# ---- regfile_wb_scheduler ----
Figure 1. Cell outlines without signal wires (regfile_wb_scheduler).
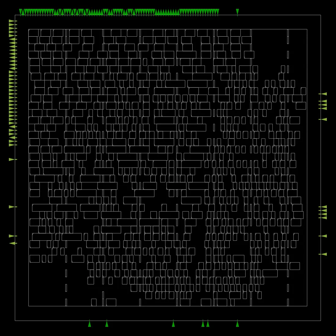

<file path="config.mk">
export PLATFORM = sky130hd
export DESIGN_NAME = regfile_wb_scheduler
export DESIGN_NICKNAME = d
export VERILOG_FILES = /design/src/rtl/regfile_wb_scheduler_pkg.sv /design/src/rtl/regfile_wb_scheduler_scoreboard.sv /design/src/rtl/regfile_wb_scheduler.sv
export SDC_FILE = /design/constraint.sdc
export NUM_CORES = 1
export LEC_CHECK = 0
export ABC_AREA = 1
export CELL_PAD_IN_SITES_DETAIL_PLACEMENT = 1
export CELL_PAD_IN_SITES_GLOBAL_PLACEMENT = 1
export CORE_MARGIN = 5
export CORE_UTILIZATION = 32
export DETAILED_ROUTE_END_ITERATION = 10
export GPL_TIMING_DRIVEN = 0
export PLACE_DENSITY_LB_ADDON = 0.25
export SLEW_MARGIN = 30
export SYNTH_ARGS = -nofsm -noshare
export SYNTH_HDL_FRONTEND = slang
export SYNTH_SLANG_ARGS = --single-unit
export TNS_END_PERCENT = 10
</file>
<file path="constraint.sdc">
create_clock -name clock -period 8.75 [get_ports clock]
set_clock_uncertainty 0.2 [all_clocks]
set_input_delay 2.625 -clock clock [delete_from_list [all_inputs] [get_ports clock]]
set_output_delay 2.625 -clock clock [all_outputs]
set_load 0.02 [all_outputs]
</file>
<file path="src/rtl/regfile_wb_scheduler_pkg.sv">
// Shared configuration for the register-file writeback scheduler: address/data widths,
// arbiter states and the register one-hot helper.
package regfile_wb_scheduler_pkg;

  localparam int REG_ADDR_W = 5;
  localparam int REG_COUNT  = 32;
  localparam int DATA_W     = 32;

  typedef enum logic [0:0] {
    ARB_NORMAL = 1'b0,
    ARB_DRAIN  = 1'b1
  } arb_state_t;

  // One-hot mask of a register; x0 never yields a bit since it can never be pending.
  function automatic logic [REG_COUNT-1:0] reg_mask(input logic [REG_ADDR_W-1:0] addr);
    logic [REG_COUNT-1:0] mask;
    mask    = {{(REG_COUNT-1){1'b0}}, 1'b1} << addr;
    mask[0] = 1'b0;
    return mask;
  endfunction

endpackage

</file>
<file path="src/rtl/regfile_wb_scheduler_scoreboard.sv">
// Pending-result scoreboard: one bit per register with an outstanding long-latency
// result, plus RAW/WAW hazard detection against the registered vector.
module regfile_scoreboard
  import regfile_wb_scheduler_pkg::*;
(
  input  logic                  clock,
  input  logic                  reset,
  input  logic                  set_en,
  input  logic [REG_ADDR_W-1:0] set_rd,
  input  logic                  clr_en,
  input  logic [REG_ADDR_W-1:0] clr_rd,
  input  logic [REG_ADDR_W-1:0] rs1,
  input  logic [REG_ADDR_W-1:0] rs2,
  input  logic [REG_ADDR_W-1:0] rd,
  input  logic                  uses_rs1,
  input  logic                  uses_rs2,
  input  logic                  writes_rd,
  output logic                  raw_hazard,
  output logic                  waw_hazard
);

  logic [REG_COUNT-1:0] pending_r;
  logic [REG_COUNT-1:0] set_mask_s;
  logic [REG_COUNT-1:0] clr_mask_s;

  // Set/clear masks; set is applied after clear so a same-cycle collision leaves the bit set.
  always_comb begin
    set_mask_s = {REG_COUNT{1'b0}};
    clr_mask_s = {REG_COUNT{1'b0}};
    if (set_en) begin
      set_mask_s = reg_mask(set_rd);
    end else begin
      set_mask_s = {REG_COUNT{1'b0}};
    end
    if (clr_en) begin
      clr_mask_s = reg_mask(clr_rd);
    end else begin
      clr_mask_s = {REG_COUNT{1'b0}};
    end
  end

  // Pending vector register.
  always_ff @(posedge clock) begin
    if (reset) begin
      pending_r <= {REG_COUNT{1'b0}};
    end else begin
      pending_r <= ((pending_r & ~clr_mask_s) | set_mask_s) & ~{{(REG_COUNT-1){1'b0}}, 1'b1};
    end
  end

  // Hazard compare uses only the registered vector; no same-cycle release.
  always_comb begin
    raw_hazard = (uses_rs1 && pending_r[rs1]) || (uses_rs2 && pending_r[rs2]);
    waw_hazard = writes_rd && pending_r[rd];
  end

endmodule

</file>
<file path="src/rtl/regfile_wb_scheduler.sv">
// Register-file write-port scheduler: fast/slow writeback arbitration with starvation
// drain, outstanding-op limit and issue stall. Optional perf counters under RF_WB_PERF_EN.
module regfile_wb_scheduler
  import regfile_wb_scheduler_pkg::*;
#(
  parameter int STARVE_LIMIT    = 4,
  parameter int MAX_OUTSTANDING = 4
) (
  input  logic                  clock,
  input  logic                  reset,
  input  logic                  issue_valid,
  input  logic [REG_ADDR_W-1:0] issue_rs1,
  input  logic [REG_ADDR_W-1:0] issue_rs2,
  input  logic [REG_ADDR_W-1:0] issue_rd,
  input  logic                  issue_uses_rs1,
  input  logic                  issue_uses_rs2,
  input  logic                  issue_writes_rd,
  input  logic                  issue_long,
  output logic                  issue_stall,
  input  logic                  fast_valid,
  input  logic [REG_ADDR_W-1:0] fast_rd,
  input  logic [DATA_W-1:0]     fast_data,
  input  logic                  slow_valid,
  input  logic [REG_ADDR_W-1:0] slow_rd,
  input  logic [DATA_W-1:0]     slow_data,
  output logic                  slow_ready,
  output logic                  rf_write_enable,
  output logic [REG_ADDR_W-1:0] rf_rd_address,
  output logic [DATA_W-1:0]     rf_rd_data
`ifdef RF_WB_PERF_EN
  ,
  output logic [31:0]           perf_stall_cycles,
  output logic [31:0]           perf_conflict_cycles
`endif
);

  localparam int OUT_W  = $clog2(MAX_OUTSTANDING + 1);
  localparam int WAIT_W = $clog2(STARVE_LIMIT + 1);

  arb_state_t          state_r, next_state_s;
  logic [OUT_W-1:0]    outstanding_r;
  logic [WAIT_W-1:0]   wait_cnt_r, next_wait_s;
  logic                raw_s, waw_s, full_s, slow_accept_s, long_issue_s, sel_valid_s;
  logic [REG_ADDR_W-1:0] sel_rd_s;

  regfile_scoreboard u_scoreboard (
    .clock      (clock),
    .reset      (reset),
    .set_en     (long_issue_s && issue_writes_rd),
    .set_rd     (issue_rd),
    .clr_en     (slow_accept_s),
    .clr_rd     (slow_rd),
    .rs1        (issue_rs1),
    .rs2        (issue_rs2),
    .rd         (issue_rd),
    .uses_rs1   (issue_uses_rs1),
    .uses_rs2   (issue_uses_rs2),
    .writes_rd  (issue_writes_rd),
    .raw_hazard (raw_s),
    .waw_hazard (waw_s)
  );

  // Issue stall, slow handshake and write-port selection (fast path always wins).
  always_comb begin
    full_s        = issue_long && (outstanding_r == OUT_W'(MAX_OUTSTANDING));
    issue_stall   = issue_valid && (raw_s || waw_s || full_s || (state_r == ARB_DRAIN));
    long_issue_s  = issue_valid && !issue_stall && issue_long;
    slow_ready    = !fast_valid;
    slow_accept_s = slow_valid && slow_ready;
    if (fast_valid) begin
      sel_valid_s = 1'b1;
      sel_rd_s    = fast_rd;
      rf_rd_data  = fast_data;
    end else if (slow_accept_s) begin
      sel_valid_s = 1'b1;
      sel_rd_s    = slow_rd;
      rf_rd_data  = slow_data;
    end else begin
      sel_valid_s = 1'b0;
      sel_rd_s    = {REG_ADDR_W{1'b0}};
      rf_rd_data  = {DATA_W{1'b0}};
    end
    rf_rd_address   = sel_rd_s;
    rf_write_enable = sel_valid_s && (sel_rd_s != {REG_ADDR_W{1'b0}});
  end

  // Arbiter next state: count consecutive refusals of slow_valid, drain once the limit is hit.
  always_comb begin
    next_state_s = state_r;
    next_wait_s  = wait_cnt_r;
    case (state_r)
      ARB_NORMAL: begin
        if (slow_accept_s || !slow_valid) begin
          next_wait_s = {WAIT_W{1'b0}};
        end else begin
          next_wait_s = wait_cnt_r + WAIT_W'(1);
          if (wait_cnt_r == WAIT_W'(STARVE_LIMIT - 1)) begin
            next_state_s = ARB_DRAIN;
          end else begin
            next_state_s = ARB_NORMAL;
          end
        end
      end
      ARB_DRAIN: begin
        if (slow_accept_s) begin
          next_state_s = ARB_NORMAL;
          next_wait_s  = {WAIT_W{1'b0}};
        end else begin
          next_state_s = ARB_DRAIN;
        end
      end
      default: begin
        next_state_s = ARB_NORMAL;
        next_wait_s  = {WAIT_W{1'b0}};
      end
    endcase
  end

  // Arbiter state, refusal counter and in-flight long-op count.
  always_ff @(posedge clock) begin
    if (reset) begin
      state_r       <= ARB_NORMAL;
      wait_cnt_r    <= {WAIT_W{1'b0}};
      outstanding_r <= {OUT_W{1'b0}};
    end else begin
      state_r    <= next_state_s;
      wait_cnt_r <= next_wait_s;
      case ({long_issue_s, slow_accept_s})
        2'b10:   outstanding_r <= outstanding_r + OUT_W'(1);
        2'b01:   outstanding_r <= outstanding_r - OUT_W'(1);
        default: outstanding_r <= outstanding_r;
      endcase
    end
  end

`ifdef RF_WB_PERF_EN
  // Saturating stall and port-conflict cycle counters.
  always_ff @(posedge clock) begin
    if (reset) begin
      perf_stall_cycles    <= 32'd0;
      perf_conflict_cycles <= 32'd0;
    end else begin
      if (issue_stall && (perf_stall_cycles != 32'hFFFF_FFFF)) begin
        perf_stall_cycles <= perf_stall_cycles + 32'd1;
      end else begin
        perf_stall_cycles <= perf_stall_cycles;
      end
      if (slow_valid && fast_valid && (perf_conflict_cycles != 32'hFFFF_FFFF)) begin
        perf_conflict_cycles <= perf_conflict_cycles + 32'd1;
      end else begin
        perf_conflict_cycles <= perf_conflict_cycles;
      end
    end
  end
`endif

endmodule

</file>
# ---- can_error_frame_flat ----
--- config.mk ---
export PLATFORM = sky130hd
export DESIGN_NAME = can_error_frame_flat
export DESIGN_NICKNAME = d
export VERILOG_FILES = /design/src/rtl/can_err_pkg.sv /design/src/rtl/can_error_frame_if.sv /design/src/rtl/can_rec_counter.sv /design/src/rtl/can_error_frame.sv /design/src/flat_wrapper.sv
export SDC_FILE = /design/constraint.sdc
export NUM_CORES = 1
export LEC_CHECK = 0
export ABC_CLOCK_PERIOD_IN_PS = 7000
export CORE_MARGIN = 2
export CORE_UTILIZATION = 61
export CTS_CLUSTER_DIAMETER = 50
export DETAILED_ROUTE_END_ITERATION = 6
export PLACE_DENSITY = 0.86
export SLEW_MARGIN = 5
export SYNTH_ARGS = -nofsm -noshare
export SYNTH_HDL_FRONTEND = slang
export SYNTH_SLANG_ARGS = --single-unit
--- constraint.sdc ---
create_clock -name SP -period 7 [get_ports SP]
set_clock_uncertainty 0.2 [all_clocks]
set_input_delay 1.4 -clock SP [delete_from_list [all_inputs] [get_ports SP]]
set_output_delay 1.4 -clock SP [all_outputs]
set_load 0.01 [all_outputs]
--- src/rtl/can_err_pkg.sv ---
// Shared types and constants for the CAN error-frame handler and its REC counter.
package can_err_pkg;

   localparam int FLAG_LEN      = 6;
   localparam int DELIM_LEN     = 8;
   localparam int REC_W         = 8;
   localparam int PASSIVE_LIMIT = 128;
   localparam int REC_RELOAD    = 119;

   // Consecutive dominant bits after the flag that earn another +8.
   localparam int DOM_LIMIT     = 8;

   localparam int BIT_W   = $clog2(FLAG_LEN);
   localparam int DELIM_W = $clog2(DELIM_LEN);
   localparam int DOM_W   = $clog2(DOM_LIMIT);

   localparam logic [BIT_W-1:0]   FLAG_LAST  = BIT_W'(FLAG_LEN - 1);
   localparam logic [DELIM_W-1:0] DELIM_LAST = DELIM_W'(DELIM_LEN - 1);
   localparam logic [DOM_W-1:0]   DOM_LAST   = DOM_W'(DOM_LIMIT - 1);

   localparam logic [REC_W-1:0] REC_PASSIVE  = REC_W'(PASSIVE_LIMIT);
   localparam logic [REC_W-1:0] REC_RELOAD_V = REC_W'(REC_RELOAD);

   typedef enum logic [1:0] {
      IDLE,
      FLAG,
      WAIT_REC,
      DELIM
   } state_e;

   typedef enum logic [1:0] {
      INC_NONE,
      INC1,
      INC8
   } rec_inc_e;

endpackage

--- src/rtl/can_error_frame_if.sv ---
// Bus-side signals between error detection / frame decoder and the error-frame handler.
interface can_error_frame_if;
   import can_err_pkg::*;

   logic             ERROR;
   logic             RX;
   logic             Frame_OK;
   logic             TX;
   logic             Error_Frame;
   logic             Err_Passive;
   logic [REC_W-1:0] REC;
   logic             Resync;

   modport master (
      output ERROR, RX, Frame_OK,
      input  TX, Error_Frame, Err_Passive, REC, Resync
   );

   modport slave (
      input  ERROR, RX, Frame_OK,
      output TX, Error_Frame, Err_Passive, REC, Resync
   );

endinterface

--- src/rtl/can_rec_counter.sv ---
// Receive error counter: saturating +1/+8, decrement or reload on a good frame,
// and the error-passive indication derived from the count.
module can_rec_counter
   import can_err_pkg::*;
(
   input  logic             clk,
   input  logic             reset,
   input  logic             inc1,
   input  logic             inc8,
   input  logic             frameOk,
   output logic [REC_W-1:0] rec,
   output logic             errPassive
);

   localparam logic [REC_W:0] REC_MAX = {1'b0, {REC_W{1'b1}}};

   logic [REC_W:0] sum;

   // Widened sum so an overflow past the top of the counter can be seen and clamped.
   always_comb begin
      sum = {1'b0, rec} + (inc8 ? (REC_W+1)'(8) : (REC_W+1)'(1));
   end

   // Increments take priority; a good frame decrements, reloads when passive, or holds at zero.
   always_ff @(posedge clk) begin
      if (reset) begin
         rec <= '0;
      end else if (inc1 || inc8) begin
         rec <= (sum > REC_MAX) ? {REC_W{1'b1}} : sum[REC_W-1:0];
      end else if (frameOk) begin
         if (rec >= REC_PASSIVE) begin
            rec <= REC_RELOAD_V;
         end else if (rec != '0) begin
            rec <= rec - 1'b1;
         end
      end
   end

   assign errPassive = (rec >= REC_PASSIVE);

endmodule

--- src/rtl/can_error_frame.sv ---
// CAN error-frame handler: drives the error flag, waits out flag superposition
// and the delimiter, updates REC and requests decoder resync when done.
module can_error_frame
   import can_err_pkg::*;
(
   input  logic              SP,
   input  logic              reset,
   can_error_frame_if.slave  bus
);

   state_e               state;
   logic                 flagActive;
   logic [BIT_W-1:0]     bitCnt;
   logic [DELIM_W-1:0]   delimCnt;
   logic [DOM_W-1:0]     domCnt;
   logic                 txReg;
   logic                 errorFrameReg;
   logic                 resyncReg;

   rec_inc_e             recInc;
   logic                 frameOkStb;
   logic                 errPassive;
   logic [REC_W-1:0]     recVal;

   // REC update requests for the current bit; the last flag edge doubles as the
   // first bit after the flag, where domCnt is still zero so only the active-flag +8 applies.
   always_comb begin
      recInc     = INC_NONE;
      frameOkStb = 1'b0;
      case (state)
         IDLE: begin
            if (bus.ERROR) begin
               recInc = INC1;
            end else if (bus.Frame_OK) begin
               frameOkStb = 1'b1;
            end
         end
         FLAG: begin
            if (bitCnt == FLAG_LAST && !bus.RX && flagActive) begin
               recInc = INC8;
            end
         end
         WAIT_REC: begin
            if (!bus.RX && domCnt == DOM_LAST) begin
               recInc = INC8;
            end
         end
         DELIM: begin
            if (!bus.RX) begin
               recInc = INC1;
            end
         end
         default: ;
      endcase
   end

   // Error-frame sequencer with registered TX, Error_Frame and Resync.
   always_ff @(posedge SP) begin
      if (reset) begin
         state         <= IDLE;
         txReg         <= 1'b1;
         errorFrameReg <= 1'b0;
         resyncReg     <= 1'b0;
         flagActive    <= 1'b0;
         bitCnt        <= '0;
         delimCnt      <= '0;
         domCnt        <= '0;
      end else begin
         resyncReg <= 1'b0;
         case (state)
            IDLE: begin
               if (bus.ERROR) begin
                  state         <= FLAG;
                  flagActive    <= ~errPassive;
                  txReg         <= errPassive;
                  errorFrameReg <= 1'b1;
                  bitCnt        <= '0;
                  delimCnt      <= '0;
                  domCnt        <= '0;
               end
            end
            FLAG: begin
               if (bitCnt != FLAG_LAST) begin
                  bitCnt <= bitCnt + 1'b1;
               end else begin
                  txReg <= 1'b1;
                  if (bus.RX) begin
                     state    <= DELIM;
                     delimCnt <= DELIM_W'(1);
                  end else begin
                     state  <= WAIT_REC;
                     domCnt <= DOM_W'(1);
                  end
               end
            end
            WAIT_REC: begin
               if (bus.RX) begin
                  state    <= DELIM;
                  delimCnt <= DELIM_W'(1);
               end else if (domCnt == DOM_LAST) begin
                  domCnt <= '0;
               end else begin
                  domCnt <= domCnt + 1'b1;
               end
            end
            DELIM: begin
               if (bus.RX) begin
                  if (delimCnt == DELIM_LAST) begin
                     state         <= IDLE;
                     resyncReg     <= 1'b1;
                     errorFrameReg <= 1'b0;
                     delimCnt      <= '0;
                  end else begin
                     delimCnt <= delimCnt + 1'b1;
                  end
               end else begin
                  state      <= FLAG;
                  flagActive <= ~errPassive;
                  txReg      <= errPassive;
                  bitCnt     <= '0;
                  delimCnt   <= '0;
                  domCnt     <= '0;
               end
            end
            default: state <= IDLE;
         endcase
      end
   end

   can_rec_counter u_rec (
      .clk        (SP),
      .reset      (reset),
      .inc1       (recInc == INC1),
      .inc8       (recInc == INC8),
      .frameOk    (frameOkStb),
      .rec        (recVal),
      .errPassive (errPassive)
   );

   assign bus.TX          = txReg;
   assign bus.Error_Frame = errorFrameReg;
   assign bus.Resync      = resyncReg;
   assign bus.REC         = recVal;
   assign bus.Err_Passive = errPassive;

endmodule

--- src/flat_wrapper.sv ---
// flat-port wrapper written by rule: the top's interface ports become plain ports
module can_error_frame_flat import can_err_pkg::*;
  (SP, reset, bus_ERROR, bus_RX, bus_Frame_OK, bus_TX, bus_Error_Frame, bus_Err_Passive, bus_REC, bus_Resync);
  can_error_frame_if bus_i ();
  input  logic SP;
  input  logic reset;
  input wire logic [$bits(bus_i.ERROR)-1:0] bus_ERROR;
  input wire logic [$bits(bus_i.RX)-1:0] bus_RX;
  input wire logic [$bits(bus_i.Frame_OK)-1:0] bus_Frame_OK;
  output wire logic [$bits(bus_i.TX)-1:0] bus_TX;
  output wire logic [$bits(bus_i.Error_Frame)-1:0] bus_Error_Frame;
  output wire logic [$bits(bus_i.Err_Passive)-1:0] bus_Err_Passive;
  output wire logic [$bits(bus_i.REC)-1:0] bus_REC;
  output wire logic [$bits(bus_i.Resync)-1:0] bus_Resync;
  assign bus_i.ERROR = bus_ERROR;
  assign bus_i.RX = bus_RX;
  assign bus_i.Frame_OK = bus_Frame_OK;
  assign bus_TX = bus_i.TX;
  assign bus_Error_Frame = bus_i.Error_Frame;
  assign bus_Err_Passive = bus_i.Err_Passive;
  assign bus_REC = bus_i.REC;
  assign bus_Resync = bus_i.Resync;
  can_error_frame u_core (.SP(SP), .reset(reset), .bus(bus_i));
endmodule
Figure 2. Cell sizes after repair (regfile_wb_scheduler).
Drawn at 2 px/um.
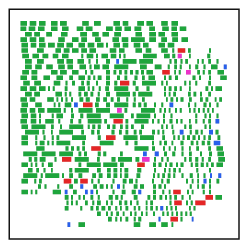
Key: x1 and smaller = green [cells 670, most used nand2_1]; x6 and larger = red [cells 16, most used buf_6]; x3 and x4 = magenta [cells 4]; x2 = blue [cells 23, most used buf_2]
bufs w/o clock: 171
Worst Slack Setup Final: 0.820 ns
cell area after layout: 0.00501 mm2
Layout area overhead: 44.4%

## Picture notes: Figure 1
Core Footprint: 0.0107 mm2
FILL cells: 1443
Final Util: 46.6%
# rows: 38
flop share of the area: 15.2%

==> impl_metrics.py, regfile_wb_scheduler <==
# Synthesis and PnR figures
metrics = {
    "outcome": {
        "outcome": "complete, no violations",
    },
    "global_routing": {
        "grt_overflow": 0,
        "grt_antenna_before_repair": 0,
        "grt_pass1_wl_um": 25000,
        "gr-usage-met2_pct": 44.8,
        "first_global_vias": 4773,
    },
    "min_path": {
        "min_from": "wait_cnt_r[2]$_SDFFE_PP0P_",
        "worstHoldPathType": "reg2reg",
    },
    "cts": {
        "clk-insertion-delay-late_ns": 0.30,
        "cts_hold_buf": 0,
    },
    "routing": {
        "ant_nets": 0,
        "dr.pass1.iters": 5,
        "drt_iter0_markers": 283,
        "wl_met1_um": 6580,
        "wl_per_cell_um": 19.7,
    },
    "timing": {
        "slew_headroom_pct": 58.6,
        "holdWs_ns": 0.273,
        "hold_violations": 0,
        "period_used_pct": 90.6,
    },
    "layout": {
        "nClkBuffers": 6,
        "num-nonclk-inverters": 59,
        "buf_share_pct": 30.6,
        "fin_cells": 853,
        "largest_class": "multi-input combinational cells",
        "drive_above_1_share_pct": 6.03,
        "n_antenna_cell": 0,
        "fin_nets": 814,
        "final_common_cell": "nand2_1",
    },
    "power": {
        "clk-power_mw": 0.129,
        "switchingPower_mw": 0.170,
        "switching_share_pct": 34.0,
        "power_leader": "combinational cells",
        "comb_power_mw": 0.194,
        "comb_power_share_pct": 38.9,
    },
    "placed_design": {
        "place_hpwl_um": 14000,
        "placed_cell_area_mm2": 0.00491,
        "gp_congestion": 0.900,
        "dp_slack_ns": 0.836,
    },
    "synthesis": {
        "synth_cell_types": 30,
        "ys_seq_share_pct": 21.9,
        "edf_count": 0,
        "xor_share_pct": 0,
        "top_logic_kind": "simple AND/OR/NAND/NOR gates",
        "synth_cells": 578,
        "syn_area_per_cell_um2": 6.00,
        "async_flop_share_pct": 0,
    },
    "critical_path": {
        "start_kind": "primary input",
        "cpLargestDelayFamily": "buffers and inverters",
        "reg2reg_from": "u_scoreboard.pending_r[2]$_SDFF_PP0_",
        "cpPeakStageDelay_ns": 0.61,
    },
    "die": {
        "die_y_um": 114,
        "ios": 138,
        "fp.dieW_um": 114,
        "fp.dieArea_mm2": 0.0130,
        "floorplan.core_util_pct": 32.3,
        "nWellTaps": 140,
    },
    "run": {
        "drv_cap": 0,
    },
}
## regfile_wb_scheduler: cells in the mapped netlist (all sizes together), types with 5 or more instances
cell	instances	area share, %
buf	23	5.3
nand3	81	12
dfxtp	38	22
clkbuf	21	2.3
nor4	5	0.90
nand4	45	8.1
a21oi	37	5.3
o21ai	47	6.8
a22o	32	8.1
nor2	38	4.3
nand2	142	16
inv	56	6.1
## regfile_wb_scheduler: flip-flops by register name, summed over array words and instances (netlist names)
register,flops
u_scoreboard.pending_r,31
wait_cnt_r,3
state_r,1
outstanding_r,3
Figure 3. Cell sizes after repair (can_error_frame_flat).
Drawn at 4 px/um.
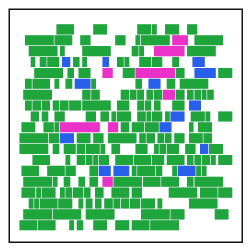
Key: x2 = blue [cells 14]; x1 and smaller = green [cells 191, most used dfxtp_1]; x3 and x4 = magenta [cells 8, most used clkbuf_4]

Figure 4. Power grid (can_error_frame_flat).
Drawn at 8 px/um. Pins as bars on the die edge.
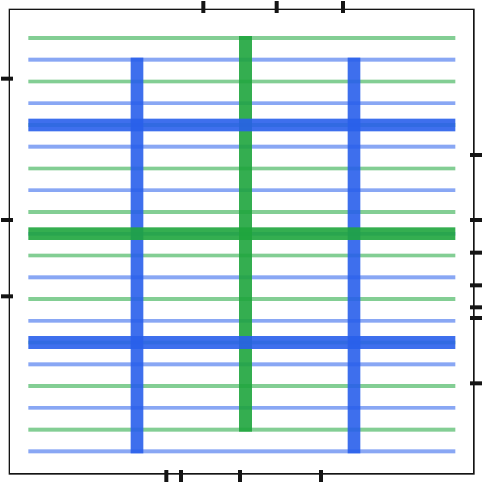
Key: VDD = green; VSS = blue
3 straps on met5. The core has 19 rows.

==> impl_metrics.py, can_error_frame_flat <==
# Synthesis and PnR figures
metrics = {
    "outcome": {
        "outcome": "complete, no violations",
    },
    "layout": {
        "fin_nets": 237,
        "layout_top_cells": "23 x dfxtp_1, 18 x a21oi_1, 18 x ha_1",
        "largest_class": "multi-input combinational cells",
        "drive_above_1_share_pct": 10.3,
        "clkCellAreaFrac_pct": 1.43,
        "nFillCells": 233,
        "logic_area_mm2": 0.00121,
        "syn2layout_area_growth_pct": 8.54,
        "nClkBuffers": 3,
        "final_util_pct": 69.7,
        "comb_area_share_pct": 62.7,
    },
    "timing": {
        "tightest_slew_ns": 0.912,
        "setup_violations": 0,
        "slew_headroom_pct": 39.0,
    },
    "critical_path": {
        "critPathArrivalTime_ns": 4.04,
        "worstPathMaxFanout": 17,
        "start_kind": "primary input",
    },
    "synthesis": {
        "yosys-stat-cells": 207,
        "xor_share_pct": 0.494,
        "top_area_cell": "dfxtp_1",
        "ys_sh_mux_pct": 2.26,
        "yosysWarnings": 0,
        "top_logic_kind": "AND-OR/OR-AND gates",
        "yosysMostFrequentCell": "dfxtp_1",
    },
    "power": {
        "p_clk_share_pct": 7.3,
        "p_per_area_mw_per_mm2": 435,
        "p_seq_mw": 0.244,
        "clk-power_mw": 0.0610,
    },
    "min_path": {
        "holdPathStages": 2,
        "worstHoldPathType": "reg2reg",
        "min_from": "u_core.delimCnt[1]$_SDFFE_PP0P_",
    },
    "placed_design": {
        "dp_cells": 240,
        "dp_slack_ns": 2.66,
    },
    "run": {
        "drv_cap": 0,
    },
    "cts": {
        "cts_tree": "yes",
        "cts-root-buf": "clkbuf_4",
    },
    "global_routing": {
        "grt_antenna_before_repair": 0,
        "grt_busiest_layer": "met2",
        "first_global_vias": 1534,
    },
    "routing": {
        "drt_iter0_markers": 71,
        "vias": 1541,
    },
    "die": {
        "fp.coreArea_mm2": 0.00276,
        "floorplan.core_util_pct": 64.2,
        "fp.dieArea_mm2": 0.00335,
    },
}
[can_error_frame_flat: worst max-delay path: stages]
cell             delay, ns
clkdlybuf4s50_1       0.61
nor2_1                0.22
a21boi_0              0.24
ha_1                  0.46
and2_4                0.27
a32oi_4               0.40
a21oi_2               0.10
a2111oi_2             0.34
[can_error_frame_flat: flip-flops by register name (all words and copies together) (netlist names)]
signal	flops
u_core.bitCnt	3
u_core.bus.Error_Frame	1
u_core.bus.Resync	1
u_core.bus.TX	1
u_core.delimCnt	3
u_core.domCnt	3
u_core.flagActive	1
u_core.state	2
u_core.u_rec.rec	8

==> screenshots <==
Signal metal coverage by tile.
(a)
Drawn at 6 px/um. 12 x 12 tiles, from dark purple (low) to yellow (high), scaled to the fullest tile. Values are wire area over tile area, all layers added.
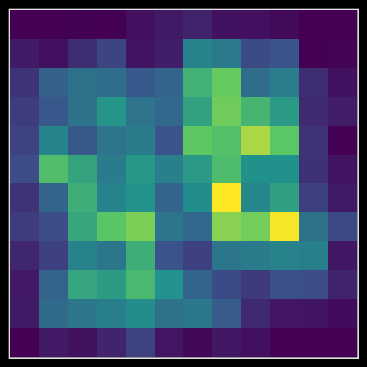
(b)
Drawn at 3 px/um. 23 x 23 tiles, from dark purple (low) to yellow (high), scaled to the fullest tile. Values are wire area over tile area, all layers added.
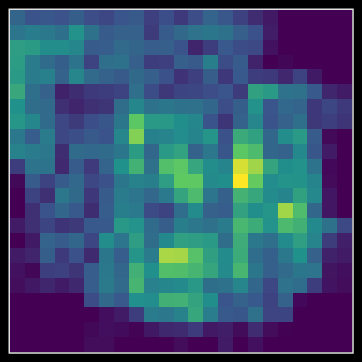
(a) comes from can_error_frame_flat.
(b) comes from regfile_wb_scheduler.

Key to (a):
The emptiest ninth of the die: lower right. The fullest tile reaches 0.57. The densest ninth of the die: center. The mean over all tiles is 0.18.


# ---- inst_fetch_flat ----
Figure 5. Signal metal coverage by tile (inst_fetch_flat).
Drawn at 8 px/um. 10 x 10 tiles, from dark purple (low) to yellow (high), scaled to the fullest tile. Values are wire area over tile area, all layers added.
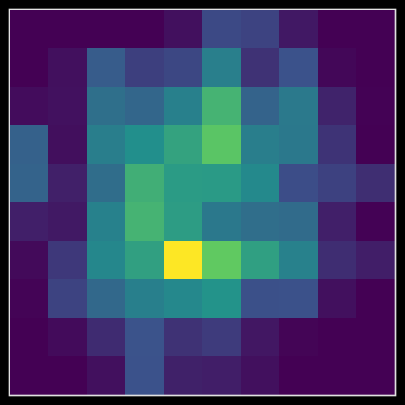

--- config.mk ---
export PLATFORM = sky130hd
export DESIGN_NAME = inst_fetch_flat
export DESIGN_NICKNAME = d
export VERILOG_FILES = /design/src/rtl/inst_fetch_if.sv /design/src/rtl/inst_fetch.sv /design/src/flat_wrapper.sv
export SDC_FILE = /design/constraint.sdc
export NUM_CORES = 1
export LEC_CHECK = 0
export ABC_AREA = 1
export CAP_MARGIN = 20
export CORE_MARGIN = 3
export CORE_UTILIZATION = 38
export CTS_CLUSTER_SIZE = 24
export DETAILED_ROUTE_END_ITERATION = 10
export PLACE_DENSITY = 0.74
export SLEW_MARGIN = 40
export SYNTH_ARGS = -nofsm -noshare
export SYNTH_HDL_FRONTEND = slang
export SYNTH_SLANG_ARGS = --single-unit
--- constraint.sdc ---
create_clock -name Clk -period 1.2 [get_ports Clk]
set_input_delay 0.12 -clock Clk [delete_from_list [all_inputs] [get_ports Clk]]
set_output_delay 0.12 -clock Clk [all_outputs]
set_load 0.005 [all_outputs]
--- src/rtl/inst_fetch_if.sv ---
// Control and program-counter signals between the decoder/ALU side and the fetch stage.
interface inst_fetch_if #(
    parameter int unsigned PC_WIDTH = 10
);
    logic                Start;
    logic                BranchEn;
    logic                BranchOnFlag;
    logic                branch_flag;
    logic [PC_WIDTH-1:0] Target;
    logic [PC_WIDTH-1:0] ProgCtr;

    modport master (
        output Start,
        output BranchEn,
        output BranchOnFlag,
        output branch_flag,
        output Target,
        input  ProgCtr
    );

    modport slave (
        input  Start,
        input  BranchEn,
        input  BranchOnFlag,
        input  branch_flag,
        input  Target,
        output ProgCtr
    );
endinterface

--- src/rtl/inst_fetch.sv ---
// Program counter with hold, increment and absolute branch selection.
// ProgCtr is purely registered; every input acts on the following rising edge.
module inst_fetch #(
    parameter int unsigned                 PC_WIDTH     = 10,
    parameter logic [PC_WIDTH-1:0]         RESET_VECTOR = '0
) (
    input  logic       Clk,
    input  logic       Reset,
    inst_fetch_if.slave bus
);

    logic [PC_WIDTH-1:0] prog_ctr_q;
    logic [PC_WIDTH-1:0] prog_ctr_d;
    logic                take_branch_c;

    // Conditional branches need the ALU flag; unconditional ones ignore it.
    always_comb begin
        take_branch_c = bus.BranchEn & (~bus.BranchOnFlag | bus.branch_flag);
        prog_ctr_d    = prog_ctr_q;
        if (bus.Start) begin
            prog_ctr_d = prog_ctr_q;
        end else if (take_branch_c) begin
            prog_ctr_d = bus.Target;
        end else begin
            prog_ctr_d = prog_ctr_q + PC_WIDTH'(1);
        end
    end

    // Reset wins over hold and branch on the same edge.
    always_ff @(posedge Clk) begin
        if (!Reset) begin
            prog_ctr_q <= RESET_VECTOR;
        end else begin
            prog_ctr_q <= prog_ctr_d;
        end
    end

    assign bus.ProgCtr = prog_ctr_q;

endmodule

--- src/flat_wrapper.sv ---
// flat-port wrapper written by rule: the top's interface ports become plain ports
module inst_fetch_flat 
#(
    parameter int unsigned                 PC_WIDTH     = 10,
    parameter logic [PC_WIDTH-1:0]         RESET_VECTOR = '0
)
  (Clk, Reset, bus_Start, bus_BranchEn, bus_BranchOnFlag, bus_branch_flag, bus_Target, bus_ProgCtr);
  inst_fetch_if #(.PC_WIDTH(PC_WIDTH)) bus_i ();
  input  logic Clk;
  input  logic Reset;
  input wire logic [$bits(bus_i.Start)-1:0] bus_Start;
  input wire logic [$bits(bus_i.BranchEn)-1:0] bus_BranchEn;
  input wire logic [$bits(bus_i.BranchOnFlag)-1:0] bus_BranchOnFlag;
  input wire logic [$bits(bus_i.branch_flag)-1:0] bus_branch_flag;
  input wire logic [$bits(bus_i.Target)-1:0] bus_Target;
  output wire logic [$bits(bus_i.ProgCtr)-1:0] bus_ProgCtr;
  assign bus_i.Start = bus_Start;
  assign bus_i.BranchEn = bus_BranchEn;
  assign bus_i.BranchOnFlag = bus_BranchOnFlag;
  assign bus_i.branch_flag = bus_branch_flag;
  assign bus_i.Target = bus_Target;
  assign bus_ProgCtr = bus_i.ProgCtr;
  inst_fetch #(.PC_WIDTH(PC_WIDTH), .RESET_VECTOR(RESET_VECTOR)) u_core (.Clk(Clk), .Reset(Reset), .bus(bus_i));
endmodule
# ---- delay_v_var ----
[src/rtl/delay_v_pkg.sv]
// Shared types and sizing helpers for the variable vector delay line.
// Used by delay_v_var (optional feature macro: DELAY_V_VAR_ZERO_INVALID_EN).
package delay_v_pkg;

  typedef enum logic {FILL, RUN} dly_state_t;

  function automatic int dly_w(input int max);
    return $clog2(max + 1);
  endfunction

  function automatic int ptr_w(input int max);
    return (max > 1) ? $clog2(max) : 1;
  endfunction

  function automatic int clamp_delay(input int sel, input int max);
    if (sel < 1) return 1;
    if (sel > max) return max;
    return sel;
  endfunction

endpackage

[src/rtl/delay_v_ram.sv]
// Circular sample store with registered, read-before-write read port.
// Storage is unreset; only the read register clears on reset.
module delay_v_ram #(
  parameter int DEPTH  = 16,
  parameter int DATA_W = 32,
  parameter int AW     = 4
) (
  input  logic              clk,
  input  logic              rstn,
  input  logic              en_i,
  input  logic [AW-1:0]     waddr_i,
  input  logic [DATA_W-1:0] wdata_i,
  input  logic [AW-1:0]     raddr_i,
  output logic [DATA_W-1:0] rdata_o
);

  logic [DATA_W-1:0] mem_q [DEPTH];
  logic [DATA_W-1:0] rdata_q;

  always_ff @(posedge clk) begin
    if (en_i) mem_q[waddr_i] <= wdata_i;
  end

  // Nonblocking write makes a same-address read return the old word.
  always_ff @(posedge clk or negedge rstn) begin
    if (!rstn) rdata_q <= '0;
    else if (en_i) rdata_q <= mem_q[raddr_i];
  end

  assign rdata_o = rdata_q;

endmodule

[src/rtl/delay_v_var.sv]
// Vector delay line with run-time delay 1..MAX_DELAY and valid tags.
// Define DELAY_V_VAR_ZERO_INVALID_EN to force c to zero when c_valid=0.
module delay_v_var
  import delay_v_pkg::*;
#(
  parameter  int WIDTH     = 8,
  parameter  int LENGTH    = 4,
  parameter  int MAX_DELAY = 16,
  localparam int DW        = dly_w(MAX_DELAY)
) (
  input  logic                         clk,
  input  logic                         rstn,
  input  logic                         en,
  input  logic [DW-1:0]                delay_sel,
  input  logic [LENGTH-1:0][WIDTH-1:0] a,
  input  logic                         a_valid,
  output logic [LENGTH-1:0][WIDTH-1:0] c,
  output logic                         c_valid,
  output logic                         ready
);

  localparam int AW = ptr_w(MAX_DELAY);
  localparam int BW = WIDTH * LENGTH;

  logic [AW-1:0]        wr_ptr_q, wr_ptr_d;
  logic [AW-1:0]        rd_idx;
  logic [DW-1:0]        fill_q, fill_d;
  logic [DW-1:0]        cur_q, cur_d;
  logic [DW-1:0]        new_dly;
  logic [MAX_DELAY-1:0] tag_q, tag_d;
  dly_state_t           state_q, state_d;
  logic                 cv_q, cv_d;
  logic                 chg;
  logic [BW-1:0]        rdata;
  int                   rd_i;

  always_comb begin
    new_dly = DW'(clamp_delay(int'(delay_sel), MAX_DELAY));
    chg     = en && (new_dly != cur_q);
  end

  always_comb begin
    rd_i = int'(wr_ptr_q) - int'(cur_q);
    if (rd_i < 0) rd_i = rd_i + MAX_DELAY;
    rd_idx = AW'(rd_i);
  end

  always_comb begin
    wr_ptr_d = wr_ptr_q;
    fill_d   = fill_q;
    cur_d    = cur_q;
    tag_d    = tag_q;
    state_d  = state_q;
    cv_d     = cv_q;
    if (en) begin
      wr_ptr_d = (wr_ptr_q == AW'(MAX_DELAY - 1))
               ? '0 : wr_ptr_q + AW'(1);
      cv_d = tag_q[rd_idx] && (state_q == RUN) && !chg;
      if (chg) begin
        cur_d  = new_dly;
        tag_d  = '0;
        fill_d = DW'(1);
      end else if (state_q == FILL) begin
        fill_d = fill_q + DW'(1);
      end
      tag_d[wr_ptr_q] = a_valid;
      // Primed once as many samples as the delay are stored.
      if (chg || state_q == FILL)
        state_d = (fill_d >= cur_d) ? RUN : FILL;
    end
  end

  always_ff @(posedge clk or negedge rstn) begin
    if (!rstn) begin
      wr_ptr_q <= '0;
      fill_q   <= '0;
      cur_q    <= DW'(1);
      tag_q    <= '0;
      state_q  <= FILL;
      cv_q     <= 1'b0;
    end else begin
      wr_ptr_q <= wr_ptr_d;
      fill_q   <= fill_d;
      cur_q    <= cur_d;
      tag_q    <= tag_d;
      state_q  <= state_d;
      cv_q     <= cv_d;
    end
  end

  delay_v_ram #(
    .DEPTH  (MAX_DELAY),
    .DATA_W (BW),
    .AW     (AW)
  ) u_ram (
    .clk     (clk),
    .rstn    (rstn),
    .en_i    (en),
    .waddr_i (wr_ptr_q),
    .wdata_i (a),
    .raddr_i (rd_idx),
    .rdata_o (rdata)
  );

  assign c_valid = cv_q;
  assign ready   = (state_q == RUN);

`ifdef DELAY_V_VAR_ZERO_INVALID_EN
  assign c = cv_q ? rdata : '0;
`else
  assign c = rdata;
`endif

endmodule

[config.mk]
export PLATFORM = sky130hd
export DESIGN_NAME = delay_v_var
export DESIGN_NICKNAME = d
export VERILOG_FILES = /design/src/rtl/delay_v_pkg.sv /design/src/rtl/delay_v_ram.sv /design/src/rtl/delay_v_var.sv
export SDC_FILE = /design/constraint.sdc
export NUM_CORES = 1
export LEC_CHECK = 0
export CORE_MARGIN = 4
export CORE_UTILIZATION = 60
export CTS_BUF_LIST = sky130_fd_sc_hd__clkbuf_8
export CTS_CLUSTER_DIAMETER = 200
export DETAILED_ROUTE_END_ITERATION = 7
export PLACE_DENSITY = 0.88
export RECOVER_POWER = 50
export SLEW_MARGIN = 40
export SYNTH_ARGS = -nofsm -noshare
export SYNTH_HDL_FRONTEND = slang
export SYNTH_SLANG_ARGS = --single-unit
export TNS_END_PERCENT = 1
[constraint.sdc]
create_clock -name clk -period 10.26 [get_ports clk]
set_input_delay 3.078 -clock clk [delete_from_list [all_inputs] [get_ports clk]]
set_output_delay 3.078 -clock clk [all_outputs]
set_load 0.02 [all_outputs]
Figure 6. Cell outlines without signal wires (inst_fetch_flat).
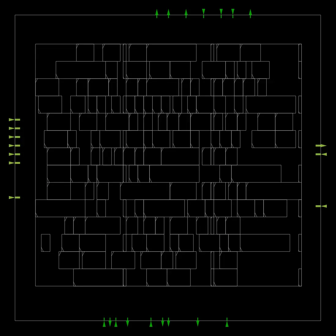
Final Util: 69.3%
non-filler instance count after layout: 170
FILL cells: 142
num sequential: 10
flop share of the area: 19.5%

Figure 7. M2 wires (inst_fetch_flat).
Drawn at 10 px/um.
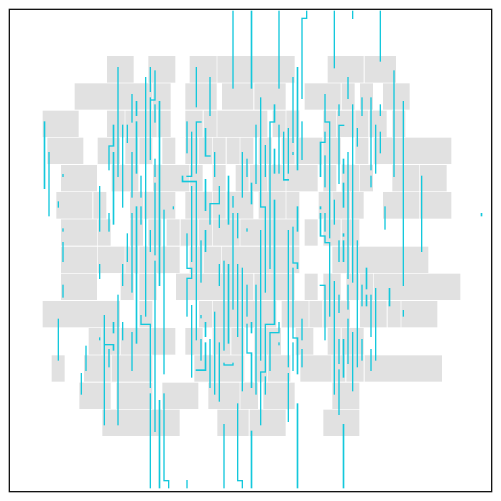
The layer holds 48% of the routed length. The layer carries 945 um of wire.
via count: 816
final wirelength: 1970 um

About Figure 5:
The emptiest ninth of the die: lower right. The fullest tile reaches 0.61. The mean over all tiles is 0.14. 23% of the tiles are nearly empty.

==> impl_metrics.py, inst_fetch_flat <==
# Synthesis and PnR figures
metrics = {
    "outcome": {
        "outcome": "complete, no violations",
    },
    "critical_path": {
        "cpLargestDelayFamily": "simple AND/OR/NAND/NOR gates",
        "crit_path_top_delay_cell": "dfxtp_2",
        "reg2reg_from": "u_core.bus.ProgCtr[0]$_SDFFE_PN0N_",
        "worst_setup_path_end_kind": "register",
        "cp_common_cell": "nand2_1",
        "cpPeakStageDelay_ns": 0.35,
        "path_cells": "ha_2 -> nand2_2 -> nor3_4 -> nand2_1 -> nand2_1 -> nand3_2 -> a21oi_2",
        "worstPathMaxFanout": 4,
        "cp_num_cells": 7,
        "r2r_slack_ns": 0.02,
    },
    "run": {
        "warnings": 27,
    },
    "power": {
        "p_clk_share_pct": 34.1,
        "switchingPower_mw": 0.288,
        "intPower_mw": 0.687,
        "clk-power_mw": 0.332,
        "finalPower_mw": 0.975,
    },
    "min_path": {
        "worstHoldPathType": "in2reg",
        "worstHoldEndpoint": "u_core.bus.ProgCtr[4]$_SDFFE_PN0N_",
        "min_from": "bus_Target[4]",
    },
    "cts": {
        "clk-insertion-delay-late_ns": 0.28,
    },
    "timing": {
        "worst_slack_ns": 0.0245,
        "grt_setup_unrepaired": "true",
        "slew_headroom_pct": 75.1,
        "holdWs_ns": 0.413,
        "period_needed_ns": 1.18,
        "hold_violations": 0,
    },
    "layout": {
        "syn2layout_area_growth_pct": 64.1,
        "fin_area_mm2": 0.00110,
        "layout_top_cells": "30 x nand2_1, 15 x clkdlybuf4s50_1, 14 x inv_1",
        "num-nonclk-inverters": 16,
        "nClkBuffers": 4,
    },
    "synthesis": {
        "yosysMostFrequentCell": "nand2_1",
        "ys.flops": 10,
        "top_area_share_pct": 29.7,
        "ys_seq_share_pct": 29.7,
        "synth_cells": 105,
        "simple_gate_share_pct": 37.2,
        "yosysWarnings": 0,
        "floorplan.nets": 122,
    },
    "placed_design": {
        "gp_congestion": 0.787,
        "placed_cell_area_um2": 976,
        "dp_cells": 157,
        "place_hpwl_um": 1300,
        "io_buffers": 25,
        "dp_slack_ns": -0.230,
    },
    "die": {
        "nWellTaps": 24,
        "die_y_um": 48.1,
    },
    "global_routing": {
        "first_global_vias": 711,
        "grt_max_degree": 14,
        "grt_pass1_wl_um": 3040,
    },
}
inst_fetch_flat: routing by layer:
| layer | routed length (um) | part of all wire (%) | global-route usage [%] |
|---|---|---|---|
| met1 | 832 | 42 | 23.0 |
| met2 | 944 | 48 | 32.5 |
| met3 | 123 | 6.2 | 2.21 |
| met4 | 70 | 3.6 | 8.06 |
| met5 | 0 | 0 | 0 |
Figure 8. Power grid (delay_v_var).
Drawn at 2 px/um. Pins as bars on the die edge.
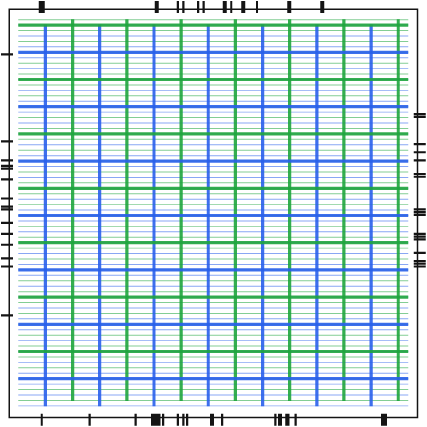
Key: VSS = blue; VDD = green
72 met1 rails follow the rows. 14 straps on met4. 14 straps on met5. The core has 71 rows.

Figure 9. Signal metal coverage by tile (delay_v_var).
Drawn at 2 px/um. 20 x 20 tiles, from dark purple (low) to yellow (high), scaled to the fullest tile. Values are wire area over tile area, all layers added.
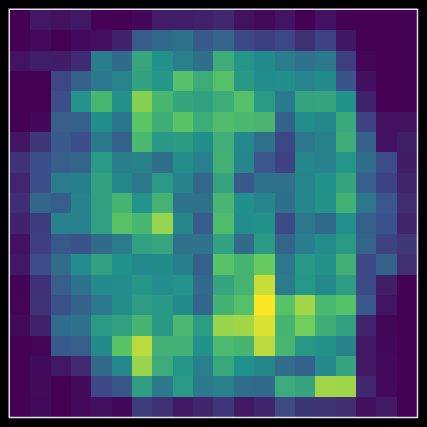
30% of the tiles are over half the peak. 11% of the tiles are nearly empty. The fullest tile reaches 0.53. The mean over all tiles is 0.19.

==> impl_metrics.py, delay_v_var <==
# Synthesis and PnR figures
metrics = {
    "routing": {
        "vias": 11751,
        "via_per_inst": 6.38,
        "wl_per_cell_um": 25.8,
        "wl_met2_um": 24800,
    },
    "timing": {
        "slew_violations": 65,
    },
    "layout": {
        "fin_nets": 1320,
        "nMultiInputCombCells": 479,
    },
    "cts": {
        "clkSinkCount": 576,
        "post_cts_buffers": 0,
    },
    "synthesis": {
        "yosysWarnings": 0,
        "xor_share_pct": 0.339,
    },
    "outcome": {
        "outcome": "complete, but fails checks",
        "violations": "max-capacitance violations, max-slew violations",
    },
    "run": {
        "drv_cap": 1,
    },
    "placed_design": {
        "io_buffers": 74,
    },
    "power": {
        "p_per_area_mw_per_mm2": 280,
    },
}
-- delay_v_var: power groups by stage --
stage	clock [mW]	combinational (mW)	sequential (mW)
finish	1.70	2.58	2.95
global route	1.84	2.76	2.97
CTS	1.72	2.60	2.95
detailed placement	0	2.58	3.00
global placement	0	2.44	2.98
floorplan	0	1.76	3.03
-- delay_v_var: state kept, by name, summed over array words and instances (netlist names) --
register and cells:
u_ram.mem_q 512, wr_ptr_q 4, ready 1, fill_q 5, cur_q 5, tag_q 16, u_ram.rdata_o 32, c_valid 1

# ---- uart_core ----
Figure 10. A small window of the routed layout (uart_core).
Window x 119 to 169, y 177 to 227 um. Cells in gray, sequential cells in the stronger gray; small squares are vias.
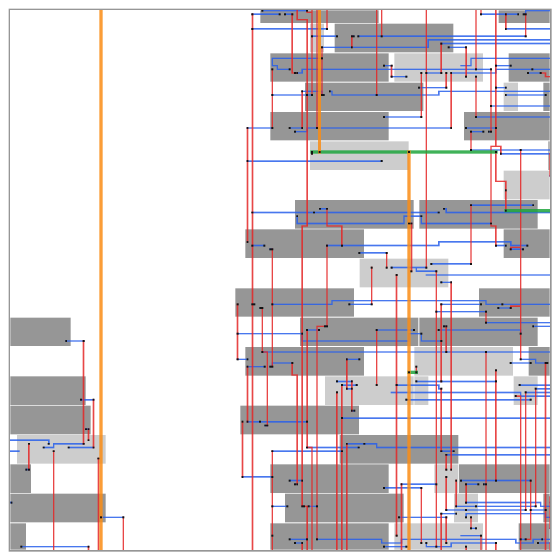

==> config.mk <==
export PLATFORM = sky130hd
export DESIGN_NAME = uart_core
export DESIGN_NICKNAME = d
export VERILOG_FILES = /design/src/rtl/uart_core.sv
export SDC_FILE = /design/constraint.sdc
export NUM_CORES = 1
export LEC_CHECK = 0
export CORE_MARGIN = 2
export CORE_UTILIZATION = 30
export DETAILED_ROUTE_END_ITERATION = 8
export GPL_TIMING_DRIVEN = 0
export PLACE_DENSITY = 0.5
export SYNTH_ARGS = -nofsm -noshare
export SYNTH_HDL_FRONTEND = slang
export SYNTH_SLANG_ARGS = --single-unit
==> constraint.sdc <==
create_clock -name clock -period 3.7 [get_ports clock]
set_input_delay 0.74 -clock clock [delete_from_list [all_inputs] [get_ports clock]]
set_output_delay 0.74 -clock clock [all_outputs]
set_load 0.05 [all_outputs]
==> src/rtl/uart_core.sv <==
// -----------------------------------------------------------------------------
// uart_core
// Single-clock UART: an 8-bit (PKT_SIZE) serial receiver and transmitter, each
// buffered by its own FIFO. The host pops received packets and pushes packets
// for transmission with a req/ready/done handshake. Bit timing is a fixed
// divide of the system clock (CLKS_PER_BIT clocks per serial bit).
//
// Frame: start (0), PKT_SIZE data bits MSB first, [even parity], stop (1).
// Optional feature macro: UART_PARITY_EN -- when defined, an even-parity bit
// is inserted after the last data bit on TX and checked on RX. A frame that
// fails the parity check is discarded.
//
// Ports:
//   clock           in   system clock, rising edge
//   reset           in   asynchronous active-high reset
//   io_rx           in   serial input (idle high, asynchronous to clock)
//   io_tx           out  serial output (idle high, registered)
//   io_rxReq_pkt    out  packet popped from the RX FIFO (held until next pop)
//   io_rxReq_req    in   one-cycle pop request
//   io_rxReq_ready  out  RX FIFO non-empty
//   io_rxReq_done   out  one-cycle pulse when a pop completes
//   io_txReq_pkt    in   packet to transmit
//   io_txReq_req    in   one-cycle push request
//   io_txReq_ready  out  TX FIFO not full
//   io_txReq_done   out  one-cycle pulse when a push is accepted
// -----------------------------------------------------------------------------
module uart_core #(
    parameter int PKT_SIZE     = 8,
    parameter int CLKS_PER_BIT = 3,
    parameter int RX_DEPTH     = 32,
    parameter int TX_DEPTH     = 32
) (
    input  logic                clock,
    input  logic                reset,
    input  logic                io_rx,
    output logic                io_tx,
    output logic [PKT_SIZE-1:0] io_rxReq_pkt,
    input  logic                io_rxReq_req,
    output logic                io_rxReq_ready,
    output logic                io_rxReq_done,
    input  logic [PKT_SIZE-1:0] io_txReq_pkt,
    input  logic                io_txReq_req,
    output logic                io_txReq_ready,
    output logic                io_txReq_done
);

    localparam int CNT_W = $clog2(CLKS_PER_BIT) + 1;
    localparam int IDX_W = $clog2(PKT_SIZE) + 1;
    localparam int RX_AW = $clog2(RX_DEPTH);
    localparam int TX_AW = $clog2(TX_DEPTH);

    localparam logic [CNT_W-1:0] C_BIT_LAST  = CNT_W'(CLKS_PER_BIT - 1);
    localparam logic [CNT_W-1:0] C_HALF_LAST = CNT_W'(CLKS_PER_BIT / 2 - 1);
    // The TX stop bit leaves one clock early so the IDLE cycle completes it;
    // back-to-back frames then keep the stop bit exactly CLKS_PER_BIT long.
    localparam logic [CNT_W-1:0] C_STOP_LAST = CNT_W'(CLKS_PER_BIT - 2);
    localparam logic [IDX_W-1:0] C_IDX_LAST  = IDX_W'(PKT_SIZE - 1);
    localparam logic [RX_AW:0]   C_RX_FULL   = (RX_AW + 1)'(RX_DEPTH);
    localparam logic [TX_AW:0]   C_TX_FULL   = (TX_AW + 1)'(TX_DEPTH);

    typedef enum logic [2:0] {
        RX_IDLE  = 3'd0,
        RX_START = 3'd1,
        RX_DATA  = 3'd2,
        RX_PAR   = 3'd3,
        RX_STOP  = 3'd4
    } rx_state_t;

    typedef enum logic [2:0] {
        TX_IDLE  = 3'd0,
        TX_START = 3'd1,
        TX_DATA  = 3'd2,
        TX_PAR   = 3'd3,
        TX_STOP  = 3'd4
    } tx_state_t;

    // Even parity: the parity bit makes the total count of ones even.
    function automatic logic f_even_parity(input logic [PKT_SIZE-1:0] data);
        f_even_parity = ^data;
    endfunction

    // ------------------------------------------------------------------ RX --
    logic                r_rx_meta;
    logic                r_rx_sync;
    logic                r_rx_prev;
    rx_state_t           r_rx_state;
    logic [CNT_W-1:0]    r_rx_cnt;
    logic [IDX_W-1:0]    r_rx_idx;
    logic [PKT_SIZE-1:0] r_rx_shift;
    logic                r_rx_par_err;
    logic                r_rx_push;

    logic [PKT_SIZE-1:0] r_rx_mem [RX_DEPTH];
    logic [RX_AW-1:0]    r_rx_wptr;
    logic [RX_AW-1:0]    r_rx_rptr;
    logic [RX_AW:0]      r_rx_count;
    logic [RX_AW:0]      w_rx_count_nxt;
    logic                w_rx_wr;
    logic                w_rx_rd;

    // Two-flop synchroniser plus a history flop for falling-edge detection
    always_ff @(posedge clock or posedge reset) begin
        if (reset) begin
            r_rx_meta <= 1'b1;
            r_rx_sync <= 1'b1;
            r_rx_prev <= 1'b1;
        end else begin
            r_rx_meta <= io_rx;
            r_rx_sync <= r_rx_meta;
            r_rx_prev <= r_rx_sync;
        end
    end

    // RX frame sequencer: start qualification, mid-bit sampling, stop check
    always_ff @(posedge clock or posedge reset) begin
        if (reset) begin
            r_rx_state   <= RX_IDLE;
            r_rx_cnt     <= '0;
            r_rx_idx     <= '0;
            r_rx_shift   <= '0;
            r_rx_par_err <= 1'b0;
            r_rx_push    <= 1'b0;
        end else begin
            r_rx_push <= 1'b0;
            case (r_rx_state)
                RX_IDLE: begin
                    if (r_rx_prev && !r_rx_sync) begin
                        r_rx_state <= RX_START;
                        r_rx_cnt   <= '0;
                    end else begin
                        r_rx_cnt   <= '0;
                    end
                end
                RX_START: begin
                    if (r_rx_cnt == C_HALF_LAST) begin
                        r_rx_cnt <= '0;
                        // A start bit that is high again by mid-bit is a glitch.
                        if (!r_rx_sync) begin
                            r_rx_state   <= RX_DATA;
                            r_rx_idx     <= '0;
                            r_rx_par_err <= 1'b0;
                        end else begin
                            r_rx_state <= RX_IDLE;
                        end
                    end else begin
                        r_rx_cnt <= r_rx_cnt + CNT_W'(1);
                    end
                end
                RX_DATA: begin
                    if (r_rx_cnt == C_BIT_LAST) begin
                        r_rx_cnt   <= '0;
                        r_rx_shift <= {r_rx_shift[PKT_SIZE-2:0], r_rx_sync};
                        if (r_rx_idx == C_IDX_LAST) begin
`ifdef UART_PARITY_EN
                            r_rx_state <= RX_PAR;
`else
                            r_rx_state <= RX_STOP;
`endif
                        end else begin
                            r_rx_idx <= r_rx_idx + IDX_W'(1);
                        end
                    end else begin
                        r_rx_cnt <= r_rx_cnt + CNT_W'(1);
                    end
                end
                RX_PAR: begin
                    if (r_rx_cnt == C_BIT_LAST) begin
                        r_rx_cnt     <= '0;
                        r_rx_par_err <= (r_rx_sync != f_even_parity(r_rx_shift));
                        r_rx_state   <= RX_STOP;
                    end else begin
                        r_rx_cnt <= r_rx_cnt + CNT_W'(1);
                    end
                end
                RX_STOP: begin
                    if (r_rx_cnt == C_BIT_LAST) begin
                        r_rx_cnt   <= '0;
                        r_rx_state <= RX_IDLE;
                        // Framing or parity errors drop the packet silently.
                        r_rx_push  <= r_rx_sync & ~r_rx_par_err;
                    end else begin
                        r_rx_cnt <= r_rx_cnt + CNT_W'(1);
                    end
                end
                default: begin
                    r_rx_state <= RX_IDLE;
                    r_rx_cnt   <= '0;
                end
            endcase
        end
    end

    // A packet arriving at a full FIFO is dropped; contents stay untouched.
    assign w_rx_wr = r_rx_push && (r_rx_count != C_RX_FULL);
    assign w_rx_rd = io_rxReq_req && io_rxReq_ready;

    // RX occupancy update for simultaneous push/pop
    always_comb begin
        w_rx_count_nxt = r_rx_count;
        if (w_rx_wr && !w_rx_rd) begin
            w_rx_count_nxt = r_rx_count + (RX_AW + 1)'(1);
        end else if (!w_rx_wr && w_rx_rd) begin
            w_rx_count_nxt = r_rx_count - (RX_AW + 1)'(1);
        end else begin
            w_rx_count_nxt = r_rx_count;
        end
    end

    // RX FIFO storage (no reset: flushing is done through the pointers)
    always_ff @(posedge clock) begin
        if (w_rx_wr) begin
            r_rx_mem[r_rx_wptr] <= r_rx_shift;
        end
    end

    // RX FIFO pointers, occupancy and registered host pop port
    always_ff @(posedge clock or posedge reset) begin
        if (reset) begin
            r_rx_wptr      <= '0;
            r_rx_rptr      <= '0;
            r_rx_count     <= '0;
            io_rxReq_ready <= 1'b0;
            io_rxReq_pkt   <= '0;
            io_rxReq_done  <= 1'b0;
        end else begin
            if (w_rx_wr) begin
                r_rx_wptr <= r_rx_wptr + RX_AW'(1);
            end
            if (w_rx_rd) begin
                io_rxReq_pkt <= r_rx_mem[r_rx_rptr];
                r_rx_rptr    <= r_rx_rptr + RX_AW'(1);
            end
            io_rxReq_done  <= w_rx_rd;
            r_rx_count     <= w_rx_count_nxt;
            io_rxReq_ready <= (w_rx_count_nxt != '0);
        end
    end

    // ------------------------------------------------------------------ TX --
    logic [PKT_SIZE-1:0] r_tx_mem [TX_DEPTH];
    logic [TX_AW-1:0]    r_tx_wptr;
    logic [TX_AW-1:0]    r_tx_rptr;
    logic [TX_AW:0]      r_tx_count;
    logic [TX_AW:0]      w_tx_count_nxt;
    logic                w_tx_wr;
    logic                w_tx_rd;
    logic [PKT_SIZE-1:0] w_tx_head;

    tx_state_t           r_tx_state;
    logic [CNT_W-1:0]    r_tx_cnt;
    logic [IDX_W-1:0]    r_tx_idx;
    logic [PKT_SIZE-1:0] r_tx_shift;
    logic                r_tx_par;

    assign w_tx_wr   = io_txReq_req && io_txReq_ready;
    assign w_tx_rd   = (r_tx_state == TX_IDLE) && (r_tx_count != '0);
    assign w_tx_head = r_tx_mem[r_tx_rptr];

    // TX occupancy update for simultaneous push/pop
    always_comb begin
        w_tx_count_nxt = r_tx_count;
        if (w_tx_wr && !w_tx_rd) begin
            w_tx_count_nxt = r_tx_count + (TX_AW + 1)'(1);
        end else if (!w_tx_wr && w_tx_rd) begin
            w_tx_count_nxt = r_tx_count - (TX_AW + 1)'(1);
        end else begin
            w_tx_count_nxt = r_tx_count;
        end
    end

    // TX FIFO storage (no reset: flushing is done through the pointers)
    always_ff @(posedge clock) begin
        if (w_tx_wr) begin
            r_tx_mem[r_tx_wptr] <= io_txReq_pkt;
        end
    end

    // TX FIFO pointers, occupancy and registered host push handshake
    always_ff @(posedge clock or posedge reset) begin
        if (reset) begin
            r_tx_wptr      <= '0;
            r_tx_rptr      <= '0;
            r_tx_count     <= '0;
            io_txReq_ready <= 1'b1;
            io_txReq_done  <= 1'b0;
        end else begin
            if (w_tx_wr) begin
                r_tx_wptr <= r_tx_wptr + TX_AW'(1);
            end
            if (w_tx_rd) begin
                r_tx_rptr <= r_tx_rptr + TX_AW'(1);
            end
            io_txReq_done  <= w_tx_wr;
            r_tx_count     <= w_tx_count_nxt;
            io_txReq_ready <= (w_tx_count_nxt != C_TX_FULL);
        end
    end

    // TX frame sequencer driving the registered serial line
    always_ff @(posedge clock or posedge reset) begin
        if (reset) begin
            r_tx_state <= TX_IDLE;
            r_tx_cnt   <= '0;
            r_tx_idx   <= '0;
            r_tx_shift <= '0;
            r_tx_par   <= 1'b0;
            io_tx      <= 1'b1;
        end else begin
            case (r_tx_state)
                TX_IDLE: begin
                    r_tx_cnt <= '0;
                    if (w_tx_rd) begin
                        r_tx_shift <= w_tx_head;
                        r_tx_par   <= f_even_parity(w_tx_head);
                        io_tx      <= 1'b0;
                        r_tx_state <= TX_START;
                    end else begin
                        io_tx <= 1'b1;
                    end
                end
                TX_START: begin
                    if (r_tx_cnt == C_BIT_LAST) begin
                        r_tx_cnt   <= '0;
                        r_tx_idx   <= '0;
                        io_tx      <= r_tx_shift[PKT_SIZE-1];
                        r_tx_shift <= {r_tx_shift[PKT_SIZE-2:0], 1'b0};
                        r_tx_state <= TX_DATA;
                    end else begin
                        r_tx_cnt <= r_tx_cnt + CNT_W'(1);
                    end
                end
                TX_DATA: begin
                    if (r_tx_cnt == C_BIT_LAST) begin
                        r_tx_cnt <= '0;
                        if (r_tx_idx == C_IDX_LAST) begin
`ifdef UART_PARITY_EN
                            io_tx      <= r_tx_par;
                            r_tx_state <= TX_PAR;
`else
                            io_tx      <= 1'b1;
                            r_tx_state <= TX_STOP;
`endif
                        end else begin
                            r_tx_idx   <= r_tx_idx + IDX_W'(1);
                            io_tx      <= r_tx_shift[PKT_SIZE-1];
                            r_tx_shift <= {r_tx_shift[PKT_SIZE-2:0], 1'b0};
                        end
                    end else begin
                        r_tx_cnt <= r_tx_cnt + CNT_W'(1);
                    end
                end
                TX_PAR: begin
                    if (r_tx_cnt == C_BIT_LAST) begin
                        r_tx_cnt   <= '0;
                        io_tx      <= 1'b1;
                        r_tx_state <= TX_STOP;
                    end else begin
                        r_tx_cnt <= r_tx_cnt + CNT_W'(1);
                    end
                end
                TX_STOP: begin
                    if (r_tx_cnt == C_STOP_LAST) begin
                        r_tx_cnt   <= '0;
                        r_tx_state <= TX_IDLE;
                    end else begin
                        r_tx_cnt <= r_tx_cnt + CNT_W'(1);
                    end
                end
                default: begin
                    r_tx_state <= TX_IDLE;
                    r_tx_cnt   <= '0;
                    io_tx      <= 1'b1;
                end
            endcase
        end
    end

endmodule

# ---- hazard_stall_controller ----
`src/rtl/pipe_ctrl_pkg.sv`:
```
// Shared definitions for the pipeline hazard/stall controller: state encoding,
// register-specifier width and the stall depth of each hazard class.
package pipe_ctrl_pkg;

    localparam int unsigned REG_W = 5;

    localparam int unsigned LU_STALL    = 1;
    localparam int unsigned LU_BR_STALL = 2;
    localparam int unsigned BR_STALL    = 1;

    typedef enum logic [1:0] {
        StRun   = 2'd0,
        StStall = 2'd1,
        StExt   = 2'd2
    } state_e;

endpackage

```
`src/rtl/hazard_detect.sv`:
```
// Combinational hazard detector: reports how many stall cycles the ID
// instruction needs (0..2) given the EX and MEM destination registers.
module hazard_detect #(
    parameter int unsigned REG_W = pipe_ctrl_pkg::REG_W
) (
    input  logic [REG_W-1:0] id_rs_i,
    input  logic [REG_W-1:0] id_rt_i,
    input  logic             id_uses_rt_i,
    input  logic             id_branch_i,
    input  logic             ex_mem_read_i,
    input  logic             ex_reg_write_i,
    input  logic [REG_W-1:0] ex_write_reg_i,
    input  logic             mem_mem_read_i,
    input  logic [REG_W-1:0] mem_write_reg_i,
    output logic [1:0]       need_o
);
    import pipe_ctrl_pkg::*;

    logic       ex_match;
    logic       mem_match;
    logic [1:0] lu_need;
    logic [1:0] br_ex_need;
    logic [1:0] br_mem_need;

    // Register 0 is hardwired, so a write to it can never be a hazard.
    assign ex_match  = (ex_write_reg_i != '0) &&
                       ((ex_write_reg_i == id_rs_i) ||
                        (id_uses_rt_i && (ex_write_reg_i == id_rt_i)));
    assign mem_match = (mem_write_reg_i != '0) &&
                       ((mem_write_reg_i == id_rs_i) ||
                        (id_uses_rt_i && (mem_write_reg_i == id_rt_i)));

    always_comb begin
        lu_need     = 2'd0;
        br_ex_need  = 2'd0;
        br_mem_need = 2'd0;
        if (ex_mem_read_i && ex_match) begin
            lu_need = id_branch_i ? 2'(LU_BR_STALL) : 2'(LU_STALL);
        end
        if (id_branch_i && ex_reg_write_i && !ex_mem_read_i && ex_match) begin
            br_ex_need = 2'(BR_STALL);
        end
        if (id_branch_i && mem_mem_read_i && mem_match) begin
            br_mem_need = 2'(BR_STALL);
        end
    end

    always_comb begin
        need_o = lu_need;
        if (br_ex_need > need_o) begin
            need_o = br_ex_need;
        end
        if (br_mem_need > need_o) begin
            need_o = br_mem_need;
        end
    end

endmodule

```
`src/rtl/hazard_stall_controller.sv`:
```
// Pipeline hazard scheduler: sequences load-use, branch-operand and external
// stalls, drives the IF/ID enables, bubble select and flush, and keeps statistics.
module hazard_stall_controller #(
    parameter int unsigned REG_W = pipe_ctrl_pkg::REG_W,
    parameter int unsigned CNT_W = 16
) (
    input  logic             Clk,
    input  logic             Rst_n,
    input  logic [REG_W-1:0] ID_Rs,
    input  logic [REG_W-1:0] ID_Rt,
    input  logic             ID_UsesRt,
    input  logic             ID_Branch,
    input  logic             ID_BranchTaken,
    input  logic             ID_Jump,
    input  logic             EX_MemRead,
    input  logic             EX_RegWrite,
    input  logic [REG_W-1:0] EX_WriteReg,
    input  logic             MEM_MemRead,
    input  logic [REG_W-1:0] MEM_WriteReg,
    input  logic             ExtStall,
    output logic             PCWrite,
    output logic             IFIDWrite,
    output logic             CtrlMuxSel,
    output logic             IFIDFlush,
    output logic             Stalling,
    output logic [CNT_W-1:0] StallCycles,
    output logic [CNT_W-1:0] FlushCount
);
    import pipe_ctrl_pkg::*;

    state_e           state_q, state_d;
    logic [1:0]       cnt_q, cnt_d;
    logic             ext_pend_q, ext_pend_d;
    logic [CNT_W-1:0] stall_cycles_q, stall_cycles_d;
    logic [CNT_W-1:0] flush_count_q, flush_count_d;

    logic [1:0] need;
    logic       stall;
    logic       flush;
    logic       stalling;

    hazard_detect #(
        .REG_W (REG_W)
    ) u_hazard_detect (
        .id_rs_i         (ID_Rs),
        .id_rt_i         (ID_Rt),
        .id_uses_rt_i    (ID_UsesRt),
        .id_branch_i     (ID_Branch),
        .ex_mem_read_i   (EX_MemRead),
        .ex_reg_write_i  (EX_RegWrite),
        .ex_write_reg_i  (EX_WriteReg),
        .mem_mem_read_i  (MEM_MemRead),
        .mem_write_reg_i (MEM_WriteReg),
        .need_o          (need)
    );

    always_comb begin
        state_d    = state_q;
        cnt_d      = cnt_q;
        ext_pend_d = 1'b0;
        stall      = 1'b0;
        flush      = 1'b0;
        stalling   = 1'b0;
        unique case (state_q)
            StRun: begin
                if (ExtStall) begin
                    stall   = 1'b1;
                    state_d = StExt;
                end else if (need != 2'd0) begin
                    // The detection cycle is the first stall; STALL covers the rest.
                    stall = 1'b1;
                    if (need > 2'd1) begin
                        cnt_d   = need - 2'd1;
                        state_d = StStall;
                    end
                end else if ((ID_Branch && ID_BranchTaken) || ID_Jump) begin
                    flush = 1'b1;
                end
            end
            StStall: begin
                stall    = 1'b1;
                stalling = 1'b1;
                if (cnt_q <= 2'd1) begin
                    cnt_d   = 2'd0;
                    state_d = (ext_pend_q || ExtStall) ? StExt : StRun;
                end else begin
                    cnt_d      = cnt_q - 2'd1;
                    ext_pend_d = ext_pend_q || ExtStall;
                end
            end
            StExt: begin
                // The release cycle (ExtStall low) still stalls.
                stall    = 1'b1;
                stalling = 1'b1;
                if (!ExtStall) begin
                    state_d = StRun;
                end
            end
            default: begin
                state_d = StRun;
                cnt_d   = 2'd0;
            end
        endcase
    end

    always_comb begin
        stall_cycles_d = stall_cycles_q;
        flush_count_d  = flush_count_q;
        if (stall && (stall_cycles_q != '1)) begin
            stall_cycles_d = stall_cycles_q + 1'b1;
        end
        if (flush && (flush_count_q != '1)) begin
            flush_count_d = flush_count_q + 1'b1;
        end
    end

    always_ff @(posedge Clk or negedge Rst_n) begin
        if (!Rst_n) begin
            state_q        <= StRun;
            cnt_q          <= 2'd0;
            ext_pend_q     <= 1'b0;
            stall_cycles_q <= '0;
            flush_count_q  <= '0;
        end else begin
            state_q        <= state_d;
            cnt_q          <= cnt_d;
            ext_pend_q     <= ext_pend_d;
            stall_cycles_q <= stall_cycles_d;
            flush_count_q  <= flush_count_d;
        end
    end

    // Gate with reset so outputs take idle values while Rst_n is low,
    // even if the hazard inputs still show a conflict.
    assign PCWrite     = !(stall && Rst_n);
    assign IFIDWrite   = !(stall && Rst_n);
    assign CtrlMuxSel  = stall && Rst_n;
    assign IFIDFlush   = flush && Rst_n;
    assign Stalling    = stalling && Rst_n;
    assign StallCycles = stall_cycles_q;
    assign FlushCount  = flush_count_q;

endmodule

```
`config.mk`:
```
export PLATFORM = sky130hd
export DESIGN_NAME = hazard_stall_controller
export DESIGN_NICKNAME = d
export VERILOG_FILES = /design/src/rtl/pipe_ctrl_pkg.sv /design/src/rtl/hazard_detect.sv /design/src/rtl/hazard_stall_controller.sv
export SDC_FILE = /design/constraint.sdc
export NUM_CORES = 1
export LEC_CHECK = 0
export CORE_ASPECT_RATIO = 0.9
export CORE_MARGIN = 2
export CORE_UTILIZATION = 50
export DETAILED_ROUTE_END_ITERATION = 6
export GPL_TIMING_DRIVEN = 0
export PLACE_DENSITY_LB_ADDON = 0.25
export SYNTH_ARGS = -nofsm -noshare
export SYNTH_HDL_FRONTEND = slang
export SYNTH_SLANG_ARGS = --single-unit
```
`constraint.sdc`:
```
create_clock -name Clk -period 5.8 [get_ports Clk]
set_input_delay 1.16 -clock Clk [delete_from_list [all_inputs] [get_ports Clk]]
set_output_delay 1.16 -clock Clk [all_outputs]
set_load 0.03 [all_outputs]
```
# ---- fetch_unit ----
$ cat src/rtl/fetch_unit.sv
// Instruction fetch stage. Keeps one instruction-memory request in flight,
// buffers the returned instructions with their PCs in a small FIFO and
// presents them over valid/ready. A redirect flushes everything and restarts
// fetch at a new word-aligned address.
module fetch_unit #(
  parameter logic [31:0] RESET_PC   = 32'h0000_0000,
  parameter int unsigned FIFO_DEPTH = 2
) (
  input  logic        clk,
  input  logic        rst,
  output logic        imem_req,
  output logic [31:0] imem_addr,
  input  logic        imem_gnt,
  input  logic        imem_rvalid,
  input  logic [31:0] imem_rdata,
  input  logic        redirect,
  input  logic [31:0] redirect_pc,
  output logic        if_valid,
  output logic [31:0] if_instr,
  output logic [31:0] if_pc,
  input  logic        if_ready
);

  localparam int unsigned PTR_W = (FIFO_DEPTH > 1) ? $clog2(FIFO_DEPTH) : 1;
  localparam int unsigned CNT_W = PTR_W + 1;

  typedef enum logic [1:0] {
    S_IDLE = 2'd0,
    S_WAIT = 2'd1,
    S_DROP = 2'd2
  } state_t;

  state_t             state_q;
  state_t             state_d;
  logic [31:0]        fetch_pc_q;
  logic [31:0]        req_pc_q;
  logic [31:0]        instr_mem [FIFO_DEPTH];
  logic [31:0]        pc_mem    [FIFO_DEPTH];
  logic [PTR_W-1:0]   wr_ptr_q;
  logic [PTR_W-1:0]   rd_ptr_q;
  logic [CNT_W-1:0]   count_q;

  logic issue;
  logic push;
  logic pop;

  // Request handshake and FIFO strobes; redirect cancels issue, push and pop.
  assign imem_req  = (state_q == S_IDLE) && (count_q < CNT_W'(FIFO_DEPTH)) && !redirect && !rst;
  assign imem_addr = fetch_pc_q;
  assign issue     = imem_req && imem_gnt;
  assign push      = (state_q == S_WAIT) && imem_rvalid && !redirect;
  assign pop       = if_valid && if_ready && !redirect;

  // FIFO head presentation.
  assign if_valid = (count_q != '0);
  assign if_instr = instr_mem[rd_ptr_q];
  assign if_pc    = pc_mem[rd_ptr_q];

  // State register.
  always_ff @(posedge clk) begin
    if (rst) begin
      state_q <= S_IDLE;
    end else begin
      state_q <= state_d;
    end
  end

  // Next-state logic: track whether the outstanding response is kept or dropped.
  always_comb begin
    state_d = state_q;
    case (state_q)
      S_IDLE: begin
        if (issue) begin
          state_d = S_WAIT;
        end
      end
      S_WAIT: begin
        if (imem_rvalid) begin
          state_d = S_IDLE;
        end else if (redirect) begin
          state_d = S_DROP;
        end
      end
      S_DROP: begin
        if (imem_rvalid) begin
          state_d = S_IDLE;
        end
      end
      default: state_d = S_IDLE;
    endcase
  end

  // Fetch PC and the PC of the request in flight.
  always_ff @(posedge clk) begin
    if (rst) begin
      fetch_pc_q <= RESET_PC;
      req_pc_q   <= '0;
    end else if (redirect) begin
      fetch_pc_q <= redirect_pc & 32'hFFFF_FFFC;
    end else if (issue) begin
      fetch_pc_q <= fetch_pc_q + 32'd4;
      req_pc_q   <= fetch_pc_q;
    end
  end

  // FIFO storage.
  always_ff @(posedge clk) begin
    if (rst) begin
      for (int i = 0; i < int'(FIFO_DEPTH); i++) begin
        instr_mem[i] <= '0;
        pc_mem[i]    <= '0;
      end
    end else if (push) begin
      instr_mem[wr_ptr_q] <= imem_rdata;
      pc_mem[wr_ptr_q]    <= req_pc_q;
    end
  end

  // FIFO pointers and occupancy; redirect empties the buffer.
  always_ff @(posedge clk) begin
    if (rst || redirect) begin
      wr_ptr_q <= '0;
      rd_ptr_q <= '0;
      count_q  <= '0;
    end else begin
      if (push) begin
        wr_ptr_q <= wr_ptr_q + PTR_W'(1);
      end
      if (pop) begin
        rd_ptr_q <= rd_ptr_q + PTR_W'(1);
      end
      case ({push, pop})
        2'b10:   count_q <= count_q + CNT_W'(1);
        2'b01:   count_q <= count_q - CNT_W'(1);
        default: count_q <= count_q;
      endcase
    end
  end

`ifndef SYNTHESIS
  // Occupancy can never exceed the buffer size.
  always_ff @(posedge clk) begin
    if (!rst) begin
      assert (count_q <= CNT_W'(FIFO_DEPTH))
        else $error("fetch_unit: FIFO occupancy %0d exceeds depth", count_q);
    end
  end
`endif

endmodule

$ cat config.mk
export PLATFORM = sky130hd
export DESIGN_NAME = fetch_unit
export DESIGN_NICKNAME = d
export VERILOG_FILES = /design/src/rtl/fetch_unit.sv
export SDC_FILE = /design/constraint.sdc
export NUM_CORES = 1
export LEC_CHECK = 0
export ABC_AREA = 1
export CAP_MARGIN = 15
export CELL_PAD_IN_SITES_DETAIL_PLACEMENT = 0
export CELL_PAD_IN_SITES_GLOBAL_PLACEMENT = 1
export CORE_UTILIZATION = 35
export CTS_BUF_LIST = sky130_fd_sc_hd__clkbuf_2 sky130_fd_sc_hd__clkbuf_4 sky130_fd_sc_hd__clkbuf_8
export CTS_CLUSTER_SIZE = 16
export DETAILED_ROUTE_END_ITERATION = 8
export MAX_ROUTING_LAYER = met4
export PLACE_DENSITY_LB_ADDON = 0.1
export SKIP_CTS_REPAIR_TIMING = 1
export SYNTH_ARGS = -nofsm -noshare
export SYNTH_HDL_FRONTEND = slang
export SYNTH_SLANG_ARGS = --single-unit
$ cat constraint.sdc
create_clock -name clk -period 3.4 [get_ports clk]
set_clock_uncertainty 0.15 [all_clocks]
set_input_delay 0.51 -clock clk [delete_from_list [all_inputs] [get_ports clk]]
set_output_delay 0.51 -clock clk [all_outputs]
set_load 0.02 [all_outputs]
# ---- dcache_ctrl ----
`config.mk`:
```
export PLATFORM = sky130hd
export DESIGN_NAME = dcache_ctrl
export DESIGN_NICKNAME = d
export VERILOG_FILES = /design/src/rtl/dcache_ctrl.sv
export SDC_FILE = /design/constraint.sdc
export NUM_CORES = 1
export LEC_CHECK = 0
export ABC_CLOCK_PERIOD_IN_PS = 10200
export CAP_MARGIN = 40
export CORE_AREA = 4 4 218 327
export CTS_BUF_LIST = sky130_fd_sc_hd__clkbuf_8 sky130_fd_sc_hd__clkbuf_16
export DETAILED_ROUTE_END_ITERATION = 8
export DIE_AREA = 0 0 222 331
export GPL_TIMING_DRIVEN = 0
export PLACE_DENSITY = 0.84
export SLEW_MARGIN = 0
export SYNTH_ARGS = -nofsm -noshare
export SYNTH_HDL_FRONTEND = slang
export SYNTH_SLANG_ARGS = --single-unit
```
`constraint.sdc`:
```
create_clock -name clk -period 10.2 [get_ports clk]
set_clock_uncertainty 0.1 [all_clocks]
set_input_delay 2.04 -clock clk [delete_from_list [all_inputs] [get_ports clk]]
set_output_delay 2.04 -clock clk [all_outputs]
set_load 0.1 [all_outputs]
```
`src/rtl/dcache_ctrl.sv`:
```
// dcache_ctrl: direct-mapped, write-through, no-write-allocate data cache
// controller sitting between the CPU load/store path and memory port 1.
// One line = one 32-bit word held as 4 bytes, byte 0 at the lowest address.
//
// Ports:
//   clk, rst_b                  clock, async active-low reset
//   cpu_req/cpu_we/cpu_addr/    CPU request (held until cpu_ready)
//   cpu_wdata
//   flush                       invalidate all lines (IDLE only, wins over cpu_req)
//   cpu_rdata, cpu_ready        registered load data, one-cycle response pulse
//   mem_addr/mem_wdata/mem_we   memory port 1 request (0 outside FILL/WRITE)
//   mem_rdata                   combinational memory read data
//   hit_count, miss_count       saturating lookup statistics
module dcache_ctrl #(
  parameter int INDEX_BITS  = 4,
  parameter int MEM_LATENCY = 2
) (
  input  logic             clk,
  input  logic             rst_b,
  input  logic             cpu_req,
  input  logic             cpu_we,
  input  logic [31:0]      cpu_addr,
  input  logic [0:3][7:0]  cpu_wdata,
  input  logic             flush,
  output logic [0:3][7:0]  cpu_rdata,
  output logic             cpu_ready,
  output logic [31:0]      mem_addr,
  input  logic [0:3][7:0]  mem_rdata,
  output logic [0:3][7:0]  mem_wdata,
  output logic             mem_we,
  output logic [15:0]      hit_count,
  output logic [15:0]      miss_count
);

  localparam int LINES = 1 << INDEX_BITS;
  localparam int TAG_W = 32 - INDEX_BITS - 2;

  typedef enum logic [2:0] {
    S_IDLE, S_LOOKUP, S_FILL, S_WRITE, S_RESP
  } state_t;

  state_t state_q, state_d;

  logic [LINES-1:0]       valid_q;
  logic [TAG_W-1:0]       tag_q  [LINES];
  logic [0:3][7:0]        data_q [LINES];

  logic                   req_we_q;
  logic [31:0]            req_addr_q;
  logic [0:3][7:0]        req_wdata_q;
  logic [3:0]             cnt_q;

  logic [INDEX_BITS-1:0]  idx;
  logic [TAG_W-1:0]       req_tag;
  logic                   hit;
  logic                   cnt_zero;

  assign idx      = req_addr_q[INDEX_BITS+1:2];
  assign req_tag  = req_addr_q[31:INDEX_BITS+2];
  // Tags and valid bits cannot change between LOOKUP and WRITE (flush is only
  // honoured in IDLE), so the hit can simply be re-evaluated in WRITE.
  assign hit      = valid_q[idx] && (tag_q[idx] == req_tag);
  assign cnt_zero = (cnt_q == 4'd0);

  // State register
  always_ff @(posedge clk or negedge rst_b) begin
    if (!rst_b) state_q <= S_IDLE;
    else        state_q <= state_d;
  end

  // Next state and memory-side outputs
  always_comb begin
    state_d   = state_q;
    mem_addr  = '0;
    mem_wdata = '0;
    mem_we    = 1'b0;
    cpu_ready = 1'b0;
    case (state_q)
      S_IDLE: begin
        if (!flush && cpu_req) state_d = S_LOOKUP;
      end
      S_LOOKUP: begin
        if (req_we_q)  state_d = S_WRITE;
        else if (hit)  state_d = S_RESP;
        else           state_d = S_FILL;
      end
      S_FILL: begin
        mem_addr = req_addr_q;
        if (cnt_zero) state_d = S_RESP;
      end
      S_WRITE: begin
        mem_addr  = req_addr_q;
        mem_wdata = req_wdata_q;
        mem_we    = cnt_zero;
        if (cnt_zero) state_d = S_RESP;
      end
      S_RESP: begin
        cpu_ready = 1'b1;
        state_d   = S_IDLE;
      end
      default: state_d = S_IDLE;
    endcase
  end

  // Control datapath: latched request, wait counter, valid bits, stats
  always_ff @(posedge clk or negedge rst_b) begin
    if (!rst_b) begin
      valid_q     <= '0;
      req_we_q    <= 1'b0;
      req_addr_q  <= '0;
      req_wdata_q <= '0;
      cnt_q       <= '0;
      cpu_rdata   <= '0;
      hit_count   <= '0;
      miss_count  <= '0;
    end else begin
      case (state_q)
        S_IDLE: begin
          if (flush) begin
            valid_q <= '0;
          end else if (cpu_req) begin
            req_we_q    <= cpu_we;
            req_addr_q  <= cpu_addr & ~32'h3;
            req_wdata_q <= cpu_wdata;
          end
        end
        S_LOOKUP: begin
          if (hit) begin
            if (hit_count != 16'hFFFF) hit_count <= hit_count + 16'd1;
          end else begin
            if (miss_count != 16'hFFFF) miss_count <= miss_count + 16'd1;
          end
          if (!req_we_q && hit) cpu_rdata <= data_q[idx];
          cnt_q <= 4'(MEM_LATENCY);
        end
        S_FILL: begin
          if (!cnt_zero) begin
            cnt_q <= cnt_q - 4'd1;
          end else begin
            valid_q[idx] <= 1'b1;
            cpu_rdata    <= mem_rdata;
          end
        end
        S_WRITE: begin
          if (!cnt_zero) cnt_q <= cnt_q - 4'd1;
        end
        default: ;
      endcase
    end
  end

  // Line storage: no reset needed, valid bits gate every use
  always_ff @(posedge clk) begin
    if (state_q == S_FILL && cnt_zero) begin
      data_q[idx] <= mem_rdata;
      tag_q[idx]  <= req_tag;
    end else if (state_q == S_WRITE && cnt_zero && hit) begin
      data_q[idx] <= req_wdata_q;
    end
  end

endmodule

```
Figure 11. Cell outlines without signal wires (fetch_unit).
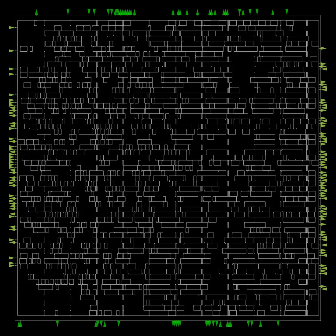
Core Footprint: 0.0245 mm2
# rows: 57
FILL cells: 2419
Final Util: 45.4%
num sequential: 191

Figure 12. Signal metal coverage by tile (fetch_unit).
Drawn at 2 px/um. 32 x 32 tiles, from dark purple (low) to yellow (high), scaled to the fullest tile. Values are wire area over tile area, all layers added.
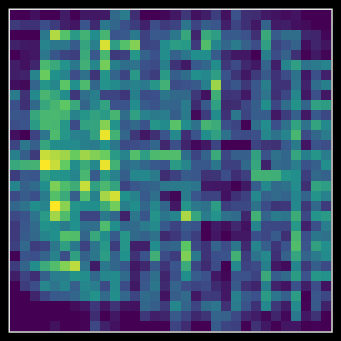
18% of the tiles are over half the peak. The fullest tile reaches 0.40. The densest ninth of the die: middle left. The mean over all tiles is 0.13.

==> impl_metrics.py, fetch_unit <==
# Synthesis and PnR figures
metrics = {
    "outcome": {
        "outcome": "complete, no violations",
    },
    "placed_design": {
        "dp_slack_ns": 0.540,
        "io_buffers": 161,
        "gp_congestion": 0.781,
        "place_hpwl_um": 13700,
    },
    "critical_path": {
        "start_kind": "register",
        "ff2ff_path_depth": 8,
        "r2r_slack_ns": 1.39,
        "reg2reg_to": "imem_addr[20]$_SDFFE_PP0P_",
    },
    "layout": {
        "final_common_cell": "nor2_1",
        "n_antenna_cell": 0,
        "clkCellAreaFrac_pct": 3.49,
        "top_regs": "instr_mem x64, pc_mem x60",
        "num-nonclk-inverters": 134,
    },
    "synthesis": {
        "yosys_area_mm2": 0.00881,
        "yosysMostFrequentCell": "nor2_1",
    },
    "timing": {
        "slew_headroom_pct": 48.2,
        "holdWs_ns": 0.328,
        "period_used_pct": 85.5,
    },
    "cts": {
        "htreeDepth": 4,
        "cts.path.max_buffers": 2,
    },
    "routing": {
        "route.met3.wl_um": 904,
        "vias": 6456,
        "topRoutingLayerUsed": "met4",
        "dr.pass1.iters": 6,
    },
    "global_routing": {
        "grt_busiest_layer": "met2",
        "grt.total_usage_pct": 17.6,
        "grt_max_degree": 76,
    },
    "power": {
        "switchingPower_mw": 1.18,
    },
    "die": {
        "die_y_um": 161,
    },
}
fetch_unit: power by group through the flow:
stage               Combinational (mW)  Sequential (mW)  Clock, mW
floorplan                        0.247             2.67          0
global placement                 0.513             2.66          0
detailed placement               0.513             2.67          0
CTS                              0.516             2.61       1.51
global route                     0.558             2.63       1.60
finish                           0.508             2.61       1.45
fetch_unit: cells by family after synthesis:
kind of cell,count (synthesis),synth area share [%]
buffers and inverters,178,8.38
xor gates and xnor gates,5,0.497
adders and majority gates,2,0.284
muxes,62,7.93
other,1,0.0426
and+or+nand+nor,391,18.7
DFF,191,57.5
AOI/OAI and AO/OA,101,6.71
Figure 13. Cell sizes after repair (hazard_stall_controller).
Drawn at 4 px/um.
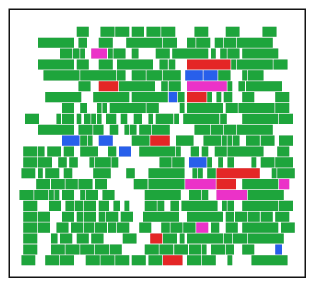
Key: x3 and x4 = magenta [cells 6, most used nor4_4]; x2 = blue [cells 8]; x6 and larger = red [cells 8, most used clkbuf_8]; x1 and smaller = green [cells 261, most used clkdlybuf4s50_1]

==> impl_metrics.py, hazard_stall_controller <==
# Synthesis and PnR figures
metrics = {
    "routing": {
        "wl_um": 4340,
        "dr.pass1.iters": 4,
        "wl_per_cell_um": 13.1,
        "ant_nets": 0,
        "drt_iter0_markers": 62,
        "wl_met1_um": 2050,
        "topRoutingLayerUsed": "met4",
    },
    "global_routing": {
        "grt_pass1_wl_um": 7400,
        "use_met3_pct": 4.24,
        "gr-usage-met2_pct": 32.4,
        "grt_overflow": 0,
        "first_global_vias": 1649,
    },
    "critical_path": {
        "path_buffers": 2,
        "worst_setup_path_end_kind": "output pin",
        "path_cells": "clkdlybuf4s50_1 -> xor2_1 -> nor4_1 -> nand3_1 -> o31ai_1 -> o2111ai_1 -> ha_1 -> o41a_1 -> ha_1 -> and3b_2 -> and2_1 -> clkdlybuf4s50_1",
    },
    "cts": {
        "post_cts_resized": 1,
        "cts_hold_buf": 0,
        "htreeDepth": 2,
        "numCtsBuffers": 5,
        "cts_tree": "yes",
    },
    "die": {
        "fp.dieW_um": 73.6,
        "ios": 67,
        "fp.dieArea_mm2": 0.00491,
        "nWellTaps": 48,
    },
    "min_path": {
        "worstHoldEndpoint": "FlushCount[15]$_DFFE_PN0P_",
    },
    "layout": {
        "comb_area_share_pct": 40.2,
        "flop-count": 37,
        "fin_area_mm2": 0.00304,
        "fin_cells": 331,
        "nClkBuffers": 5,
        "drive_above_1_share_pct": 7.77,
        "final_util_pct": 73.6,
    },
    "timing": {
        "setup_tns_ns": 0,
        "slew_headroom_pct": 45.4,
    },
    "power": {
        "pwr-share-seq_pct": 35.4,
        "switchingPower_mw": 0.395,
        "finalPower_mw": 1.07,
        "ir_drop_v": 0.000181,
    },
    "synthesis": {
        "syn_area_per_cell_um2": 10.4,
        "synthAoiAreaFrac_pct": 7.52,
        "floorplan.nets": 247,
        "top_logic_kind": "simple AND/OR/NAND/NOR gates",
        "top_area_share_pct": 42.5,
    },
    "outcome": {
        "outcome": "complete, no violations",
    },
}
==> hazard_stall_controller: cells in the final DEF, fill, tap and decap left out, types with 2 or more instances in the layout <==
master,netlist,layout
clkdlybuf4s50_1,0,62
xnor2_1,38,38
dfrtp_1,37,37
nand2_1,20,20
nand3_1,15,15
nand4_1,11,11
nor2_1,11,11
xor2_1,10,10
ha_1,8,8
inv_1,7,7
clkbuf_8,0,5
nor3_1,4,4
and3_1,4,4
and2_1,4,4
a21oi_1,4,4
mux2_1,3,3
mux2i_1,2,2
o21ai_0,2,2
nand2b_1,2,2
nor4_4,2,2
bufinv_16,0,2
dlymetal6s2s_1,0,2
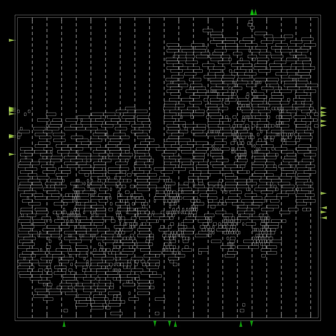
Figure 14: uart_core, cell outlines without signal wires.
# rows: 104
FILL cells: 7676
num sequential: 598
Final Util: 34.8%
Well Taps: 1060

Figure 15. Power grid (uart_core).
Drawn at 1.5 px/um. Pins as bars on the die edge.
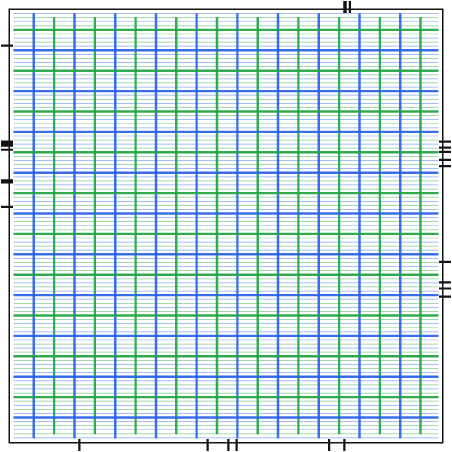
Key: VSS = blue; VDD = green
The core has 104 rows. 26 signal pins sit on the boundary. 105 met1 rails follow the rows.
die height: 288 um
Core Footprint: 0.0802 mm2
Die W: 288 um
VDD IR max: 0.000409 V

About Figure 10:
Key: M1 = blue; M3 = green; M2 = red; M4 = orange
36 logic cells have their middle in the window. Netlist names of flops here include r_rx_mem (19), r_tx_mem (4). Most frequent: edfxtp_1 (23), mux4_2 (5). Sequential cells in the window: 23.

==> impl_metrics.py, uart_core <==
# Synthesis and PnR figures
metrics = {
    "routing": {
        "wl_met1_um": 24500,
        "wl_met2_um": 26500,
        "ant_nets": 0,
    },
    "synthesis": {
        "synth_area_mm2": 0.0242,
        "floorplan.nets": 1387,
        "ff_type": "edfxtp_1",
        "synth_cell_types": 66,
        "synthAoiAreaFrac_pct": 4.63,
    },
    "timing": {
        "period_used_pct": 87.1,
        "slew_headroom_pct": 12.8,
        "clock.fmax_ghz": 0.310,
        "period_needed_ns": 3.22,
        "slew_violations": 0,
    },
    "critical_path": {
        "critPathArrivalTime_ns": 3.42,
        "ff2ff_path_depth": 7,
        "start_kind": "primary input",
        "r2r_slack_ns": 0.56,
        "reg2reg_from": "r_rx_count[1]$_DFF_PP0_",
    },
    "global_routing": {
        "grt_busiest_layer": "met2",
        "grt_max_degree": 54,
        "gr-usage-met2_pct": 21.8,
    },
    "layout": {
        "top_regs": "r_rx_mem x256, r_tx_mem x256",
        "layout_top_cells": "512 x edfxtp_1, 108 x mux4_2, 94 x nor2_1",
    },
    "run": {
        "warnings": 38,
    },
    "min_path": {
        "min_from": "r_rx_meta$_DFF_PP1_",
        "holdPathStages": 0,
    },
    "outcome": {
        "outcome": "complete, no violations",
    },
    "cts": {
        "cts_tree": "yes",
    },
}
-- uart_core: stage by stage --
stage               area (um2)  worst slack, ns  instances  hold WS (ns)  util (%)
finish                   27900            0.479       2561         0.370      34.8
global route             27900            0.279       2561         0.377      34.8
detailed placement       25800           -0.148       2439         0.361      32.2
floorplan                24200            0.746       1353         0.345         -
CTS                      27900            0.462       2560         0.374      34.8
global placement         25800            -1.13       2438         0.369      32.2
-- uart_core: worst max-delay path: stages --
cell,delay (ns)
clkdlybuf4s50_1,0.54
and2_1,0.14
clkbuf_1,0.23
clkbuf_1,0.53
nand2_1,0.37
nor2_1,0.84
Figure 16. A small window of the routed layout (dcache_ctrl).
Window x 86 to 136, y 207 to 257 um. Cells in gray, sequential cells in the stronger gray; small squares are vias.
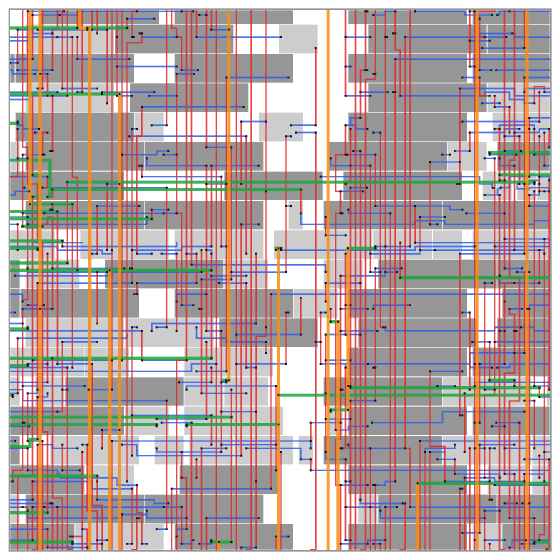
Key: M4 = orange; M1 = blue; M3 = green; M2 = red
94 logic cells have their middle in the window. Netlist names of flops here include tag_q (22), data_q (20), req_addr_q (2). Most frequent: edfxtp_1 (42), mux4_2 (11), buf_6 (6). Sequential cells in the window: 45.

==> impl_metrics.py, dcache_ctrl <==
# Synthesis and PnR figures
metrics = {
    "timing": {
        "period_used_pct": 67.7,
        "slew_headroom_pct": 32.6,
        "setup_violations": 0,
        "clock.fmax_ghz": 0.145,
    },
    "placed_design": {
        "placed_cell_area_mm2": 0.0506,
        "io_buffers": 226,
        "place_hpwl_um": 87300,
    },
    "synthesis": {
        "synth_area_mm2": 0.0434,
        "yosys_area_mm2": 0.0434,
        "ys.flops": 1078,
        "adder_share_pct": 0.0864,
        "synthTopCellsByCount": "928 x edfxtp_1, 225 x mux4_2, 150 x dfrtp_1",
        "yosysMostFrequentCell": "edfxtp_1",
        "async_flop_share_pct": 13.9,
        "yosys-stat-cells": 2174,
        "synthAoiAreaFrac_pct": 2.11,
    },
    "layout": {
        "nClkBuffers": 105,
        "comb_area_share_pct": 21.0,
        "largest_reg_flops": 512,
        "flop-count": 1078,
        "largest_class": "registers",
        "fin_cells": 3729,
        "top_regs": "data_q x512, tag_q x416",
    },
    "critical_path": {
        "start_kind": "register",
        "ff2ff_path_depth": 15,
        "cp-startpoint": "req_addr_q[3]$_DFFE_PN0P_",
        "worst_setup_path_end_kind": "output pin",
        "critPathCapture": "mem_addr[3]",
    },
    "power": {
        "power_leader": "combinational cells",
        "p_per_area_mw_per_mm2": 298,
        "comb_power_mw": 6.47,
        "clk-power_mw": 3.71,
        "finalPower_mw": 16.0,
        "switching_share_pct": 37.3,
        "p_leak_nw": 19.0,
    },
    "cts": {
        "clk-insertion-delay-late_ns": 0.68,
        "htreeDepth": 3,
        "cts.path.max_buffers": 3,
        "post_cts_resized": 0,
        "cts_tree": "yes",
    },
    "outcome": {
        "outcome": "complete, no violations",
    },
    "min_path": {
        "min_from": "valid_q[7]$_DFFE_PN0P_",
        "worstHoldPathType": "reg2reg",
    },
    "routing": {
        "wl_per_cell_um": 35.4,
        "via_per_inst": 6.91,
        "drcViolationCount": 0,
        "wl_met1_um": 40000,
        "wl_met2_um": 67000,
        "drt_iter0_markers": 3353,
    },
    "die": {
        "ios": 231,
        "nWellTaps": 900,
        "rows": 118,
        "fp.dieW_um": 222,
        "fp.coreArea_mm2": 0.0685,
    },
    "global_routing": {
        "use_met3_pct": 8.22,
        "grt_max_degree": 97,
        "gr-usage-met2_pct": 61.6,
    },
}
==> dcache_ctrl: metrics by stage <==
step / setup TNS, ns / setup WS (ns) / hold WS (ns) / util [%]
global route: 0 / 3.25 / 0.409 / 78.6
floorplan: 0 / 3.54 / 0.359 / -
CTS: 0 / 3.34 / 0.390 / 78.5
detailed placement: 0 / 3.53 / 0.376 / 73.9
global placement: -207.95 / -1.88 / 0.367 / 68.4
finish: 0 / 3.30 / 0.391 / 78.6


==> screenshots <==
Signal metal coverage by tile.
shot_01.png
Drawn at 4 px/um. 15 x 13 tiles, from dark purple (low) to yellow (high), scaled to the fullest tile. Values are wire area over tile area, all layers added.
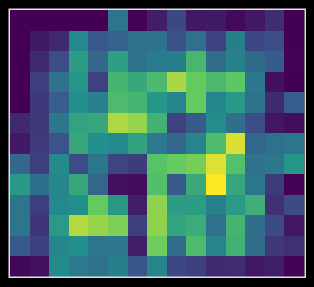
shot_02.png
Drawn at 1 px/um. 22 x 33 tiles, from dark purple (low) to yellow (high), scaled to the fullest tile. Values are wire area over tile area, all layers added.
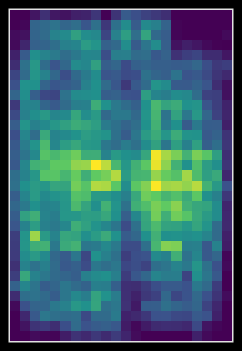
shot_03.png
Drawn at 1 px/um. 29 x 29 tiles, from dark purple (low) to yellow (high), scaled to the fullest tile. Values are wire area over tile area, all layers added.
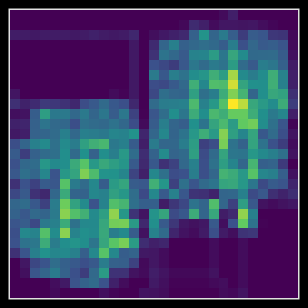
uart_core -> shot_03.png
dcache_ctrl -> shot_02.png
hazard_stall_controller -> shot_01.png
The one with the smallest die is shot_01.png.

Key to shot_01.png:
The fullest tile reaches 0.37. The mean over all tiles is 0.14. 28% of the tiles are over half the peak. The densest ninth of the die: center. The emptiest ninth of the die: upper left. 8.7% of the tiles are nearly empty.


==> layout pictures side by side <==
Cell sizes after repair.
Plate I
Drawn at 6 px/um.
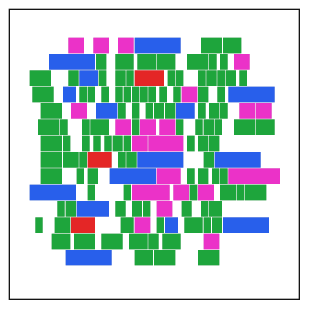
Plate II
Drawn at 1.5 px/um.
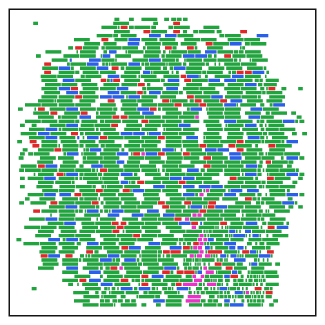
Plate III
Drawn at 1.5 px/um.
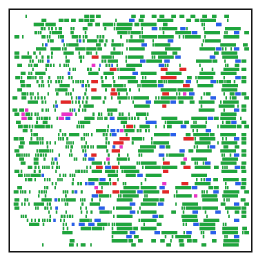
The one with the most cells is Plate II.
The one with the smallest die is Plate I.
Plate I comes from inst_fetch_flat.
Plate III comes from fetch_unit.
Plate II comes from delay_v_var.

Key to Plate III:
Key: x6 and larger = red [cells 29, most used clkbuf_8]; x1 and smaller = green [cells 952, most used nor2_1]; x2 = blue [cells 98, most used mux2_2]; x3 and x4 = magenta [cells 14, most used buf_4]

Power figures rest on the tool's default switching activity, not on a simulated workload.
